# fifo_pkt_reader

**fifo_pkt_reader: wires at chosen ports, followed through buffers**

Drawn at 2 px/um.
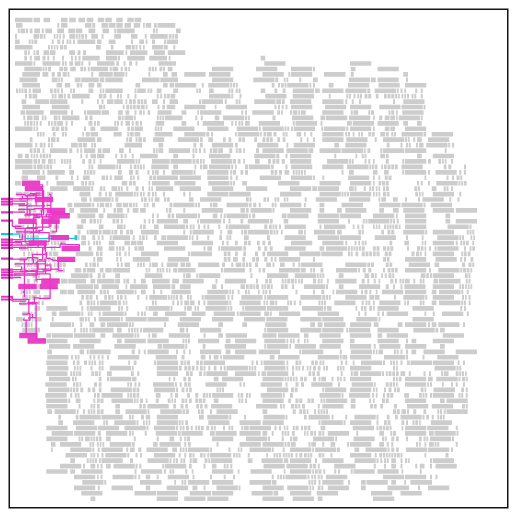
**fifo_pkt_reader: cell classes on the final placement**

Drawn at 1 px/um.
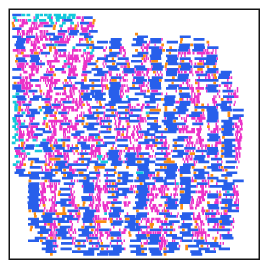
**fifo_pkt_reader: where the registers sit**

Drawn at 1 px/um.
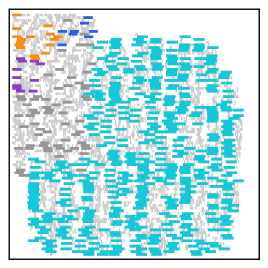
File: config.mk
export PLATFORM = sky130hd
export DESIGN_NAME = fifo_pkt_reader
export DESIGN_NICKNAME = d
export VERILOG_FILES = /design/src/rtl/fifo_pkt_reader.sv
export SDC_FILE = /design/constraint.sdc
export NUM_CORES = 1
export LEC_CHECK = 0
export ABC_AREA = 1
export CAP_MARGIN = 20
export CORE_UTILIZATION = 45
export CTS_BUF_LIST = sky130_fd_sc_hd__clkbuf_4
export DETAILED_ROUTE_END_ITERATION = 8
export SETUP_SLACK_MARGIN = 0.05
export SLEW_MARGIN = 25
export SYNTH_ARGS = -nofsm -noshare
export SYNTH_HDL_FRONTEND = slang
export SYNTH_SLANG_ARGS = --single-unit
File: constraint.sdc
create_clock -name clk -period 5.7 [get_ports clk]
set_input_delay 0.855 -clock clk [delete_from_list [all_inputs] [get_ports clk]]
set_output_delay 0.855 -clock clk [all_outputs]
set_load 0.005 [all_outputs]
File: src/rtl/fifo_pkt_reader.sv
// Receive-side packet reader: hunts for SYNC, reassembles length-prefixed frames,
// verifies the additive checksum and streams only verified payloads downstream.
module fifo_pkt_reader #(
    parameter logic [7:0] SYNC    = 8'h7E,
    parameter int         MAX_LEN = 64,
    parameter int         LEN_W   = 7,
    parameter int         TIMEOUT = 1024
) (
    input  logic        clk,
    input  logic        srst_n,
    output logic        fifo_rd_en,
    input  logic        fifo_empty,
    input  logic [7:0]  fifo_dout,
    input  logic        fifo_valid,
    output logic [7:0]  out_data,
    output logic        out_valid,
    output logic        out_last,
    input  logic        out_ready,
    output logic        pkt_ok,
    output logic        err_len,
    output logic        err_csum,
    output logic        err_timeout,
    output logic [15:0] good_cnt,
    output logic [15:0] err_cnt
);

    localparam int AW = (MAX_LEN > 1) ? $clog2(MAX_LEN) : 1;
    localparam int TW = $clog2(TIMEOUT + 1);
    localparam logic [TW-1:0] TIMER_LAST = TW'(TIMEOUT - 1);
    localparam logic [7:0]    MAX_LEN_B  = 8'(MAX_LEN);

    localparam logic [2:0] ST_HUNT    = 3'd0;
    localparam logic [2:0] ST_LEN     = 3'd1;
    localparam logic [2:0] ST_PAYLOAD = 3'd2;
    localparam logic [2:0] ST_CSUM    = 3'd3;
    localparam logic [2:0] ST_DRAIN   = 3'd4;

    logic [2:0]       state_q, state_d;
    logic [LEN_W-1:0] len_q, len_d;
    logic [LEN_W-1:0] idx_q, idx_d;
    logic [LEN_W-1:0] rd_idx_q, rd_idx_d;
    logic [7:0]       acc_q, acc_d;
    logic [TW-1:0]    timer_q, timer_d;
    logic             skid_full_q, skid_full_d;
    logic [7:0]       skid_data_q, skid_data_d;
    logic [7:0]       out_data_q, out_data_d;
    logic             out_valid_q, out_valid_d;
    logic             out_last_q, out_last_d;
    logic             pkt_ok_q, pkt_ok_d;
    logic             err_len_q, err_len_d;
    logic             err_csum_q, err_csum_d;
    logic             err_timeout_q, err_timeout_d;
    logic [15:0]      good_cnt_q, good_cnt_d;
    logic [15:0]      err_cnt_q, err_cnt_d;

    logic [7:0]       pkt_mem_q [MAX_LEN];

    logic             in_frame;
    logic             byte_vld;
    logic [7:0]       byte_in;
    logic             mem_we;
    logic [LEN_W-1:0] rd_nxt;

    assign in_frame   = (state_q == ST_LEN) || (state_q == ST_PAYLOAD) || (state_q == ST_CSUM);
    assign fifo_rd_en = (in_frame || (state_q == ST_HUNT)) && !skid_full_q && !fifo_empty;

    // The skid byte always has priority so bytes are consumed in arrival order.
    assign byte_vld = (state_q != ST_DRAIN) && (skid_full_q || fifo_valid);
    assign byte_in  = skid_full_q ? skid_data_q : fifo_dout;
    assign mem_we   = (state_q == ST_PAYLOAD) && byte_vld;
    assign rd_nxt   = rd_idx_q + LEN_W'(1);

    always_comb begin
        state_d       = state_q;
        len_d         = len_q;
        idx_d         = idx_q;
        rd_idx_d      = rd_idx_q;
        acc_d         = acc_q;
        timer_d       = timer_q;
        skid_full_d   = skid_full_q;
        skid_data_d   = skid_data_q;
        out_data_d    = out_data_q;
        out_valid_d   = out_valid_q;
        out_last_d    = out_last_q;
        pkt_ok_d      = 1'b0;
        err_len_d     = 1'b0;
        err_csum_d    = 1'b0;
        err_timeout_d = 1'b0;
        good_cnt_d    = good_cnt_q;
        err_cnt_d     = err_cnt_q;

        // A byte still in flight when reads stop must land somewhere: park it in the skid.
        if (state_q == ST_DRAIN) begin
            if (fifo_valid) begin
                skid_full_d = 1'b1;
                skid_data_d = fifo_dout;
            end
        end else if (skid_full_q) begin
            skid_full_d = fifo_valid;
            if (fifo_valid) begin
                skid_data_d = fifo_dout;
            end
        end

        if (in_frame) begin
            if (byte_vld) begin
                timer_d = '0;
            end else if (timer_q == TIMER_LAST) begin
                timer_d       = '0;
                err_timeout_d = 1'b1;
                state_d       = ST_HUNT;
            end else begin
                timer_d = timer_q + TW'(1);
            end
        end

        case (state_q)
            ST_HUNT: begin
                if (byte_vld && (byte_in == SYNC)) begin
                    state_d = ST_LEN;
                    timer_d = '0;
                end
            end
            ST_LEN: begin
                if (byte_vld) begin
                    if ((byte_in == 8'd0) || (byte_in > MAX_LEN_B)) begin
                        err_len_d = 1'b1;
                        state_d   = ST_HUNT;
                    end else begin
                        len_d   = byte_in[LEN_W-1:0];
                        idx_d   = '0;
                        acc_d   = 8'd0;
                        state_d = ST_PAYLOAD;
                    end
                end
            end
            ST_PAYLOAD: begin
                if (byte_vld) begin
                    acc_d = acc_q + byte_in;
                    idx_d = idx_q + LEN_W'(1);
                    if ((idx_q + LEN_W'(1)) == len_q) begin
                        state_d = ST_CSUM;
                    end
                end
            end
            ST_CSUM: begin
                if (byte_vld) begin
                    if (byte_in == acc_q) begin
                        pkt_ok_d    = 1'b1;
                        good_cnt_d  = good_cnt_q + 16'd1;
                        state_d     = ST_DRAIN;
                        rd_idx_d    = '0;
                        out_valid_d = 1'b1;
                        out_data_d  = pkt_mem_q[0];
                        out_last_d  = (len_q == LEN_W'(1));
                    end else begin
                        err_csum_d = 1'b1;
                        state_d    = ST_HUNT;
                    end
                end
            end
            ST_DRAIN: begin
                if (out_valid_q && out_ready) begin
                    if (out_last_q) begin
                        out_valid_d = 1'b0;
                        out_last_d  = 1'b0;
                        out_data_d  = 8'd0;
                        state_d     = ST_HUNT;
                    end else begin
                        rd_idx_d   = rd_nxt;
                        out_data_d = pkt_mem_q[rd_nxt[AW-1:0]];
                        out_last_d = (rd_nxt == (len_q - LEN_W'(1)));
                    end
                end
            end
            default: begin
                state_d = ST_HUNT;
            end
        endcase

        if (err_len_d || err_csum_d || err_timeout_d) begin
            err_cnt_d = err_cnt_q + 16'd1;
        end
    end

    always_ff @(posedge clk or negedge srst_n) begin
        if (!srst_n) begin
            state_q       <= ST_HUNT;
            len_q         <= '0;
            idx_q         <= '0;
            rd_idx_q      <= '0;
            acc_q         <= 8'd0;
            timer_q       <= '0;
            skid_full_q   <= 1'b0;
            skid_data_q   <= 8'd0;
            out_data_q    <= 8'd0;
            out_valid_q   <= 1'b0;
            out_last_q    <= 1'b0;
            pkt_ok_q      <= 1'b0;
            err_len_q     <= 1'b0;
            err_csum_q    <= 1'b0;
            err_timeout_q <= 1'b0;
            good_cnt_q    <= 16'd0;
            err_cnt_q     <= 16'd0;
        end else begin
            state_q       <= state_d;
            len_q         <= len_d;
            idx_q         <= idx_d;
            rd_idx_q      <= rd_idx_d;
            acc_q         <= acc_d;
            timer_q       <= timer_d;
            skid_full_q   <= skid_full_d;
            skid_data_q   <= skid_data_d;
            out_data_q    <= out_data_d;
            out_valid_q   <= out_valid_d;
            out_last_q    <= out_last_d;
            pkt_ok_q      <= pkt_ok_d;
            err_len_q     <= err_len_d;
            err_csum_q    <= err_csum_d;
            err_timeout_q <= err_timeout_d;
            good_cnt_q    <= good_cnt_d;
            err_cnt_q     <= err_cnt_d;
        end
    end

    // Packet storage carries no reset; stale contents are never presented unverified.
    always_ff @(posedge clk) begin
        if (mem_we) begin
            pkt_mem_q[idx_q[AW-1:0]] <= byte_in;
        end
    end

    assign out_data    = out_data_q;
    assign out_valid   = out_valid_q;
    assign out_last    = out_last_q;
    assign pkt_ok      = pkt_ok_q;
    assign err_len     = err_len_q;
    assign err_csum    = err_csum_q;
    assign err_timeout = err_timeout_q;
    assign good_cnt    = good_cnt_q;
    assign err_cnt     = err_cnt_q;

endmodule

==> qor.yml <==
finish:
  fin_nets: 2866
  drive_gt1_share_pct: 10.5
critical_path:
  rr_startpoint: "rd_idx_q[0]"
  cp.arrival_ns: 4.70
drt:
  met2WireLength_mm: 32.9
  detail-route-antenna-nets: 0
clocking:
  clk_path_buf_depth: 3
  worstSkewPairLatency_ns: 1.00
status:
  status: "finished clean"
timing:
  maxSlewViolCount: 0
  final.period_utilization_pct: 67.0
  hold_slack_ns: 0.482
synthesis:
  postSynthCellCount: 2726
  yosys.stat.seqShare_pct: 65.2
  yosys_cells: 2726
global_routing:
  grt_pass1_wl_mm: 107
About 'wires at chosen ports, followed through buffers' of fifo_pkt_reader:
Key: magenta = good_cnt [bits 16, direction output, edge left, end cells 16, buffers 16, wire 807 um]; cyan = out_ready [bits 1, direction input, edge left, end cells 1, buffers 1, wire 32.2 um]
IO Port Bufs: 59
IO Count: 60

About 'cell classes on the final placement' of fifo_pkt_reader:
Key: magenta = remaining logic cells [cells 1990, share of their area 30%]; orange = clock drivers and dummy loads [cells 273, share of their area 6.8%]; cyan = remaining buffers and delay cells [cells 82, share of their area 2.7%]; blue = sequential cells [cells 610, share of their area 60%]

About 'where the registers sit' of fifo_pkt_reader:
Key: blue = skid_data_q [flops 8, where upper left]; orange = err_cnt [flops 16, where upper left]; cyan = pkt_mem_q [flops 512, where widely spread]; purple = timer_q [flops 11, where upper left]

## final cells by class
class / count / area (um^2)
clock buffer: 209 / 1570
fill: 5501 / 28900
tap: 773 / 967
multi-input combinational: 1756 / 8100
inverter: 234 / 883
sequential: 610 / 17800
clock inverter: 64 / 440
timing repair buffer: 82 / 788
antenna: 1 / 2.50
## worst max-delay path, delay by kind of cell, from the launching register on
kind / cells / cell delay [ns]
flip-flops: 1 / 0.89
adder cells (fa/ha/maj): 1 / 0.44
buffers and inverters: 2 / 1.22
AND-OR/OR-AND: 1 / 0.14
AND/OR/NAND/NOR: 7 / 1.01
## timing repair
item / 4_1_cts / 5_1_grt
endpoints found under the hold margin: 59 / 0
resized: 0 / 0
hold buffers: 1 / 0
## power by group through the flow
stage	clock network, mW	registers (mW)	logic, mW
detailed placement	0	5.79	4.66
global route	4.07	5.73	5.17
global placement	0	5.78	4.62
floorplan	0	5.70	3.13
CTS	3.84	5.70	4.68
finish	3.75	5.70	4.69
## cell families after synthesis
family | Yosys count | synth area share (%)
and+or+nand+nor | 1512 | 23.2
buffers and inverters | 360 | 5.47
AOI/OAI and AO/OA | 174 | 3.53
adders and majority gates | 15 | 0.714
DFF | 610 | 65.2
xor gates and xnor gates | 55 | 1.82

# spi_slave_regif

**spi_slave_regif: where the registers sit**

Drawn at 3 px/um.
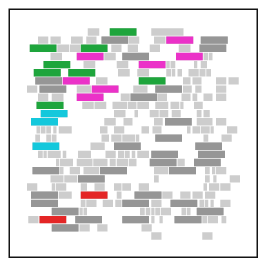
**spi_slave_regif: clock distribution**

Drawn at 3 px/um.
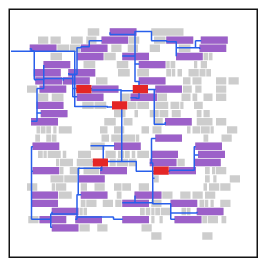
### config.mk
export PLATFORM = sky130hd
export DESIGN_NAME = spi_slave_regif
export DESIGN_NICKNAME = d
export VERILOG_FILES = /design/src/rtl/spi_regif_pkg.sv /design/src/rtl/spi_edge_sync.sv /design/src/rtl/spi_slave_regif.sv
export SDC_FILE = /design/constraint.sdc
export NUM_CORES = 1
export LEC_CHECK = 0
export CELL_PAD_IN_SITES_DETAIL_PLACEMENT = 0
export CELL_PAD_IN_SITES_GLOBAL_PLACEMENT = 1
export CORE_MARGIN = 5
export CORE_UTILIZATION = 45
export DETAILED_ROUTE_END_ITERATION = 6
export GPL_ROUTABILITY_DRIVEN = 1
export PLACE_DENSITY_LB_ADDON = 0.1
export SYNTH_ARGS = -nofsm -noshare
export SYNTH_HDL_FRONTEND = slang
export SYNTH_SLANG_ARGS = --single-unit
### constraint.sdc
create_clock -name clk -period 4.6 [get_ports clk]
set_input_delay 1.38 -clock clk [delete_from_list [all_inputs] [get_ports clk]]
set_output_delay 1.38 -clock clk [all_outputs]
set_load 0.01 [all_outputs]
### src/rtl/spi_regif_pkg.sv
// spi_regif_pkg
//   Shared definitions for the SPI-to-register-bus responder:
//   - frame decoder FSM state encoding
//   - command byte layout and bus widths
package spi_regif_pkg;

  // Position of the read/not-write flag inside the command byte.
  localparam int CMD_RW_BIT = 7;
  // Register address width (command byte bits 6:0).
  localparam int ADDR_W     = 7;
  // Register data width; also the SPI byte length.
  localparam int DATA_W     = 8;

  typedef enum logic [1:0] {
    IDLE = 2'd0,  // waiting for a fresh chip-select falling edge
    CMD  = 2'd1,  // shifting in the command byte
    DATA = 2'd2   // shifting data bytes in (write) or out (read)
  } spi_state_e;

endpackage

### src/rtl/spi_edge_sync.sv
// spi_edge_sync
//   Multi-flop synchronizer for one asynchronous input, followed by a history
//   flop so that edges of the synchronized level can be detected.
//   All flops reset to 0.
// Ports:
//   clk     in   system clock
//   rst_n   in   asynchronous active-low reset
//   din_i   in   asynchronous input
//   level_o out  synchronized level (last synchronizer stage)
//   rise_o  out  one-cycle pulse on a 0->1 change of level_o
//   fall_o  out  one-cycle pulse on a 1->0 change of level_o
module spi_edge_sync #(
  parameter int SYNC_STAGES = 2
) (
  input  logic clk,
  input  logic rst_n,
  input  logic din_i,
  output logic level_o,
  output logic rise_o,
  output logic fall_o
);

  logic [SYNC_STAGES-1:0] sync_q;
  logic                   hist_q;

  always_ff @(posedge clk or negedge rst_n) begin
    if (!rst_n) begin
      sync_q <= '0;
      hist_q <= 1'b0;
    end else begin
      sync_q <= {sync_q[SYNC_STAGES-2:0], din_i};
      hist_q <= sync_q[SYNC_STAGES-1];
    end
  end

  assign level_o = sync_q[SYNC_STAGES-1];
  assign rise_o  = level_o & ~hist_q;
  assign fall_o  = ~level_o & hist_q;

endmodule

### src/rtl/spi_slave_regif.sv
// spi_slave_regif
//   SPI mode-0 responder that turns SPI frames into register-bus strobes.
//   Frame: command byte {R/nW, addr[6:0]} followed by any number of data bytes,
//   MSB first. Writes strobe reg_we once per completed data byte; reads strobe
//   reg_re for the command byte and for every completed data byte, and the
//   returned reg_rdata is shifted out on MISO. All SPI inputs are oversampled
//   in the clk domain (SCK must be no faster than clk/8).
// Ports:
//   clk, rst_n          system clock, asynchronous active-low reset
//   spi_sck, spi_cs_n,  SPI clock, chip select (active low), master data
//   spi_mosi
//   spi_miso            data to master, updated on SCK falling edges
//   spi_miso_oe         MISO pad enable, high while a frame is active
//   reg_addr            register address (auto-increments when AUTO_INC != 0)
//   reg_wdata, reg_we   write data and one-cycle write strobe
//   reg_re, reg_rdata   one-cycle read strobe; data expected the cycle after
//   busy                high while a frame is active
module spi_slave_regif
  import spi_regif_pkg::*;
#(
  parameter int SYNC_STAGES = 2,
  parameter int AUTO_INC    = 1
) (
  input  logic              clk,
  input  logic              rst_n,
  input  logic              spi_sck,
  input  logic              spi_cs_n,
  input  logic              spi_mosi,
  output logic              spi_miso,
  output logic              spi_miso_oe,
  output logic [ADDR_W-1:0] reg_addr,
  output logic [DATA_W-1:0] reg_wdata,
  output logic              reg_we,
  output logic              reg_re,
  input  logic [DATA_W-1:0] reg_rdata,
  output logic              busy
);

  localparam logic [ADDR_W-1:0] ADDR_ONE = ADDR_W'(1);

  logic sck_level, sck_rise, sck_fall;
  logic cs_level, cs_rise, cs_fall;
  logic mosi_level, mosi_rise, mosi_fall;

  spi_edge_sync #(.SYNC_STAGES(SYNC_STAGES)) u_sck_sync (
    .clk    (clk),
    .rst_n  (rst_n),
    .din_i  (spi_sck),
    .level_o(sck_level),
    .rise_o (sck_rise),
    .fall_o (sck_fall)
  );

  // The cs_n synchronizer resets to 0 (as if selected) on purpose: if cs_n is
  // already low when reset is released no falling edge is seen, so the block
  // stays in IDLE until the master deselects and selects again.
  spi_edge_sync #(.SYNC_STAGES(SYNC_STAGES)) u_cs_sync (
    .clk    (clk),
    .rst_n  (rst_n),
    .din_i  (spi_cs_n),
    .level_o(cs_level),
    .rise_o (cs_rise),
    .fall_o (cs_fall)
  );

  // MOSI goes through the same latency as SCK so it is aligned with sck_rise.
  spi_edge_sync #(.SYNC_STAGES(SYNC_STAGES)) u_mosi_sync (
    .clk    (clk),
    .rst_n  (rst_n),
    .din_i  (spi_mosi),
    .level_o(mosi_level),
    .rise_o (mosi_rise),
    .fall_o (mosi_fall)
  );

  logic unused_edges;
  assign unused_edges = ^{sck_level, cs_rise, mosi_rise, mosi_fall};

  spi_state_e        state_q;
  logic [2:0]        bit_cnt_q;
  logic [DATA_W-1:0] shift_q;
  logic [DATA_W-1:0] shift_d;
  logic [DATA_W-1:0] tx_q;
  logic              rw_q;
  logic [ADDR_W-1:0] addr_q;
  logic [DATA_W-1:0] wdata_q;
  logic              we_pend_q;
  logic              we_q;
  logic              re_pend_q;
  logic              re_q;
  logic              load_q;
  logic              miso_q;
  logic              oe_q;
  logic              busy_q;
  logic              byte_done;

  assign shift_d   = {shift_q[DATA_W-2:0], mosi_level};
  assign byte_done = (bit_cnt_q == 3'd7);

  always_ff @(posedge clk or negedge rst_n) begin
    if (!rst_n) begin
      state_q   <= IDLE;
      bit_cnt_q <= '0;
      shift_q   <= '0;
      tx_q      <= '0;
      rw_q      <= 1'b0;
      addr_q    <= '0;
      wdata_q   <= '0;
      we_pend_q <= 1'b0;
      we_q      <= 1'b0;
      re_pend_q <= 1'b0;
      re_q      <= 1'b0;
      load_q    <= 1'b0;
      miso_q    <= 1'b0;
      oe_q      <= 1'b0;
      busy_q    <= 1'b0;
    end else begin
      // Strobe pipeline: wdata is latched one cycle before reg_we, and in
      // read data bytes the address moves one cycle before reg_re. Pending
      // strobes of a completed byte still drain if cs_n rises meanwhile.
      we_q      <= we_pend_q;
      we_pend_q <= 1'b0;
      re_q      <= re_pend_q;
      re_pend_q <= 1'b0;
      // reg_rdata is valid the cycle after reg_re; capture it then.
      load_q    <= re_q;

      // Post-write increment, with reg_addr held stable during the strobe.
      if (we_q && (AUTO_INC != 0)) begin
        addr_q <= addr_q + ADDR_ONE;
      end

      unique case (state_q)
        IDLE: begin
          if (cs_fall) begin
            state_q   <= CMD;
            bit_cnt_q <= '0;
            oe_q      <= 1'b1;
            miso_q    <= 1'b0;
            busy_q    <= 1'b1;
          end
        end

        CMD: begin
          if (sck_rise) begin
            shift_q   <= shift_d;
            bit_cnt_q <= bit_cnt_q + 3'd1;
            if (byte_done) begin
              rw_q    <= shift_d[CMD_RW_BIT];
              addr_q  <= shift_d[ADDR_W-1:0];
              state_q <= DATA;
              // Read frames fetch the first byte right away.
              re_q    <= shift_d[CMD_RW_BIT];
            end
          end
        end

        DATA: begin
          if (sck_rise) begin
            shift_q   <= shift_d;
            bit_cnt_q <= bit_cnt_q + 3'd1;
            if (byte_done) begin
              if (rw_q) begin
                if (AUTO_INC != 0) begin
                  addr_q <= addr_q + ADDR_ONE;
                end
                re_pend_q <= 1'b1;
              end else begin
                wdata_q   <= shift_d;
                we_pend_q <= 1'b1;
              end
            end
          end
          if (rw_q && sck_fall) begin
            miso_q <= tx_q[DATA_W-1];
            tx_q   <= {tx_q[DATA_W-2:0], 1'b0};
          end
        end

        default: state_q <= IDLE;
      endcase

      // The clk/8 SCK bound keeps this reload clear of the next SCK fall.
      if (load_q) begin
        tx_q <= reg_rdata;
      end

      // Deselect aborts from any state; a partial byte is simply dropped.
      if (cs_level) begin
        state_q <= IDLE;
        oe_q    <= 1'b0;
        miso_q  <= 1'b0;
        busy_q  <= 1'b0;
      end
    end
  end

  assign spi_miso    = miso_q;
  assign spi_miso_oe = oe_q;
  assign reg_addr    = addr_q;
  assign reg_wdata   = wdata_q;
  assign reg_we      = we_q;
  assign reg_re      = re_q;
  assign busy        = busy_q;

endmodule

==> qor.yml <==
critical_path:
  crit_start: "reg_we"
  crit_slowest_cell: "clkdlybuf4s50_1"
  cp.arrival_ns: 1.44
  critical_path_class: "reg -> out"
  r2r_cells: 6
  crit_cells: 1
  r2r-end: "reg_addr[3]"
  crit_fanout: 9
  crit_required_ns: 3.22
  reg2reg_slack_ns: 2.37
global_routing:
  antenna_found_initial: 0
  grt_overflow_total: 0
  grt_use_met2_pct: 22.7
  grt_pass1_vias: 1555
  grt_usage_pct: 14.5
  grt_util_met1_pct: 20.8
  use_met3_pct: 2.71
clocking:
  clk_path_buf_depth: 2
  cts_hold_buf: 0
  cts_max_level: 2
  cts_tree: "built"
  post_cts_resized: 0
  post_cts_buffers: 0
status:
  status: "finished clean"
synthesis:
  yosys_warnings: 0
  largest_area_cell: "dfrtp_1"
  ys_types: 42
  logic_family: "multiplexers"
  postSynthCellCount: 192
  top_cells_by_area: "dfrtp_1 55%, mux2_2 8.7%, mux2i_1 4.7%, ha_1 4.3%, o21ai_0 3.0%"
  xor_share_pct: 1.87
die:
  fp_util_pct: 46.1
  rows: 26
power_and_ir_drop:
  p_clk_mw: 0.310
  pg_comb_mw: 0.256
  power.total_mw: 1.10
  p_leak_nw: 1.25
finish:
  fin_cells: 294
  stdcell_area_um2: 2820
placed_design:
  numPortBuffers: 32
drt:
  wl_per_cell_um: 14.9
timing:
  finClkSkew_ns: 0.00711
Notes on 'where the registers sit' of spi_slave_regif above:
Key: cyan = bit_cnt_q [flops 3]; magenta = shift_q [flops 7]; green = reg_wdata [flops 8]; red = u_sck_sync.sync_q [flops 2]
Another 31 sequential cells are not colored.
sequential share of cell area: 45.3%
fin util: 55.5%
Seq group: 0.531 mW

Notes on 'clock distribution' of spi_slave_regif above:
Key: purple = flip-flops [count 51]; blue = clock wires [length 493 um]; red = clock-net drivers [count 5]
There are 6 routed clock nets. Position of the flops: widely spread.

[synthesized netlist by cell type (all sizes together)]
master / count
a2111oi: 1
a211oi: 1
a21oi: 3
a221oi: 2
a222oi: 1
a22o: 5
a311oi: 2
a31oi: 1
a41oi: 1
and2: 2
and3: 1
and3b: 2
and4: 2
and4b: 1
buf: 7
clkbuf: 2
dfrtp: 51
ha: 8
inv: 7
mux2: 18
mux2i: 11
nand2: 14
nand2b: 4
nand3: 7
nand3b: 3
nand4: 1
nand4b: 1
nor2: 8
nor3: 1
nor3b: 1
o211ai: 1
o21ai: 14
o21bai: 1
o22ai: 1
o31ai: 1
xnor2: 3
xor2: 2
[per-layer routing]
| metal | routed length (um) | vias to the layer above |
|---|---|---|
| met3 | 196 | 4 |
| met1 | 2130 | 747 |
| met4 | 36 | 0 |
| met5 | 0 | - |
| li1 | - | 750 |
| met2 | 2020 | 30 |
[cell type report]
cell class / instances / area [um^2]
clock buffers: 6 / 82.6
clock inverters: 2 / 35.0
fillers: 458 / 2260
inverters: 7 / 26.3
multi-input cells: 125 / 988
flip-flops and latches: 51 / 1280
well taps: 70 / 87.6
repair buffers: 33 / 323

# multiport_register_file

**multiport_register_file: clock distribution**

Drawn at 1 px/um.
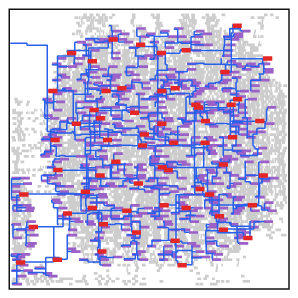
**multiport_register_file: cell placement**

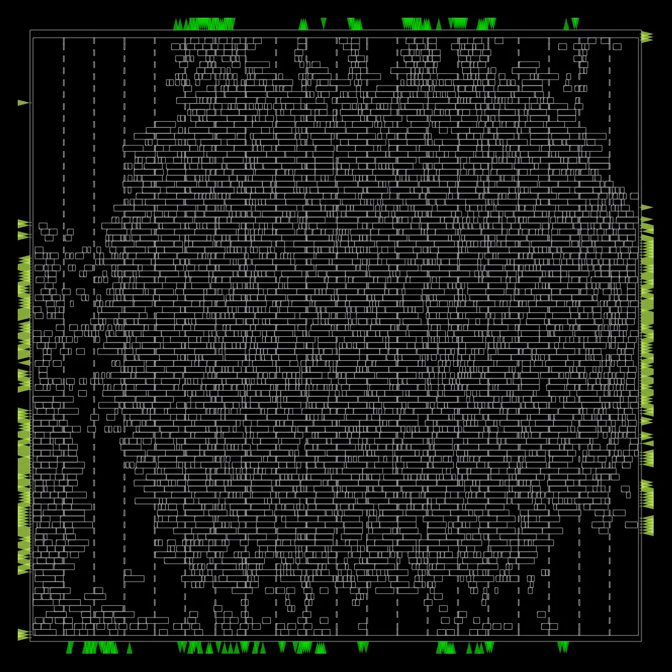
--- config.mk ---
export PLATFORM = sky130hd
export DESIGN_NAME = multiport_register_file
export DESIGN_NICKNAME = d
export VERILOG_FILES = /design/src/rtl/regfile_pkg.sv /design/src/rtl/regfile_scoreboard.sv /design/src/rtl/multiport_register_file.sv
export SDC_FILE = /design/constraint.sdc
export NUM_CORES = 2
export LEC_CHECK = 0
export ABC_AREA = 0
export CAP_MARGIN = 40
export CORE_UTILIZATION = 55
export CTS_BUF_LIST = sky130_fd_sc_hd__clkbuf_16
export DETAILED_ROUTE_END_ITERATION = 7
export PLACE_DENSITY = 0.85
export REMOVE_ABC_BUFFERS = 1
export SYNTH_ARGS = -nofsm -noshare
export SYNTH_HDL_FRONTEND = slang
export SYNTH_SLANG_ARGS = --single-unit
--- constraint.sdc ---
create_clock -name clk -period 39.9 [get_ports clk]
set_input_delay 5.985 -clock clk [delete_from_list [all_inputs] [get_ports clk]]
set_output_delay 5.985 -clock clk [all_outputs]
set_load 0.005 [all_outputs]
--- src/rtl/regfile_pkg.sv ---
// Shared constants for the pipelined-core register file: default geometry,
// PC location/step, CPSR reset value and CPSR field byte positions.
package regfile_pkg;

    localparam int RF_WORD_SIZE  = 32;
    localparam int RF_NUM_REGS   = 16;
    localparam int RF_ADDR_WIDTH = 4;
    localparam int RF_NUM_RD     = 3;

    localparam int PC_INDEX = 15;
    localparam int PC_STEP  = 4;

    localparam logic [RF_WORD_SIZE-1:0] CPSR_RESET = 32'h0000_00D3;

    // CPSR fields {f,s,x,c} each own one byte, c in the lowest.
    typedef enum logic [1:0] {
        CPSR_FIELD_C = 2'd0,
        CPSR_FIELD_X = 2'd1,
        CPSR_FIELD_S = 2'd2,
        CPSR_FIELD_F = 2'd3
    } cpsr_field_e;

    localparam int CPSR_NUM_FIELDS = 4;
    localparam int CPSR_FIELD_BITS = 8;

    function automatic int cpsr_field_lsb(input cpsr_field_e field);
        return int'(field) * CPSR_FIELD_BITS;
    endfunction

endpackage

--- src/rtl/regfile_scoreboard.sv ---
// Per-register load scoreboard: busy bits set at load issue, cleared by load
// writeback, with same-cycle writeback masking on each read port.
module regfile_scoreboard
    import regfile_pkg::*;
#(
    parameter int NUM_REGS   = RF_NUM_REGS,
    parameter int ADDR_WIDTH = RF_ADDR_WIDTH,
    parameter int NUM_RD     = RF_NUM_RD,
    parameter int PC_IDX     = PC_INDEX
) (
    input  logic                         clk,
    input  logic                         reset,
    input  logic                         mark_we,
    input  logic [ADDR_WIDTH-1:0]        mark_addr,
    input  logic                         wb_we,
    input  logic [ADDR_WIDTH-1:0]        wb_addr,
    input  logic [NUM_RD*ADDR_WIDTH-1:0] rd_addr,
    output logic [NUM_RD-1:0]            rd_busy
);

    logic [NUM_REGS-1:0] busy_q;
    logic [NUM_REGS-1:0] busy_d;

    // Clear first, then set, so a load issued in the same cycle as a writeback
    // to that register keeps it busy.
    always_comb begin
        busy_d = busy_q;
        for (int i = 0; i < NUM_REGS; i++) begin
            if (wb_we && (wb_addr == ADDR_WIDTH'(i))) begin
                busy_d[i] = 1'b0;
            end
            if (mark_we && (mark_addr == ADDR_WIDTH'(i)) && (i != PC_IDX)) begin
                busy_d[i] = 1'b1;
            end
        end
    end

    always_ff @(posedge clk or posedge reset) begin
        if (reset) begin
            busy_q <= '0;
        end else begin
            busy_q <= busy_d;
        end
    end

    for (genvar k = 0; k < NUM_RD; k++) begin : g_port
        logic [ADDR_WIDTH-1:0] addr;
        assign addr       = rd_addr[k*ADDR_WIDTH +: ADDR_WIDTH];
        assign rd_busy[k] = busy_q[addr] & ~(wb_we & (wb_addr == addr));
    end

endmodule

--- src/rtl/multiport_register_file.sv ---
// Register file with NUM_RD bypassed read ports, ALU and load write ports,
// load scoreboard with stall, gated PC advance and field-masked CPSR.
module multiport_register_file
    import regfile_pkg::*;
#(
    parameter int                    WORD_SIZE  = RF_WORD_SIZE,
    parameter int                    NUM_REGS   = RF_NUM_REGS,
    parameter int                    ADDR_WIDTH = RF_ADDR_WIDTH,
    parameter int                    NUM_RD     = RF_NUM_RD,
    parameter int                    PC_IDX     = PC_INDEX,
    parameter int                    PC_INC     = PC_STEP,
    parameter logic [WORD_SIZE-1:0]  CPSR_INIT  = CPSR_RESET
) (
    input  logic                         clk,
    input  logic                         reset,
    input  logic [NUM_RD*ADDR_WIDTH-1:0] rd_addr,
    output logic [NUM_RD*WORD_SIZE-1:0]  rd_data,
    output logic [NUM_RD-1:0]            rd_busy,
    output logic                         stall,
    input  logic [NUM_RD-1:0]            rd_used,
    input  logic                         wa_we,
    input  logic [ADDR_WIDTH-1:0]        wa_addr,
    input  logic [WORD_SIZE-1:0]         wa_data,
    input  logic                         wb_we,
    input  logic [ADDR_WIDTH-1:0]        wb_addr,
    input  logic [WORD_SIZE-1:0]         wb_data,
    input  logic                         mark_we,
    input  logic [ADDR_WIDTH-1:0]        mark_addr,
    input  logic                         pc_we,
    input  logic [WORD_SIZE-1:0]         pc_in,
    input  logic                         pc_en,
    output logic [WORD_SIZE-1:0]         pc_out,
    input  logic                         cpsr_we,
    input  logic [CPSR_NUM_FIELDS-1:0]   cpsr_mask,
    input  logic [WORD_SIZE-1:0]         cpsr_in,
    output logic [WORD_SIZE-1:0]         cpsr_out
);

    localparam logic [ADDR_WIDTH-1:0] PC_ADDR = ADDR_WIDTH'(PC_IDX);
    localparam logic [WORD_SIZE-1:0]  PC_ADD  = WORD_SIZE'(PC_INC);

    logic [WORD_SIZE-1:0] regs [NUM_REGS];
    logic [WORD_SIZE-1:0] pc_next;
    logic [WORD_SIZE-1:0] cpsr_q;
    logic                 wa_pc_hit;
    logic                 wb_pc_hit;

    regfile_scoreboard #(
        .NUM_REGS   (NUM_REGS),
        .ADDR_WIDTH (ADDR_WIDTH),
        .NUM_RD     (NUM_RD),
        .PC_IDX     (PC_IDX)
    ) u_scoreboard (
        .clk       (clk),
        .reset     (reset),
        .mark_we   (mark_we),
        .mark_addr (mark_addr),
        .wb_we     (wb_we),
        .wb_addr   (wb_addr),
        .rd_addr   (rd_addr),
        .rd_busy   (rd_busy)
    );

    assign stall  = |(rd_busy & rd_used);
    assign pc_out = regs[PC_IDX];

    // Read ports: PC reads see the registered PC, other registers see
    // same-cycle writes with port A taking precedence over port B.
    for (genvar k = 0; k < NUM_RD; k++) begin : g_rd
        logic [ADDR_WIDTH-1:0] addr;
        logic [WORD_SIZE-1:0]  data;

        assign addr = rd_addr[k*ADDR_WIDTH +: ADDR_WIDTH];

        always_comb begin
            if (addr == PC_ADDR) begin
                data = pc_out;
            end else if (wa_we && (wa_addr == addr)) begin
                data = wa_data;
            end else if (wb_we && (wb_addr == addr)) begin
                data = wb_data;
            end else begin
                data = regs[addr];
            end
        end

        assign rd_data[k*WORD_SIZE +: WORD_SIZE] = data;
    end

    assign wa_pc_hit = wa_we && (wa_addr == PC_ADDR);
    assign wb_pc_hit = wb_we && (wb_addr == PC_ADDR);

    always_comb begin
        pc_next = pc_out;
        if (pc_we) begin
            pc_next = pc_in;
        end else if (wa_pc_hit) begin
            pc_next = wa_data;
        end else if (wb_pc_hit) begin
            pc_next = wb_data;
        end else if (pc_en && !stall) begin
            pc_next = pc_out + PC_ADD;
        end
    end

    always_ff @(posedge clk or posedge reset) begin
        if (reset) begin
            for (int i = 0; i < NUM_REGS; i++) begin
                regs[i] <= '0;
            end
        end else begin
            for (int i = 0; i < NUM_REGS; i++) begin
                if (i == PC_IDX) begin
                    regs[i] <= pc_next;
                end else if (wa_we && (wa_addr == ADDR_WIDTH'(i))) begin
                    regs[i] <= wa_data;
                end else if (wb_we && (wb_addr == ADDR_WIDTH'(i))) begin
                    regs[i] <= wb_data;
                end
            end
        end
    end

    always_ff @(posedge clk or posedge reset) begin
        if (reset) begin
            cpsr_q <= CPSR_INIT;
        end else if (cpsr_we) begin
            for (int f = 0; f < CPSR_NUM_FIELDS; f++) begin
                if (cpsr_mask[f]) begin
                    cpsr_q[f*CPSR_FIELD_BITS +: CPSR_FIELD_BITS] <=
                        cpsr_in[f*CPSR_FIELD_BITS +: CPSR_FIELD_BITS];
                end
            end
        end
    end

    assign cpsr_out = cpsr_q;

endmodule

==> qor.yml <==
finish:
  largest_reg_flops: 480
  n_fill_cell: 5446
  comb_share_pct: 54.4
synthesis:
  edf_count: 0
  simple_gate_area_share_pct: 8.74
die:
  die_w_um: 278
  pin_count: 331
  taps: 969
timing:
  maxSlewViolCount: 0
  setup_slack_ns: 23.86
  setup_tns_ns: 0
  setup_viol: 0
  final.period_utilization_pct: 40.2
  hold_slack_ns: 0.508
critical_path:
  crit_cells: 11
  start_kind: "input pin"
  crit_start: "rd_addr[8]"
  slowest_delay_ns: 0.62
clocking:
  worstSkewPairLatency_ns: 0.69
  post_cts_buffers: 0
global_routing:
  grt_usage_pct: 39.9
  grt_util_met1_pct: 48.5
  grt_max_degree: 170
drt:
  wl_per_cell_um: 31.0
  wl_met1_mm: 50.1
  route.met3.wl_mm: 26.0
  via_count: 37200
  drc: 0
power_and_ir_drop:
  power_density_nw_per_um2: 47.4
placed_design:
  dp_hpwl_mm: 92.6
  dp_cells: 4868
status:
  status: "finished clean"
## Picture notes: 'clock distribution' of multiport_register_file
Key: blue = clock wires [length 7600 um]; red = clock-net drivers [count 61]; purple = flip-flops [count 559]
Position of the flops: widely spread.

## Picture notes: 'cell placement' of multiport_register_file
Finished Layout Cells: 4986
sequential cells: 559
Core ar.: 74900 um^2
fin util: 63.6%

Yosys cell counts, types with 3 or more instances:
cell type,number,share of area [%]
mux2i_1,584,14
dfrtp_1,554,33
mux4_2,487,26
nand2_1,464,4.1
o21ai_0,439,5.2
nor2_1,341,3.0
clkbuf_1,333,3.0
a21oi_1,325,3.9
buf_2,95,1.1
buf_1,69,0.62
buf_4,34,0.61
mux2_2,32,0.86
xor2_1,24,0.50
nand3_1,22,0.26
nor3_1,22,0.26
inv_1,19,0.17
o22ai_1,19,0.28
xnor2_1,19,0.40
nand3b_1,9,0.16
nand4_1,9,0.13
a21o_1,6,0.11
and3_1,6,0.089
and4_1,6,0.13
nor2b_1,6,0.089
o311ai_0,6,0.13
a311oi_1,5,0.10
a31oi_1,5,0.075
dfstp_2,5,0.31
nor3b_1,5,0.089
a22oi_1,4,0.072
nor4_2,4,0.12
o2bb2ai_1,4,0.083
o31ai_1,4,0.072
a22o_1,3,0.063
a2bb2oi_1,3,0.063
a32o_1,3,0.072
nand2b_1,3,0.045
nor4_1,3,0.045
where the power goes:
part	total [mW]	internal, mW	switching [mW]
clock network	0.602	0.343	0.259
registers	0.881	0.706	0.175
logic	0.776	0.452	0.324

# cb_sampler

**cb_sampler: clock distribution**

Drawn at 1.5 px/um.
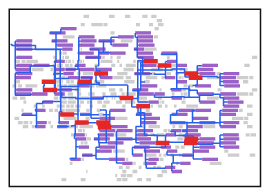
**cb_sampler: cell placement**

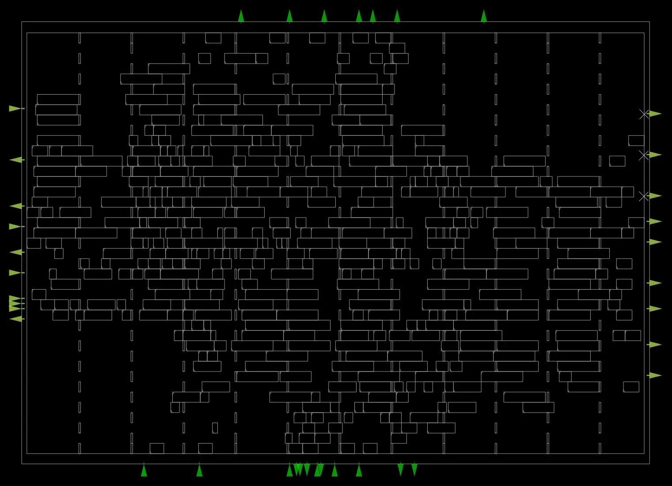
**cb_sampler: wires at chosen ports, followed through buffers**

Drawn at 3 px/um.
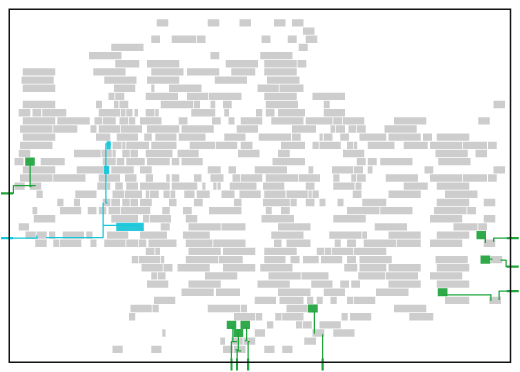
===== config.mk =====
export PLATFORM = sky130hd
export DESIGN_NAME = cb_sampler
export DESIGN_NICKNAME = d
export VERILOG_FILES = /design/src/rtl/cb_sampler_pkg.sv /design/src/rtl/cb_sampler_fifo.sv /design/src/rtl/cb_sampler.sv
export SDC_FILE = /design/constraint.sdc
export NUM_CORES = 1
export LEC_CHECK = 0
export ABC_CLOCK_PERIOD_IN_PS = 2400
export CAP_MARGIN = 20
export CORE_ASPECT_RATIO = 0.7
export CORE_UTILIZATION = 29
export DETAILED_ROUTE_END_ITERATION = 12
export PLACE_DENSITY = 0.51
export SLEW_MARGIN = 5
export SYNTH_ARGS = -nofsm -noshare
export SYNTH_HDL_FRONTEND = slang
export SYNTH_SLANG_ARGS = --single-unit

===== constraint.sdc =====
create_clock -name clk -period 2.4 [get_ports clk]
set_clock_uncertainty 0.15 [all_clocks]
set_input_delay 0.72 -clock clk [delete_from_list [all_inputs] [get_ports clk]]
set_output_delay 0.72 -clock clk [all_outputs]
set_load 0.02 [all_outputs]

===== src/rtl/cb_sampler_pkg.sv =====
// Shared types and constants for the cb_sampler bus sampler.
// The record layout is {data, ts}, with data in the upper bits.
package cb_sampler_pkg;

   localparam int MAX_SKEW  = 7;
   localparam int DROP_W    = 8;
   localparam int DEF_WIDTH = 8;
   localparam int DEF_TS_W  = 16;

   // Record layout at the default widths. The top re-declares it with its own widths.
   typedef struct packed {
      logic [DEF_WIDTH-1:0] data;
      logic [DEF_TS_W-1:0]  ts;
   } cb_rec_t;

   function automatic bit is_pow2(input int n);
      return (n >= 2) && ((n & (n - 1)) == 0);
   endfunction

endpackage


===== src/rtl/cb_sampler_fifo.sv =====
// Synchronous record FIFO with a combinational head.
// A push while full is accepted only when a pop happens in the same cycle.
module cb_sampler_fifo #(
   parameter int REC_W = 24,
   parameter int DEPTH = 4
) (
   input  logic             clk,
   input  logic             rst,
   input  logic             push,
   input  logic [REC_W-1:0] push_data,
   input  logic             pop,
   output logic [REC_W-1:0] pop_data,
   output logic             full,
   output logic             empty
);

   localparam int AW = $clog2(DEPTH);

   logic [REC_W-1:0] mem [DEPTH];
   logic [AW:0]      wr_ptr, rd_ptr;
   logic             do_push, do_pop;

   // The extra pointer bit tells full apart from empty when the indices are equal.
   assign empty    = (wr_ptr == rd_ptr);
   assign full     = (wr_ptr[AW] != rd_ptr[AW]) && (wr_ptr[AW-1:0] == rd_ptr[AW-1:0]);
   assign do_pop   = pop && !empty;
   assign do_push  = push && (!full || do_pop);
   assign pop_data = empty ? '0 : mem[rd_ptr[AW-1:0]];

   always_ff @(posedge clk) begin
      if (rst) begin
         wr_ptr <= '0;
         rd_ptr <= '0;
      end else begin
         if (do_push) begin
            mem[wr_ptr[AW-1:0]] <= push_data;
            wr_ptr              <= wr_ptr + 1'b1;
         end
         if (do_pop)
            rd_ptr <= rd_ptr + 1'b1;
      end
   end

endmodule


===== src/rtl/cb_sampler.sv =====
// Change-based bus sampler. It sends din through a skew pipe, then records {value, timestamp} on each change.
// Optional feature: define CB_SAMPLER_DROP_CNT_EN to add the saturating drop_cnt output.
module cb_sampler
   import cb_sampler_pkg::*;
#(
   parameter int WIDTH = 8,
   parameter int SKEW  = 2,
   parameter int DEPTH = 4,
   parameter int TS_W  = 16
) (
   input  logic              clk,
   input  logic              rst,
   input  logic [WIDTH-1:0]  din,
   input  logic              en,
   output logic              out_valid,
   input  logic              out_ready,
   output logic [WIDTH-1:0]  out_data,
   output logic [TS_W-1:0]   out_ts,
`ifdef CB_SAMPLER_DROP_CNT_EN
   output logic [DROP_W-1:0] drop_cnt,
`endif
   output logic              full
);

   if (SKEW < 0 || SKEW > MAX_SKEW) begin : g_bad_skew
      $fatal(1, "cb_sampler: SKEW must be within 0..%0d", MAX_SKEW);
   end
   if (!is_pow2(DEPTH)) begin : g_bad_depth
      $fatal(1, "cb_sampler: DEPTH must be a power of two and at least 2");
   end

   typedef struct packed {
      logic [WIDTH-1:0] data;
      logic [TS_W-1:0]  ts;
   } rec_t;

   logic [WIDTH-1:0] stage_out;
   logic [WIDTH-1:0] samp;
   logic [TS_W-1:0]  ts;
   logic             first_flag;
   logic             push;
   logic             fifo_empty;
   rec_t             push_rec, pop_rec;

   if (SKEW == 0) begin : g_noskew
      assign stage_out = din;
   end else begin : g_skew
      logic [SKEW-1:0][WIDTH-1:0] skew_q;
      always_ff @(posedge clk) begin
         if (rst) begin
            skew_q <= '0;
         end else begin
            skew_q[0] <= din;
            for (int i = 1; i < SKEW; i++)
               skew_q[i] <= skew_q[i-1];
         end
      end
      assign stage_out = skew_q[SKEW-1];
   end

   // The push decision is made on the edge that loads samp. The record therefore carries the ts
   // value of the cycle in which samp first shows the new value.
   assign push = en && ((stage_out != samp) || first_flag);

   always_comb begin
      push_rec      = '0;
      push_rec.data = stage_out;
      push_rec.ts   = ts + 1'b1;
   end

   always_ff @(posedge clk) begin
      if (rst) begin
         samp       <= '0;
         ts         <= '0;
         first_flag <= 1'b1;
      end else begin
         samp <= stage_out;
         ts   <= ts + 1'b1;
         if (push)
            first_flag <= 1'b0;
      end
   end

   cb_sampler_fifo #(
      .REC_W ($bits(rec_t)),
      .DEPTH (DEPTH)
   ) u_fifo (
      .clk       (clk),
      .rst       (rst),
      .push      (push),
      .push_data (push_rec),
      .pop       (out_ready),
      .pop_data  (pop_rec),
      .full      (full),
      .empty     (fifo_empty)
   );

   assign out_valid = !fifo_empty;
   assign out_data  = pop_rec.data;
   assign out_ts    = pop_rec.ts;

`ifdef CB_SAMPLER_DROP_CNT_EN
   logic drop;
   assign drop = push && full && !(out_ready && out_valid);

   always_ff @(posedge clk) begin
      if (rst)
         drop_cnt <= '0;
      else if (drop && drop_cnt != {DROP_W{1'b1}})
         drop_cnt <= drop_cnt + 1'b1;
   end
`else
`endif

endmodule


==> qor.yml <==
timing:
  fin_crit_ns: 2.63
  hold_slack_ns: 0.278
  setup_slack_ns: -0.232
  setup_viol: 25
finish:
  area_growth_pct: 32.2
  n_clock_buffer: 18
  finish.utilization_pct: 39.8
  fin_nets: 424
  buffers: 70
  clkCellAreaFrac_pct: 7.69
  logic_gates: 168
  layout_top_cells: "96 x edfxtp_1, 43 x dfxtp_1, 38 x nor2b_1, 30 x buf_6"
critical_path:
  r2r_cells: 9
  reg2reg_slack_ns: 0.07
  crit_required_ns: 1.53
  r2r-end: "u_fifo.mem[2][11]"
  crit_chain: "buf_12 > mux4_2 > and2_4 > buf_6"
drt:
  drc: 3
  met2WireLength_mm: 5.00
  via_count: 2833
  route.met3.wl_um: 251
power_and_ir_drop:
  p_switching_mw: 1.84
  p_leak_nw: 2.74
  seq_power_mw: 2.80
status:
  status: "complete, but fails checks"
  violations: "design-rule violations, negative setup slack"
die:
  core_um2: 18300
run:
  warnings: 31
global_routing:
  grt_util_met1_pct: 15.9
  top_usage_layer: "met2"
  grt_pass1_wl_mm: 16.7
placed_design:
  placed_area_um2: 6450
synthesis:
  largest_area_cell: "edfxtp_1"
  logic_family: "simple AND/OR/NAND/NOR gates"
clocking:
  clkSinkCount: 145
## Picture notes: 'clock distribution' of cb_sampler
Key: purple = flip-flops [count 145]; red = clock-net drivers [count 17]; blue = clock wires [length 1690 um]
There are 18 routed clock nets. Position of the flops: widely spread.
Clock group: 2.46 mW
Late-Pin Clk Latency: 0.41 ns
Clock power frac: 36.0%

## Picture notes: 'cell placement' of cb_sampler
fillcell total: 1664
sequential cells: 145
FP Rows: 41
Finished Layout Cells: 655

## Picture notes: 'wires at chosen ports, followed through buffers' of cb_sampler
Key: green = out_data [bits 8, direction output, edge 4 bottom, 3 right, 1 left, end cells 8, buffers 8, wire 110 um]; cyan = out_ready [bits 1, direction input, edge left, end cells 3, buffers 2, wire 74.4 um]
IO Port Bufs: 37
IO Count: 38

[worst max path at each step]
stage | start | to | slack (ns)
after CTS | register | out_data[0] | -0.34
after global placement | register | out_ts[4] | -0.32
after detailed placement | register | out_ts[4] | -0.34
after global routing | register | out_ts[1] | -0.29
final | register | out_ts[13] | -0.23
after floorplan | register | out_data[0] | 0.02
[what timing repair did]
action	4_1_cts	5_1_grt
pin swaps	27	6
hold buffers	0	0
buffers inserted	3	3
gates resized	191	19
setup endpoints to repair	26	26
gates cloned	2	0
[cells in the mapped netlist, drive strengths merged, types with 5 or more instances]
library cell / count
edfxtp: 96
dfxtp: 49
nor2b: 38
and2: 28
mux4: 24
xnor2: 16
xor2: 12
nor2: 10
nand3: 9
clkbuf: 8
ha: 6
buf: 5
nand2: 5
[sequential cells by signal (all words and copies together), names as in the netlist, named ones only]
signal         cells
ts                16
samp               8
g_skew.skew_q      8
first_flag         1
u_fifo.wr_ptr      3
u_fifo.rd_ptr      3
stage_out          8
u_fifo.mem        96
[cells by family after synthesis]
logic type	after synthesis
buffers and inverters	17
muxes	26
adders and majority gates	6
DFF	145
and+or+nand+nor	104
AOI/OAI and AO/OA	4
xor gates and xnor gates	28

# stage4ma

==> src/rtl/stage4ma.sv <==
// stage4ma: memory-access stage; runs load/store on a request/ready port and
// registers the MA/WB latch, stalling EX/MA while a transaction is outstanding.
module stage4ma #(
  parameter int TIMEOUT = 0
) (
  input  logic        clk,
  input  logic        rst,
  input  logic        enable_in,
  input  logic [23:0] pc_in,
  input  logic [23:0] instr_in,
  input  logic [23:0] result_in,
  input  logic [23:0] store_data_in,
  input  logic [3:0]  tgt_gp_in,
  input  logic [3:0]  tgt_sr_in,
  input  logic [3:0]  flags_in,
  input  logic        branch_taken_in,
  output logic        stall_out,
  output logic        mem_req,
  output logic        mem_we,
  output logic [23:0] mem_addr,
  output logic [23:0] mem_wdata,
  input  logic        mem_ready,
  input  logic [23:0] mem_rdata,
  output logic        enable_out,
  output logic [23:0] pc_out,
  output logic [23:0] instr_out,
  output logic [23:0] result_out,
  output logic [3:0]  tgt_gp_out,
  output logic [3:0]  tgt_sr_out,
  output logic [3:0]  flags_out,
  output logic        branch_taken_out,
  output logic        err_out
);
  localparam logic [7:0] OPC_R_LD  = 8'h20;
  localparam logic [7:0] OPC_I_LDi = 8'h21;
  localparam logic [7:0] OPC_R_ST  = 8'h22;
  localparam logic [7:0] OPC_I_STi = 8'h23;
  localparam logic [23:0] TO_LAST = 24'(TIMEOUT - 1);
  typedef enum logic {IDLE, ACCESS} state_t;
  typedef struct packed {
    logic [23:0] pc;
    logic [23:0] instr;
    logic [3:0]  gp;
    logic [3:0]  sr;
    logic [3:0]  flags;
    logic        br;
  } fld_t;
  state_t      state_q, state_d;
  fld_t        fld_in, cap_q, cap_d, out_q, out_d;
  logic [23:0] cnt_q, cnt_d, addr_q, addr_d, wdata_q, wdata_d, result_q, result_d;
  logic        req_q, req_d, we_q, we_d, en_q, en_d, err_q, err_d;
  logic        is_ld, is_st, timeout;
  assign fld_in  = {pc_in, instr_in, tgt_gp_in, tgt_sr_in, flags_in, branch_taken_in};
  assign is_ld   = instr_in[23:16] == OPC_R_LD || instr_in[23:16] == OPC_I_LDi;
  assign is_st   = instr_in[23:16] == OPC_R_ST || instr_in[23:16] == OPC_I_STi;
  // mem_ready has priority, so timeout only fires while still waiting
  assign timeout = TIMEOUT != 0 && state_q == ACCESS && !mem_ready && cnt_q == TO_LAST;
  always_comb begin
    state_d  = state_q;
    cnt_d    = cnt_q;
    cap_d    = cap_q;
    out_d    = out_q;
    result_d = result_q;
    err_d    = err_q;
    en_d     = 1'b0;
    req_d    = req_q;
    we_d     = we_q;
    addr_d   = addr_q;
    wdata_d  = wdata_q;
    if (state_q == IDLE) begin
      if (enable_in && !(is_ld || is_st)) begin
        out_d    = fld_in;
        result_d = result_in;
        err_d    = 1'b0;
        en_d     = 1'b1;
      end else if (enable_in) begin
        cap_d   = fld_in;
        addr_d  = result_in;
        wdata_d = is_st ? store_data_in : '0;
        we_d    = is_st;
        req_d   = 1'b1;
        cnt_d   = '0;
        state_d = ACCESS;
      end
    end else begin
      cnt_d = &cnt_q ? cnt_q : cnt_q + 24'd1;
      if (mem_ready || timeout) begin
        req_d    = 1'b0;
        out_d    = cap_q;
        result_d = mem_ready ? (we_q ? addr_q : mem_rdata) : '0;
        err_d    = !mem_ready;
        en_d     = 1'b1;
        state_d  = IDLE;
      end
    end
  end
  always_ff @(posedge clk) begin
    if (!rst) begin
      state_q  <= IDLE;
      cnt_q    <= '0;
      cap_q    <= '0;
      out_q    <= '0;
      result_q <= '0;
      err_q    <= 1'b0;
      en_q     <= 1'b0;
      req_q    <= 1'b0;
      we_q     <= 1'b0;
      addr_q   <= '0;
      wdata_q  <= '0;
    end else begin
      state_q  <= state_d;
      cnt_q    <= cnt_d;
      cap_q    <= cap_d;
      out_q    <= out_d;
      result_q <= result_d;
      err_q    <= err_d;
      en_q     <= en_d;
      req_q    <= req_d;
      we_q     <= we_d;
      addr_q   <= addr_d;
      wdata_q  <= wdata_d;
    end
  end
  assign stall_out        = state_q == ACCESS;
  assign mem_req          = req_q;
  assign mem_we           = we_q;
  assign mem_addr         = addr_q;
  assign mem_wdata        = wdata_q;
  assign enable_out       = en_q;
  assign pc_out           = out_q.pc;
  assign instr_out        = out_q.instr;
  assign result_out       = result_q;
  assign tgt_gp_out       = out_q.gp;
  assign tgt_sr_out       = out_q.sr;
  assign flags_out        = out_q.flags;
  assign branch_taken_out = out_q.br;
  assign err_out          = err_q;
endmodule

==> config.mk <==
export PLATFORM = sky130hd
export DESIGN_NAME = stage4ma
export DESIGN_NICKNAME = d
export VERILOG_FILES = /design/src/rtl/stage4ma.sv
export SDC_FILE = /design/constraint.sdc
export NUM_CORES = 1
export LEC_CHECK = 0
export ABC_AREA = 1
export CAP_MARGIN = 0
export CORE_MARGIN = 5
export CORE_UTILIZATION = 30
export DETAILED_ROUTE_END_ITERATION = 7
export GPL_TIMING_DRIVEN = 0
export HOLD_SLACK_MARGIN = 0.08
export PLACE_DENSITY = 0.65
export SKIP_LAST_GASP = 1
export SYNTH_ARGS = -nofsm -noshare
export SYNTH_HDL_FRONTEND = slang
export SYNTH_SLANG_ARGS = --single-unit
==> constraint.sdc <==
create_clock -name clk -period 2.4 [get_ports clk]
set_input_delay 0.48 -clock clk [delete_from_list [all_inputs] [get_ports clk]]
set_output_delay 0.48 -clock clk [all_outputs]
set_load 0.05 [all_outputs]
**stage4ma: cell placement**

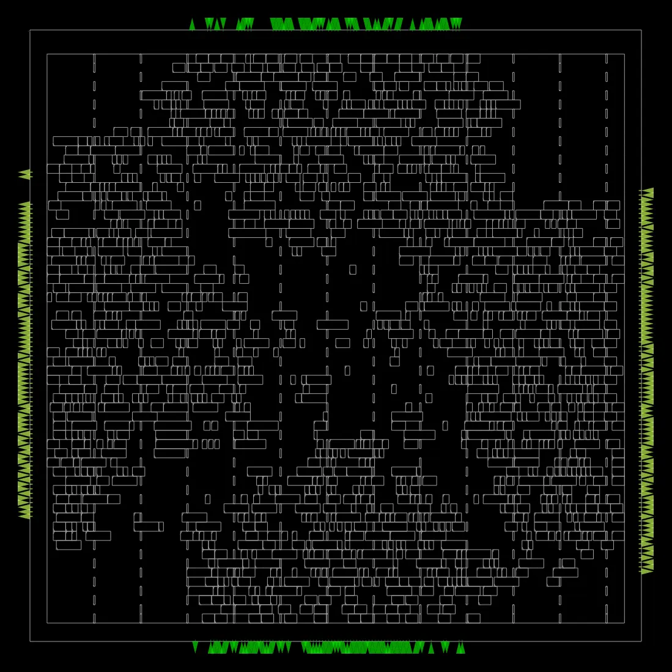
sequential cells: 199
tap cells: 384
Finished Layout Cells: 1847
fillcell total: 2906
fin util: 43.9%

==> qor.yml <==
status:
  status: "finished clean"
drt:
  via_count: 8542
  first_iter_violations: 440
synthesis:
  ys_ff: 199
  ff_type: "dfxtp_1"
  top_cells_by_area: "dfxtp_1 45%, nor2_1 14%, mux2_2 7.7%, nand3b_1 7.1%, nand2_1 6.4%"
placed_design:
  place_ws_ns: -0.106
  dp_cells: 1813
  dp_hpwl_mm: 24.3
timing:
  hold_slack_ns: 0.440
  max_slew.worst_pin.slew_ns: 0.675
die:
  pin_count: 275
  rows: 62
finish:
  inv_count: 52
  mostFrequentLayoutCell: "nor2_1"
  area_growth_pct: 44.0
  nonClkBufAreaFrac_pct: 25.2
run:
  warnings: 26
clocking:
  worstSkewPairLatency_ns: 0.44
  cts_hold_buf: 0
critical_path:
  crit_slowest_cell: "clkdlybuf4s50_1"
min_path:
  min-delay-start: "cap_q[32]"
global_routing:
  grt_overflow_total: 0
[report_power, final]
| part | switching, mW | internal (mW) | leakage [nW] |
|---|---|---|---|
| logic | 0.808 | 0.579 | 2.93 |
| clock network | 1.43 | 1.84 | 0.317 |
| registers | 0.0628 | 3.42 | 1.63 |
[layer usage]
| metal | share of wire [%] | vias up |
|---|---|---|
| li1 | - | 4299 |
| met1 | 43 | 3951 |
| met2 | 49 | 261 |
| met3 | 6.8 | 27 |
| met4 | 1.7 | 4 |
| met5 | 0.080 | - |
[final timing paths]
kind / slack, ns / cells past startpoint / end
max: 0.11 / 1 / stall_out
min: 0.44 / 2 / cap_q[32]
max reg2reg: 0.44 / 6 / result_out[2]
min reg2reg: 0.44 / 2 / cap_q[32]
[flip-flops by register name (all words and copies together), names as in the netlist]
name and count:
mem_wdata 24, enable_out 1, result_out 24, flags_out 4, pc_out 24, instr_out 24
cap_q 61, mem_we 1, stall_out 1, mem_addr 24, tgt_gp_out 4, err_out 1
branch_taken_out 1, tgt_sr_out 4, mem_req 1
[kinds of logic after synthesis]
logic type | share of synthesized area [%]
simple gates | 30.1
flops | 45.3
mux | 7.91
buf+inv | 7.48
compound gates | 9.22

# matrix_operand_loader

**matrix_operand_loader: where the registers sit**

Drawn at 2 px/um.
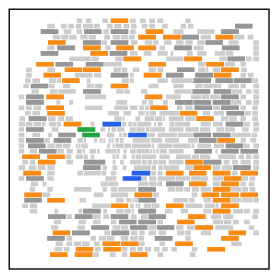
--- config.mk ---
export PLATFORM = sky130hd
export DESIGN_NAME = matrix_operand_loader
export DESIGN_NICKNAME = d
export VERILOG_FILES = /design/src/rtl/matrix_pkg.sv /design/src/rtl/matrix_operand_bank.sv /design/src/rtl/matrix_operand_loader.sv
export SDC_FILE = /design/constraint.sdc
export NUM_CORES = 1
export LEC_CHECK = 0
export CORE_MARGIN = 4
export CORE_UTILIZATION = 45
export CTS_CLUSTER_DIAMETER = 50
export DETAILED_ROUTE_END_ITERATION = 16
export GPL_TIMING_DRIVEN = 0
export PLACE_DENSITY = 0.87
export SYNTH_ARGS = -nofsm -noshare
export SYNTH_HDL_FRONTEND = slang
export SYNTH_SLANG_ARGS = --single-unit
--- constraint.sdc ---
create_clock -name clk -period 2.4 [get_ports clk]
set_clock_uncertainty 0.2 [all_clocks]
set_input_delay 0.36 -clock clk [delete_from_list [all_inputs] [get_ports clk]]
set_output_delay 0.36 -clock clk [all_outputs]
set_load 0.1 [all_outputs]
--- src/rtl/matrix_pkg.sv ---
// Shared types and default sizing for the matrix operand loader.
// N_ELEM/IDX_W describe the default 3x3 configuration; parameterised users derive their own.
package matrix_pkg;

  typedef enum logic [1:0] {LOAD_A, LOAD_B, FULL} ldr_state_t;

  localparam int DEF_DIM = 3;
  localparam int DEF_DW  = 8;
  localparam int N_ELEM  = DEF_DIM * DEF_DIM;
  localparam int IDX_W   = $clog2(N_ELEM);

endpackage

--- src/rtl/matrix_operand_bank.sv ---
// N_ELEM x DW register bank with a single indexed write port, flattened row-major.
module operand_bank
  import matrix_pkg::*;
#(
  parameter int DIM = DEF_DIM,
  parameter int DW  = DEF_DW
) (
  input  logic                                clk,
  input  logic                                reset,
  input  logic                                we,
  input  logic [$clog2(DIM*DIM)-1:0]          idx,
  input  logic [DW-1:0]                       wdata,
  output logic [DIM*DIM*DW-1:0]               flat
);

  localparam int NUM_EL = DIM * DIM;

  // element storage; unwritten elements keep their value
  always_ff @(posedge clk or negedge reset) begin
    if (!reset) begin
      flat <= {(NUM_EL*DW){1'b0}};
    end else if (we) begin
      flat[int'(idx)*DW +: DW] <= wdata;
    end else begin
      flat <= flat;
    end
  end

endmodule

--- src/rtl/matrix_operand_loader.sv ---
// Byte-serial loader: streams A then B (or A only in B-reuse mode) into two operand banks
// and holds them in FULL until the multiplier core consumes them.
module matrix_operand_loader
  import matrix_pkg::*;
#(
  parameter int DIM = DEF_DIM,
  parameter int DW  = DEF_DW
) (
  input  logic                     clk,
  input  logic                     reset,
  input  logic                     enable,
  input  logic [DW-1:0]            data_in,
  input  logic                     data_valid,
  output logic                     data_ready,
  input  logic                     keep_b,
  input  logic                     consume,
  output logic                     done,
  output logic                     overflow,
  output logic [DIM*DIM*DW-1:0]    a_flat,
  output logic [DIM*DIM*DW-1:0]    b_flat
);

  localparam int NUM_EL   = DIM * DIM;
  localparam int IDX_BITS = $clog2(NUM_EL);
  localparam logic [IDX_BITS-1:0] LAST_IDX = IDX_BITS'(NUM_EL - 1);
  localparam logic [IDX_BITS-1:0] ONE_IDX  = IDX_BITS'(1);
  localparam logic [IDX_BITS-1:0] ZERO_IDX = IDX_BITS'(0);

  ldr_state_t           state_r, state_next_s;
  logic [IDX_BITS-1:0]  idx_r, idx_next_s;
  logic                 keep_b_q_r, keep_b_next_s;
  logic                 done_r, ready_r, overflow_r;
  logic                 accept_s, we_a_s, we_b_s;

  // ready is a registered decode of state, so accept has no input-to-ready loop
  assign accept_s   = enable & data_valid & ready_r;
  assign data_ready = ready_r;
  assign done       = done_r;
  assign overflow   = overflow_r;

  // control state, element index and registered status outputs
  always_ff @(posedge clk or negedge reset) begin
    if (!reset) begin
      state_r    <= LOAD_A;
      idx_r      <= ZERO_IDX;
      keep_b_q_r <= 1'b0;
      done_r     <= 1'b0;
      ready_r    <= 1'b1;
      overflow_r <= 1'b0;
    end else begin
      state_r    <= state_next_s;
      idx_r      <= idx_next_s;
      keep_b_q_r <= keep_b_next_s;
      done_r     <= (state_next_s == FULL);
      ready_r    <= (state_next_s != FULL);
      overflow_r <= overflow_r | (enable & data_valid & (state_r == FULL));
    end
  end

  // next-state, index advance and bank write enables
  always_comb begin
    state_next_s  = state_r;
    idx_next_s    = idx_r;
    keep_b_next_s = keep_b_q_r;
    we_a_s        = 1'b0;
    we_b_s        = 1'b0;
    case (state_r)
      LOAD_A: begin
        if (accept_s) begin
          we_a_s = 1'b1;
          if (idx_r == LAST_IDX) begin
            idx_next_s   = ZERO_IDX;
            state_next_s = keep_b_q_r ? FULL : LOAD_B;
          end else begin
            idx_next_s = idx_r + ONE_IDX;
          end
        end else begin
          idx_next_s = idx_r;
        end
      end
      LOAD_B: begin
        if (accept_s) begin
          we_b_s = 1'b1;
          if (idx_r == LAST_IDX) begin
            idx_next_s   = ZERO_IDX;
            state_next_s = FULL;
          end else begin
            idx_next_s = idx_r + ONE_IDX;
          end
        end else begin
          idx_next_s = idx_r;
        end
      end
      FULL: begin
        if (consume) begin
          keep_b_next_s = keep_b;
          state_next_s  = LOAD_A;
        end else begin
          state_next_s = FULL;
        end
      end
      default: begin
        state_next_s = LOAD_A;
        idx_next_s   = ZERO_IDX;
      end
    endcase
  end

  operand_bank #(.DIM(DIM), .DW(DW)) u_bank_a (
    .clk   (clk),
    .reset (reset),
    .we    (we_a_s),
    .idx   (idx_r),
    .wdata (data_in),
    .flat  (a_flat)
  );

  operand_bank #(.DIM(DIM), .DW(DW)) u_bank_b (
    .clk   (clk),
    .reset (reset),
    .we    (we_b_s),
    .idx   (idx_r),
    .wdata (data_in),
    .flat  (b_flat)
  );

endmodule
==> qor.yml <==
status:
  status: "complete, but fails checks"
  violations: "negative setup slack"
clocking:
  cts_max_level: 4
  cts_hold_buf: 1
die:
  pin_count: 161
  fp_util_pct: 45.6
  die_h_um: 129
power_and_ir_drop:
  power.total_mw: 11.8
  maxPowerGroup: "combinational cells"
  p_switching_mw: 5.72
  pwr-share-comb_pct: 49.7
timing:
  setup_viol: 16
  setup_slack_ns: -0.0359
  final.period_utilization_pct: 101
finish:
  finish.utilization_pct: 65.2
  layout_top_cells: "149 x dfrtp_1, 146 x dlygate4sd2_1, 103 x mux2_2, 40 x mux2_4, 20 x buf_4"
critical_path:
  cp.arrival_ns: 2.54
  r2r-end: "u_bank_a.flat[50]"
  crit_chain: "inv_2 > ha_4 > or2b_4 > a2111oi_4 > buf_4 > o211ai_4 > mux2_4"
  rr_startpoint: "idx_r[0]"
synthesis:
  async_reset_ff_share_pct: 100
  aoi_share_pct: 4.78
  synthesis.area_um2: 6600
  simple_gate_area_share_pct: 6.67
min_path:
  hold_path_class: "reg -> reg"
  min_to: "overflow"
drt:
  wl_mm: 17.1
  first_iter_violations: 154
  dr.pass1.iters: 4
placed_design:
  numPortBuffers: 160
global_routing:
  grt_usage_pct: 21.1
Notes on 'where the registers sit' of matrix_operand_loader above:
Key: orange = u_bank_b.flat [flops 72, where widely spread]; blue = idx_r [flops 4, where center]; green = state_r [flops 2]
Another 76 sequential cells are not colored.

per-layer routing:
metal,wire (um),track usage (%)
met2,8450,34.6
met4,372,7.97
met1,7130,26.5
met3,1150,6.31
met5,0,0
through the flow:
stage / setup slack, ns / instance area (um^2)
floorplan: -0.0258 / 6610
global placement: -4.98 / 8440
detailed placement: -0.477 / 8470
CTS: -0.0407 / 9240
global route: -0.0896 / 9440
finish: -0.0359 / 9440
synth_stat cells (2+ instances only):
master,number
nand4_1,2
buf_8,2
nor2_2,2
a21oi_1,2
nor2b_1,2
dlygate4sd3_1,7
ha_1,4
and2_1,8
buf_6,3
mux2_4,25
nor2_1,5
buf_2,3
o32ai_1,2
o21ai_0,4
inv_1,7
clkbuf_1,2
dfrtp_1,153
nor3_1,2
nand3_1,4
o211ai_4,4
nand2_1,8
nor3_2,4
o31ai_1,2
o211ai_2,6
nor4_2,2
mux2i_1,2
mux2_2,117
and3_1,9
a2111oi_4,2
cell type report:
type,instances,area (um^2)
fill,1077,5040
sequential,154,3860
multi-input combinational,240,2810
timing repair buffer,189,1750
clock buffer,21,460
tap,184,230
buffer,18,176
clock inverter,8,121
inverter,7,28.8

# alu_op_sequencer

**alu_op_sequencer: where the registers sit**

Drawn at 1.5 px/um.
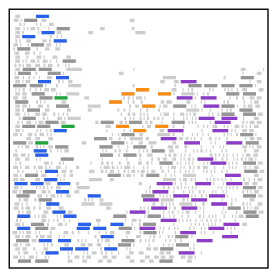
**alu_op_sequencer: cell classes on the final placement**

Drawn at 1.5 px/um.
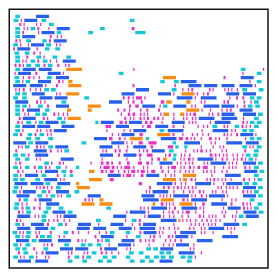
<file path="src/rtl/alu_seq_pkg.sv">
// Shared encodings for the ALU operation sequencer: ALU commands and FSM states.
package alu_seq_pkg;

  typedef enum logic [2:0] {
    CMD_ADD  = 3'b000,
    CMD_SUB  = 3'b001,
    CMD_XOR  = 3'b010,
    CMD_SLT  = 3'b011,
    CMD_AND  = 3'b100,
    CMD_NAND = 3'b101,
    CMD_NOR  = 3'b110,
    CMD_OR   = 3'b111
  } alu_cmd_e;

  typedef enum logic [1:0] {
    IDLE   = 2'd0,
    SETTLE = 2'd1,
    RESP   = 2'd2
  } seq_state_e;

endpackage

</file>
<file path="src/rtl/stability_tracker.sv">
// Watches the ALU output word and reports when it has held still long enough,
// or when the settle window has run out.
module stability_tracker #(
  parameter int WIDTH         = 32,
  parameter int SETTLE_CYCLES = 4,
  parameter int MAX_WAIT      = 64,
  parameter int CNT_W         = 8
) (
  input  logic             clk,
  input  logic             reset,
  input  logic             clear,
  input  logic             active,
  input  logic [WIDTH+2:0] sample,
  output logic             stable_done,
  output logic             timeout
);

  localparam logic [CNT_W-1:0] STABLE_LAST = CNT_W'(SETTLE_CYCLES - 1);
  localparam logic [CNT_W-1:0] WAIT_LAST   = CNT_W'(MAX_WAIT - 1);

  logic [WIDTH+2:0] prev;
  logic [CNT_W-1:0] stable_cnt;
  logic [CNT_W-1:0] wait_cnt;
  logic             first;
  logic             same;

  // The first settle cycle only seeds prev, so no comparison is trusted there.
  assign same        = (sample == prev);
  assign stable_done = active && !first && same && (stable_cnt == STABLE_LAST);
  assign timeout     = active && !stable_done && (wait_cnt == WAIT_LAST);

  always_ff @(posedge clk or posedge reset) begin
    if (reset) begin
      stable_cnt <= '0;
      wait_cnt   <= '0;
      first      <= 1'b0;
    end else if (clear) begin
      stable_cnt <= '0;
      wait_cnt   <= '0;
      first      <= 1'b1;
    end else if (active) begin
      first <= 1'b0;
      if (first || !same)
        stable_cnt <= '0;
      else if (stable_cnt != STABLE_LAST)
        stable_cnt <= stable_cnt + 1'b1;
      if (wait_cnt != WAIT_LAST)
        wait_cnt <= wait_cnt + 1'b1;
    end
  end

  always_ff @(posedge clk) begin
    if (active)
      prev <= sample;
  end

endmodule

</file>
<file path="src/rtl/alu_op_sequencer.sv">
// Handshake front end for a combinational ALU: holds operands, waits for the outputs
// to settle, returns result and flags. Define ALU_CHECK_EN to add expected-result checking.
module alu_op_sequencer
  import alu_seq_pkg::*;
#(
  parameter int WIDTH         = 32,
  parameter int SETTLE_CYCLES = 4,
  parameter int MAX_WAIT      = 64,
  parameter int CNT_W         = 8
) (
  input  logic             clk,
  input  logic             reset,
  input  logic             req_valid,
  output logic             req_ready,
  input  logic [WIDTH-1:0] req_a,
  input  logic [WIDTH-1:0] req_b,
  input  logic [2:0]       req_cmd,
`ifdef ALU_CHECK_EN
  input  logic [WIDTH-1:0] req_expect,
`endif
  output logic [WIDTH-1:0] alu_a,
  output logic [WIDTH-1:0] alu_b,
  output logic [2:0]       alu_cmd,
  input  logic [WIDTH-1:0] alu_result,
  input  logic             alu_carryout,
  input  logic             alu_zero,
  input  logic             alu_overflow,
  output logic             rsp_valid,
  input  logic             rsp_ready,
  output logic [WIDTH-1:0] rsp_result,
  output logic             rsp_carryout,
  output logic             rsp_zero,
  output logic             rsp_overflow,
  output logic             rsp_timeout,
  output logic             rsp_mismatch
);

  seq_state_e       state;
  seq_state_e       state_next;
  logic             accept;
  logic             in_settle;
  logic             stable_done;
  logic             timeout;
  logic             capture;
  logic [WIDTH+2:0] sample;

  assign sample    = {alu_result, alu_carryout, alu_zero, alu_overflow};
  assign accept    = req_valid && req_ready;
  assign in_settle = (state == SETTLE);
  assign capture   = stable_done || timeout;

  stability_tracker #(
    .WIDTH        (WIDTH),
    .SETTLE_CYCLES(SETTLE_CYCLES),
    .MAX_WAIT     (MAX_WAIT),
    .CNT_W        (CNT_W)
  ) u_tracker (
    .clk        (clk),
    .reset      (reset),
    .clear      (accept),
    .active     (in_settle),
    .sample     (sample),
    .stable_done(stable_done),
    .timeout    (timeout)
  );

  always_ff @(posedge clk or posedge reset) begin
    if (reset) state <= IDLE;
    else       state <= state_next;
  end

  always_comb begin
    state_next = state;
    case (state)
      IDLE:    if (req_valid) state_next = SETTLE;
      SETTLE:  if (capture)   state_next = RESP;
      RESP:    if (rsp_ready) state_next = IDLE;
      default: state_next = IDLE;
    endcase
  end

  // Handshake outputs depend on state alone so reset clears them without a clock.
  always_comb begin
    req_ready = (state == IDLE);
    rsp_valid = (state == RESP);
  end

  always_ff @(posedge clk or posedge reset) begin
    if (reset) begin
      alu_a   <= '0;
      alu_b   <= '0;
      alu_cmd <= '0;
    end else if (accept) begin
      alu_a   <= req_a;
      alu_b   <= req_b;
      alu_cmd <= req_cmd;
    end
  end

  always_ff @(posedge clk or posedge reset) begin
    if (reset) begin
      rsp_result   <= '0;
      rsp_carryout <= 1'b0;
      rsp_zero     <= 1'b0;
      rsp_overflow <= 1'b0;
      rsp_timeout  <= 1'b0;
    end else if (capture) begin
      rsp_result   <= alu_result;
      rsp_carryout <= alu_carryout;
      rsp_zero     <= alu_zero;
      rsp_overflow <= alu_overflow;
      rsp_timeout  <= timeout;
    end
  end

`ifdef ALU_CHECK_EN
  logic [WIDTH-1:0] expect_q;

  always_ff @(posedge clk or posedge reset) begin
    if (reset) begin
      expect_q     <= '0;
      rsp_mismatch <= 1'b0;
    end else begin
      if (accept)
        expect_q <= req_expect;
      if (capture)
        rsp_mismatch <= timeout || (alu_result != expect_q);
    end
  end
`else
  assign rsp_mismatch = 1'b0;
`endif

endmodule

</file>
<file path="config.mk">
export PLATFORM = sky130hd
export DESIGN_NAME = alu_op_sequencer
export DESIGN_NICKNAME = d
export VERILOG_FILES = /design/src/rtl/alu_seq_pkg.sv /design/src/rtl/stability_tracker.sv /design/src/rtl/alu_op_sequencer.sv
export SDC_FILE = /design/constraint.sdc
export NUM_CORES = 1
export LEC_CHECK = 0
export ABC_AREA = 1
export CAP_MARGIN = 25
export CELL_PAD_IN_SITES_DETAIL_PLACEMENT = 1
export CELL_PAD_IN_SITES_GLOBAL_PLACEMENT = 1
export CORE_UTILIZATION = 25
export DETAILED_ROUTE_END_ITERATION = 7
export HOLD_SLACK_MARGIN = 0.12
export PLACE_DENSITY = 0.74
export SETUP_SLACK_MARGIN = 0.02
export SKIP_LAST_GASP = 1
export SYNTH_ARGS = -nofsm -noshare
export SYNTH_HDL_FRONTEND = slang
export SYNTH_HIERARCHICAL = 1
export SYNTH_SLANG_ARGS = --single-unit
</file>
<file path="constraint.sdc">
create_clock -name clk -period 3.63 [get_ports clk]
set_input_delay 0.726 -clock clk [delete_from_list [all_inputs] [get_ports clk]]
set_output_delay 0.726 -clock clk [all_outputs]
set_load 0.03 [all_outputs]
</file>
==> qor.yml <==
synthesis:
  logic_family: "simple AND/OR/NAND/NOR gates"
  ys_ff: 157
  postSynthCellCount: 864
  synth.top_cell.area_share_pct: 42.5
  common_cells: "344 x nand2_1, 122 x dfrtp_1, 90 x inv_1, 81 x nand3_1, 49 x nor2_1"
  xor_share_pct: 1.10
  simple_gate_area_share_pct: 30.2
  yosys_cells: 864
  yosys_warnings: 6
  ff_type: "dfrtp_1"
drt:
  vias_per_cell: 4.44
  wl_mm: 23.6
  via_count: 6484
  drc: 0
  met2WireLength_mm: 11.0
power_and_ir_drop:
  vdd_drop_max_v: 0.000403
  power_density_nw_per_um2: 812
  p_leak_nw: 5.06
  power.total_mw: 8.33
timing:
  rsz0062_at_grt: "no"
  setup_viol: 0
  hold_slack_ns: 0.470
  finClkSkew_ns: 0.0195
critical_path:
  critical_path_class: "in -> reg"
  reg2reg_slack_ns: 0.92
  cp.arrival_ns: 3.30
  r2r-end: "u_tracker/wait_cnt[7]"
finish:
  buffers: 220
  n_fill_cell: 3352
  comb_area_um2: 2570
  diodes: 0
  largestClassByArea: "sequential cells"
  drive_gt1_share_pct: 5.64
clocking:
  path_clk_slew_ns: 0.07
  post_cts_buffers: 0
placed_design:
  dp_cells: 1427
  placed_area_um2: 9680
die:
  die_h_um: 171
  fp_util_pct: 25.6
status:
  status: "finished clean"
global_routing:
  grt_use_met2_pct: 27.1
  use_met3_pct: 7.16
run:
  warnings: 28
  maxCapViolations: 0
About 'where the registers sit' of alu_op_sequencer:
Key: purple = u_tracker/prev [flops 35]; green = alu_cmd [flops 3]; orange = u_tracker/wait_cnt [flops 8]; blue = alu_a [flops 32]
Another 79 sequential cells are not colored.
fin util: 36.6%
Seq group: 2.89 mW
Seq. cell area: 4100 um^2
sequential share of cell area: 40.0%

About 'cell classes on the final placement' of alu_op_sequencer:
Key: orange = clock drivers and dummy loads [cells 32, share of their area 5.9%]; blue = sequential cells [cells 157, share of their area 42%]; cyan = remaining buffers and delay cells [cells 220, share of their area 22%]; magenta = remaining logic cells [cells 672, share of their area 30%]
FP Rows: 61
final instance area: 10300 um^2
Core ar.: 28000 um^2

-- sequential cells by signal, indices dropped and copies added (netlist names) --
name and count:
alu_a 32, alu_b 32, alu_cmd 3, rsp_carryout 1, rsp_overflow 1, rsp_result 32, rsp_timeout 1, rsp_zero 1
state 2, u_tracker/first 1, u_tracker/prev 35, u_tracker/stable_cnt 8, u_tracker/wait_cnt 8
-- worst max-delay path: stages --
cell and delay (ns):
clkdlybuf4s50_1 0.63, nand2_1 0.14, nand2_1 0.08, nor2_1 0.05, nand2_1 0.07, nor2_1 0.05, nand2_1 0.06, nor2_1 0.05
nand3_2 0.12, nand2_4 0.10, nor2_2 0.62, buf_4 0.36, o21ai_0 0.14, nand2_1 0.08
-- report_power, final --
| group | total, mW | internal (mW) | switching (mW) |
|---|---|---|---|
| sequential | 2.89 | 2.51 | 0.380 |
| clock | 1.80 | 0.974 | 0.828 |
| combinational | 3.64 | 1.36 | 2.27 |
-- logic make-up after synthesis --
group                    count (synthesis)
AND-OR/OR-AND                           55
adder cells (fa/ha/maj)                  2
XOR/XNOR                                 9
other                                    1
buffers and inverters                  126
flip-flops                             157
AND/OR/NAND/NOR                        514

# blake2_msg_feeder

**blake2_msg_feeder: where the registers sit**

Drawn at 1 px/um.
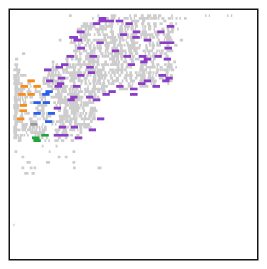
### src/rtl/blake2_pkg.sv
// Shared definitions for the blake2 message feeder: default geometry and the feeder state encoding.
package blake2_pkg;

  localparam int unsigned BB_DEFAULT        = 128;
  localparam int unsigned KEY_BYTES_DEFAULT = 64;
  localparam int unsigned BYTE_IDX_W        = $clog2(BB_DEFAULT);

  typedef enum logic [2:0] {
    S_IDLE,
    S_KEY,
    S_MSG,
    S_PAD,
    S_DONE
  } state_e;

endpackage

### src/rtl/blake2_msg_feeder.sv
// Feeds the blake2 core: optional zero-padded key block, message pass-through, zero pad to BB.
// Keyed hashing is compiled in only when BLAKE2_KEY_EN is defined.
module blake2_msg_feeder
  import blake2_pkg::*;
#(
  parameter int unsigned BB        = BB_DEFAULT,
  parameter int unsigned KEY_BYTES = KEY_BYTES_DEFAULT,
  parameter int unsigned LL_W      = 64
) (
  input  logic                   clk,
  input  logic                   reset,
  input  logic                   start_i,
  input  logic [7:0]             kk_i,
  input  logic [7:0]             nn_i,
  input  logic [KEY_BYTES*8-1:0] key_i,
  input  logic                   empty_i,
  input  logic                   msg_v_i,
  input  logic [7:0]             msg_i,
  input  logic                   msg_last_i,
  output logic                   msg_ready_o,
  input  logic                   core_ready_i,
  output logic                   data_v_o,
  output logic [7:0]             data_o,
  output logic                   block_first_o,
  output logic                   block_last_o,
  output logic [LL_W-1:0]        ll_o,
  output logic [7:0]             kk_o,
  output logic [7:0]             nn_o,
  output logic                   busy_o,
  output logic                   done_o
);

  localparam int unsigned      IDX_W    = $clog2(BB);
  localparam logic [IDX_W-1:0] LAST_IDX = IDX_W'(BB - 1);
  localparam logic [LL_W-1:0]  LL_MAX   = '1;

  state_e           state_q, state_d;
  logic [IDX_W-1:0] byte_idx_q;
  logic             first_q;
  logic             empty_q;
  logic [LL_W-1:0]  ll_q, ll_inc;
  logic [7:0]       kk_q, nn_q;
  logic [7:0]       key_byte;
  logic             keyed_start;
  logic             xfer;
  logic             blk_end;

`ifdef BLAKE2_KEY_EN
  localparam int unsigned KIDX_W = $clog2(KEY_BYTES);
  logic [7:0]        key_q [KEY_BYTES];
  logic [KIDX_W-1:0] key_idx;

  assign keyed_start = (kk_i != 8'd0);
  assign key_idx     = byte_idx_q[KIDX_W-1:0];
  assign key_byte    = (int'(byte_idx_q) < int'(kk_q) && int'(byte_idx_q) < int'(KEY_BYTES)) ?
                       key_q[key_idx] : 8'h00;

  always_ff @(posedge clk) begin
    if (state_q == S_IDLE && start_i) begin
      for (int j = 0; j < int'(KEY_BYTES); j++) key_q[j] <= key_i[8*j +: 8];
    end
  end
`else
  logic unused_key_in;
  assign unused_key_in = ^{kk_i, key_i};
  assign keyed_start   = 1'b0;
  assign key_byte      = 8'h00;
`endif

  assign ll_inc  = (ll_q == LL_MAX) ? ll_q : ll_q + LL_W'(1);
  assign blk_end = (byte_idx_q == LAST_IDX);
  assign xfer    = data_v_o & core_ready_i;

  always_comb begin
    state_d      = state_q;
    data_v_o     = 1'b0;
    data_o       = 8'h00;
    msg_ready_o  = 1'b0;
    block_last_o = 1'b0;
    unique case (state_q)
      S_IDLE: begin
        if (start_i) state_d = keyed_start ? S_KEY : (empty_i ? S_PAD : S_MSG);
      end
`ifdef BLAKE2_KEY_EN
      S_KEY: begin
        data_v_o     = 1'b1;
        data_o       = key_byte;
        block_last_o = empty_q;
        if (core_ready_i && blk_end) state_d = empty_q ? S_DONE : S_MSG;
      end
`endif
      S_MSG: begin
        data_v_o     = msg_v_i;
        data_o       = msg_i;
        msg_ready_o  = core_ready_i;
        block_last_o = msg_v_i & msg_last_i;
        if (msg_v_i && core_ready_i && msg_last_i) state_d = blk_end ? S_DONE : S_PAD;
      end
      S_PAD: begin
        data_v_o     = 1'b1;
        block_last_o = 1'b1;
        if (core_ready_i && blk_end) state_d = S_DONE;
      end
      S_DONE:  state_d = S_IDLE;
      default: state_d = S_IDLE;
    endcase
  end

  always_ff @(posedge clk) begin
    if (reset) begin
      state_q    <= S_IDLE;
      byte_idx_q <= '0;
      first_q    <= 1'b0;
      empty_q    <= 1'b0;
      ll_q       <= '0;
      kk_q       <= 8'd0;
      nn_q       <= 8'd0;
    end else begin
      state_q <= state_d;
      if (state_q == S_IDLE && start_i) begin
        byte_idx_q <= '0;
        first_q    <= 1'b1;
        empty_q    <= empty_i;
        ll_q       <= keyed_start ? LL_W'(BB) : '0;
`ifdef BLAKE2_KEY_EN
        kk_q       <= kk_i;
`else
        kk_q       <= 8'd0;
`endif
        nn_q       <= nn_i;
      end else if (xfer) begin
        byte_idx_q <= blk_end ? '0 : byte_idx_q + IDX_W'(1);
        if (blk_end) first_q <= 1'b0;
        if (state_q == S_MSG) ll_q <= ll_inc;
      end
    end
  end

  // In S_MSG the byte on the bus is not yet counted, so report the total including it.
  assign ll_o          = (state_q == S_MSG) ? ll_inc : ll_q;
  assign block_first_o = first_q;
  assign kk_o          = kk_q;
  assign nn_o          = nn_q;
  assign busy_o        = (state_q != S_IDLE);
  assign done_o        = (state_q == S_DONE);

endmodule

### config.mk
export PLATFORM = sky130hd
export DESIGN_NAME = blake2_msg_feeder
export DESIGN_NICKNAME = d
export VERILOG_FILES = /design/src/rtl/blake2_pkg.sv /design/src/rtl/blake2_msg_feeder.sv
export SDC_FILE = /design/constraint.sdc
export NUM_CORES = 1
export LEC_CHECK = 0
export CAP_MARGIN = 20
export CORE_AREA = 3 3 244 246
export CTS_CLUSTER_SIZE = 14
export DETAILED_ROUTE_END_ITERATION = 6
export DIE_AREA = 0 0 247 249
export SYNTH_ARGS = -nofsm -noshare
export SYNTH_HDL_FRONTEND = slang
export SYNTH_SLANG_ARGS = --single-unit
### constraint.sdc
create_clock -name clk -period 3.4 [get_ports clk]
set_clock_uncertainty 0.1 [all_clocks]
set_input_delay 0.34 -clock clk [delete_from_list [all_inputs] [get_ports clk]]
set_output_delay 0.34 -clock clk [all_outputs]
set_load 0.005 [all_outputs]
==> qor.yml <==
status:
  status: "complete, but fails checks"
  violations: "negative setup slack"
run:
  maxCapViolations: 0
finish:
  diodes: 0
timing:
  max_freq_ghz: 0.291
  setup_slack_ns: -0.0340
  setup_viol: 2
critical_path:
  start_kind: "register"
  cp.buffers_inverters: 5
  crit_required_ns: 2.96
  slowest_delay_ns: 0.54
  crit_path_end_kind: "output pin"
  r2r-end: "ll_q[32]"
  crit_slowest_cell: "or4_4"
synthesis:
  simple_gate_area_share_pct: 36.0
  yosys.stat.seqShare_pct: 30.0
  largest_area_cell: "dfxtp_1"
  ys_types: 53
  xor_share_pct: 15.8
  ys_ff: 83
  postSynthCellCount: 738
power_and_ir_drop:
  intPower_mw: 1.77
  clkPwrFrac_pct: 43.0
  vdd_drop_max_v: 0.000216
  pg_comb_mw: 0.401
  p_clk_mw: 1.06
  p_sw_share_pct: 28.1
min_path:
  hold_path_class: "reg -> reg"
  holdPathStages: 2
drt:
  wl_mm: 24.0
  vias_per_cell: 3.67
  via_count: 6459
  detail-route-antenna-nets: 0
  met2WireLength_mm: 11.1
placed_design:
  place_ws_ns: -0.280
  dp_cells: 1712
die:
  rows: 88
clocking:
  path_clk_slew_ns: 0.06
global_routing:
  grt_usage_pct: 7.48
  grt_overflow_total: 0
## Picture notes: 'where the registers sit' of blake2_msg_feeder
Key: orange = nn_o [flops 8]; blue = byte_idx_q [flops 7]; green = state_q [flops 3]; purple = ll_q [flops 64]
Another 1 sequential cells are not colored.
sequential share of cell area: 18.2%
fin util: 15.9%
Seq. cell area: 1670 um^2

==> cell type report <==
cell class	instances	area share, %
sequential	83	18.2
inverter	6	0.245
clock buffer	10	2.60
timing repair buffer	286	25.6
tap	765	10.4
multi-input combinational	603	42.1
clock inverter	6	0.790
==> routing by layer <==
layer | global-route usage [%] | up-vias
li1 | - | 3088
met2 | 12.0 | 250
met1 | 9.93 | 3095
met3 | 2.09 | 26
met5 | 0 | -
met4 | 1.61 | 0
==> how the worst max path moves through the flow <==
stage / start / endpoint / slack, ns / cells after the start
finish: ll_q[1] / ll_o[51] / -0.03 / 11
global route: ll_q[1] / ll_o[51] / -0.14 / 11
CTS: ll_q[1] / ll_o[53] / -0.06 / 11
detailed placement: ll_q[1] / ll_o[53] / -0.28 / 10
global placement: ll_q[1] / ll_o[53] / -0.26 / 10
floorplan: ll_q[0] / ll_o[4] / 0.42 / 10
==> metrics by stage <==
stage	power [mW]	setup TNS [ns]	area [um^2]
global placement	1.40	-3.28	8440
detailed placement	1.40	-3.75	8440
floorplan	1.19	0	5560
global route	2.54	-0.640	9180
finish	2.46	-0.0415	9180
CTS	2.48	-0.173	9110

# button_event_arbiter

==> config.mk <==
export PLATFORM = sky130hd
export DESIGN_NAME = button_event_arbiter
export DESIGN_NICKNAME = d
export VERILOG_FILES = /design/src/rtl/button_event_arbiter.sv
export SDC_FILE = /design/constraint.sdc
export NUM_CORES = 1
export LEC_CHECK = 0
export ABC_AREA = 1
export CAP_MARGIN = 10
export CORE_MARGIN = 2
export CORE_UTILIZATION = 56
export CTS_CLUSTER_DIAMETER = 120
export DETAILED_ROUTE_END_ITERATION = 7
export PLACE_DENSITY = 0.88
export SYNTH_ARGS = -nofsm -noshare
export SYNTH_HDL_FRONTEND = slang
export SYNTH_SLANG_ARGS = --single-unit
==> constraint.sdc <==
create_clock -name clk -period 1.7 [get_ports clk]
set_input_delay 0.17 -clock clk [delete_from_list [all_inputs] [get_ports clk]]
set_output_delay 0.17 -clock clk [all_outputs]
set_load 0.02 [all_outputs]
==> src/rtl/button_event_arbiter.sv <==
// button_event_arbiter
//   Debounces N_BTN raw push-buttons, turns each debounced press into a
//   one-shot event, and shares one valid/ready event port between all
//   channels with round-robin arbitration.
//   Optional feature macro: BTN_AUTOREPEAT_EN (per-channel auto-repeat events
//   while a button is held). Without it evt_repeat is tied low.
//
// Handshake: evt_valid/evt_id/evt_repeat are held stable while evt_ready is
//   low; one event transfers on every clock edge where evt_valid && evt_ready
//   are both high. evt_ready is ignored while evt_valid is low.
module button_event_arbiter #(
  parameter int N_BTN         = 4,
  parameter int DEB_CYCLES    = 20,
  parameter int REPEAT_CYCLES = 25_000_000
) (
  input  logic                     clk,
  input  logic                     rst_n,
  input  logic [N_BTN-1:0]         btn_raw,
  output logic [N_BTN-1:0]         btn_level,
  output logic                     evt_valid,
  input  logic                     evt_ready,
  output logic [$clog2(N_BTN)-1:0] evt_id,
  output logic                     evt_repeat,
  output logic                     evt_drop
);

  localparam int IDW = $clog2(N_BTN);
  localparam int DCW = $clog2(DEB_CYCLES + 1);
  localparam logic [DCW-1:0] DEB_LAST = DCW'(DEB_CYCLES - 1);

  // Elaboration-time guard on the configuration range.
  if (N_BTN < 2 || DEB_CYCLES < 2 || REPEAT_CYCLES < 1) begin : g_bad_params
    $error("button_event_arbiter: illegal parameter values");
  end

  typedef enum logic {
    ST_EMPTY = 1'b0,
    ST_FULL  = 1'b1
  } state_t;

  // Input synchroniser and debounce state
  logic [N_BTN-1:0] sync1_q, sync2_q;
  logic [N_BTN-1:0] level_q, level_d;
  logic [DCW-1:0]   deb_cnt_q [N_BTN];
  logic [DCW-1:0]   deb_cnt_d [N_BTN];

  // Event sources
  logic [N_BTN-1:0] press_init;
  logic [N_BTN-1:0] press;

  // Arbitration and output state
  state_t           state_q, state_d;
  logic [N_BTN-1:0] pend_q, pend_d;
  logic             drop_q, drop_d;
  logic [IDW-1:0]   rr_q, rr_d;
  logic [IDW-1:0]   id_q, id_d;
  logic             any_pend;
  logic             grant;
  logic [IDW-1:0]   winner;
  logic [IDW-1:0]   win_hi, win_lo;
  logic             found_hi, found_lo;
  logic [N_BTN-1:0] grant_clr;

  // Two-flop synchroniser on every raw button input.
  always_ff @(posedge clk or negedge rst_n) begin
    if (!rst_n) begin
      sync1_q <= '0;
      sync2_q <= '0;
    end else begin
      sync1_q <= btn_raw;
      sync2_q <= sync1_q;
    end
  end

  // Debounce: count consecutive cycles the synced value differs from the
  // level; a cycle where it matches again clears the count. Since the input
  // is one bit, any change of a differing value makes it match, so this also
  // restarts the count on every bounce. The count stops at DEB_LAST because
  // reaching it commits the level and clears the counter.
  always_comb begin
    level_d = level_q;
    for (int i = 0; i < N_BTN; i++) begin
      deb_cnt_d[i] = '0;
      if (sync2_q[i] != level_q[i]) begin
        if (deb_cnt_q[i] == DEB_LAST) begin
          level_d[i]   = sync2_q[i];
          deb_cnt_d[i] = '0;
        end else begin
          deb_cnt_d[i] = deb_cnt_q[i] + 1'b1;
        end
      end
    end
  end

  // Debounced level and per-channel stability counters.
  always_ff @(posedge clk or negedge rst_n) begin
    if (!rst_n) begin
      level_q <= '0;
      for (int i = 0; i < N_BTN; i++) deb_cnt_q[i] <= '0;
    end else begin
      level_q <= level_d;
      for (int i = 0; i < N_BTN; i++) deb_cnt_q[i] <= deb_cnt_d[i];
    end
  end

  // A press is the debounced level rising; it is flagged on the same edge
  // the level flips so the event can be granted on the following edge.
  assign press_init = level_d & ~level_q;

`ifdef BTN_AUTOREPEAT_EN
  localparam int RCW = (REPEAT_CYCLES > 1) ? $clog2(REPEAT_CYCLES) : 1;
  localparam logic [RCW-1:0] REP_LAST = RCW'(REPEAT_CYCLES - 1);

  logic [RCW-1:0]   hold_cnt_q [N_BTN];
  logic [RCW-1:0]   hold_cnt_d [N_BTN];
  logic [N_BTN-1:0] press_rep;
  logic [N_BTN-1:0] tag_q, tag_d;
  logic             rep_q, rep_d;

  // Hold counters: fire a repeat press every REPEAT_CYCLES cycles the level
  // has been (and stays) high; releasing the button clears the counter.
  always_comb begin
    for (int i = 0; i < N_BTN; i++) begin
      hold_cnt_d[i] = '0;
      press_rep[i]  = 1'b0;
      if (level_q[i] && level_d[i]) begin
        if (hold_cnt_q[i] == REP_LAST) begin
          press_rep[i]  = 1'b1;
          hold_cnt_d[i] = '0;
        end else begin
          hold_cnt_d[i] = hold_cnt_q[i] + 1'b1;
        end
      end
    end
  end

  // Hold counter registers.
  always_ff @(posedge clk or negedge rst_n) begin
    if (!rst_n) begin
      for (int i = 0; i < N_BTN; i++) hold_cnt_q[i] <= '0;
    end else begin
      for (int i = 0; i < N_BTN; i++) hold_cnt_q[i] <= hold_cnt_d[i];
    end
  end

  // Initial and repeat presses are mutually exclusive per channel (one
  // needs the old level low, the other high).
  assign press = press_init | press_rep;

  // Repeat tag follows the most recent press that set the pending bit.
  always_comb begin
    for (int i = 0; i < N_BTN; i++) begin
      tag_d[i] = press[i] ? press_rep[i] : tag_q[i];
    end
    rep_d = grant ? tag_q[winner] : rep_q;
  end

  assign evt_repeat = rep_q;
`else
  assign press      = press_init;
  assign evt_repeat = 1'b0;
`endif

  // Round-robin pick: lowest pending index above the pointer, otherwise the
  // lowest pending index at or below it (wrap from N_BTN-1 to 0).
  always_comb begin
    win_hi   = '0;
    win_lo   = '0;
    found_hi = 1'b0;
    found_lo = 1'b0;
    for (int j = 0; j < N_BTN; j++) begin
      if (pend_q[j]) begin
        if (j > int'(rr_q)) begin
          if (!found_hi) begin
            found_hi = 1'b1;
            win_hi   = IDW'(j);
          end
        end else if (!found_lo) begin
          found_lo = 1'b1;
          win_lo   = IDW'(j);
        end
      end
    end
    winner   = found_hi ? win_hi : win_lo;
    any_pend = |pend_q;
  end

  // Output FSM next state: EMPTY loads the winner; FULL holds until the
  // handshake and then either reloads the next winner or drains to EMPTY.
  always_comb begin
    state_d = state_q;
    id_d    = id_q;
    rr_d    = rr_q;
    grant   = 1'b0;
    case (state_q)
      ST_EMPTY: begin
        if (any_pend) grant = 1'b1;
      end
      ST_FULL: begin
        if (evt_ready) begin
          if (any_pend) grant = 1'b1;
          else          state_d = ST_EMPTY;
        end
      end
      default: state_d = ST_EMPTY;
    endcase
    if (grant) begin
      state_d = ST_FULL;
      id_d    = winner;
      rr_d    = winner;
    end
    for (int j = 0; j < N_BTN; j++) begin
      grant_clr[j] = grant && (winner == IDW'(j));
    end
    // A same-cycle press on the granted channel re-arms it and is not a drop.
    pend_d = (pend_q & ~grant_clr) | press;
    drop_d = drop_q | (|(press & pend_q & ~grant_clr));
  end

  // Output FSM, pending set, round-robin pointer and sticky drop flag.
  always_ff @(posedge clk or negedge rst_n) begin
    if (!rst_n) begin
      state_q <= ST_EMPTY;
      id_q    <= '0;
      rr_q    <= IDW'(N_BTN - 1);
      pend_q  <= '0;
      drop_q  <= 1'b0;
`ifdef BTN_AUTOREPEAT_EN
      tag_q   <= '0;
      rep_q   <= 1'b0;
`endif
    end else begin
      state_q <= state_d;
      id_q    <= id_d;
      rr_q    <= rr_d;
      pend_q  <= pend_d;
      drop_q  <= drop_d;
`ifdef BTN_AUTOREPEAT_EN
      tag_q   <= tag_d;
      rep_q   <= rep_d;
`endif
    end
  end

  assign btn_level = level_q;
  assign evt_valid = (state_q == ST_FULL);
  assign evt_id    = id_q;
  assign evt_drop  = drop_q;

endmodule

==> qor.yml <==
status:
  status: "finished clean"
min_path:
  min-delay-start: "btn_raw[0]"
  holdPathStages: 1
run:
  warnings: 27
  maxCapViolations: 0
critical_path:
  crit_path_end_kind: "register"
  crit_chain: "inv_2 > a21oi_2 > nand2_1 > nand2_2 > nand2_2 > nand2_2 > inv_2 > nor2_2 > nor2_1 > nor2_2 > nand3_1"
  crit_required_ns: 1.93
  r2r_cells: 11
  r2r-end: "evt_drop"
  reg2reg_slack_ns: 0.05
synthesis:
  syn_avg_cell_area_um2: 9.43
  top_cell: "dfrtp_1"
  synth-area-yosys_um2: 1840
  edf_count: 0
  fp_nets: 206
  synthesis.area_um2: 1840
  synth.top_cell.area_share_pct: 54.4
finish:
  diodes: 0
  n_fill_cell: 244
  flop_area_um2: 1050
  layout_top_cells: "40 x dfrtp_1, 29 x nor2_1, 25 x nand2_1, 22 x inv_1, 15 x nand3_1"
timing:
  setup_slack_ns: 0.0472
  maxSlewViolCount: 0
  final.period_utilization_pct: 97.2
power_and_ir_drop:
  intPower_mw: 1.64
  power.total_mw: 2.65
die:
  die_w_um: 61.3
  pin_count: 16
drt:
  first_iter_violations: 82
global_routing:
  grt_overflow_total: 0
placed_design:
  dp_hpwl_mm: 2.30
clocking:
  clk_path_buf_depth: 2
[cell families after synthesis]
| family | Yosys count | synth area share [%] |
|---|---|---|
| AOI/OAI and AO/OA | 20 | 6.60 |
| other | 1 | 0.204 |
| and+or+nand+nor | 89 | 21.5 |
| buffers and inverters | 26 | 5.51 |
| DFF | 42 | 57.3 |
| xor gates and xnor gates | 13 | 6.19 |
| adders and majority gates | 4 | 2.72 |
[per-layer routing]
| layer | GRT usage [%] | vias up |
|---|---|---|
| li1 | - | 664 |
| met1 | 25.1 | 647 |
| met2 | 31.3 | 20 |
| met3 | 6.72 | 6 |
| met4 | 7.76 | 0 |
| met5 | 0 | - |
[per-stage QoR]
stage          instances  utilization (%)  area [um^2]
2_1_floorplan        195                -         1840
3_3_place_gp         253             65.9         2030
3_5_place_dp         253             65.9         2030
4_1_cts              262             67.8         2090
5_1_grt              263             69.4         2140
6_report             263             69.4         2140
[area by class of cell]
type                       instances  area share [%]
sequential                        42            49.3
clock buffer                       8            2.28
inverter                          25            4.39
multi-input combinational        127            34.0
tap                               44            2.58
timing repair buffer              17            7.49
**button_event_arbiter: clock distribution**

Drawn at 4 px/um.
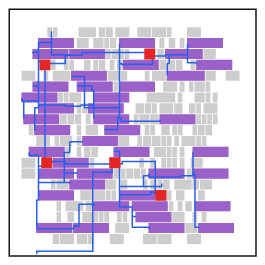
Key: purple = flip-flops [count 42]; blue = clock wires [length 461 um]; red = clock-net drivers [count 5]
There are 6 routed clock nets.
Clock power frac: 17.3%
Late-Pin Clk Latency: 0.34 ns
Clock group: 0.459 mW
clk_skew: 0.00987 ns



==> notes/layouts.md <==
Pictures saved along the way, in no particular order.

Where the registers sit.
shot_01.png
Drawn at 4 px/um.
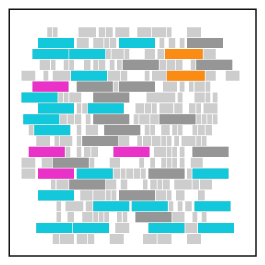
shot_02.png
Drawn at 1.5 px/um.
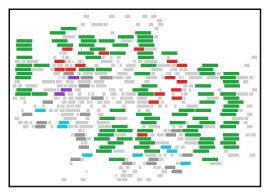
shot_03.png
Drawn at 1.5 px/um.
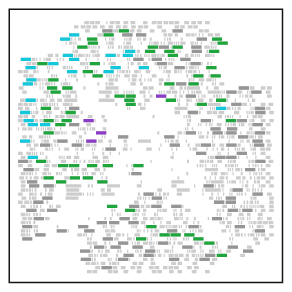
shot_04.png
Drawn at 1 px/um.
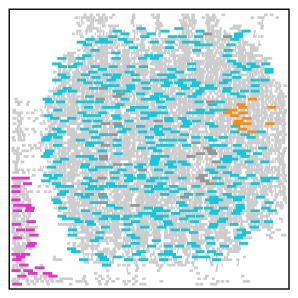
| from | picture |
|---|---|
| multiport_register_file | shot_04.png |
| stage4ma | shot_03.png |
| cb_sampler | shot_02.png |
| button_event_arbiter | shot_01.png |
The one with the fewest cells is shot_01.png.
The one with the smallest die is shot_01.png.

Key to shot_04.png:
Key: orange = u_scoreboard.busy_q [flops 15]; magenta = cpsr_out [flops 32, where lower left]; cyan = regs [flops 480]


==> screenshots <==
Cell classes on the final placement.
(a)
Drawn at 1.5 px/um.
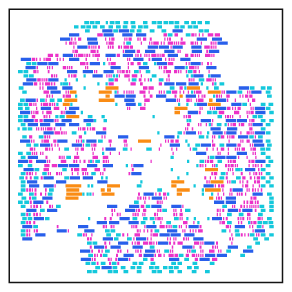
(b)
Drawn at 4 px/um.
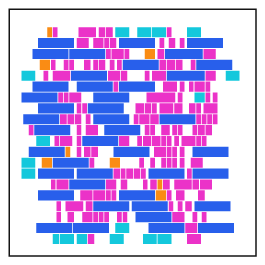
(c)
Drawn at 2 px/um.
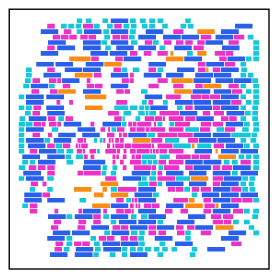
(d)
Drawn at 1 px/um.
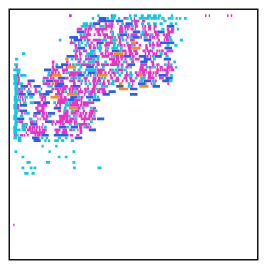
(e)
Drawn at 1 px/um.
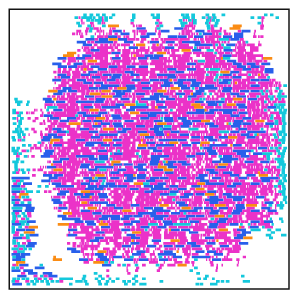
(f)
Drawn at 1.5 px/um.
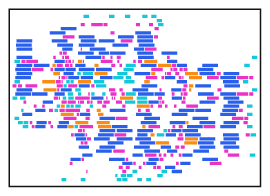
multiport_register_file -> (e)
cb_sampler -> (f)
stage4ma -> (a)
blake2_msg_feeder -> (d)
matrix_operand_loader -> (c)
button_event_arbiter -> (b)
Of these, lowest utilization: (d)
Of these, smallest die: (b)

Power figures rest on the tool's default switching activity, not on a simulated workload.
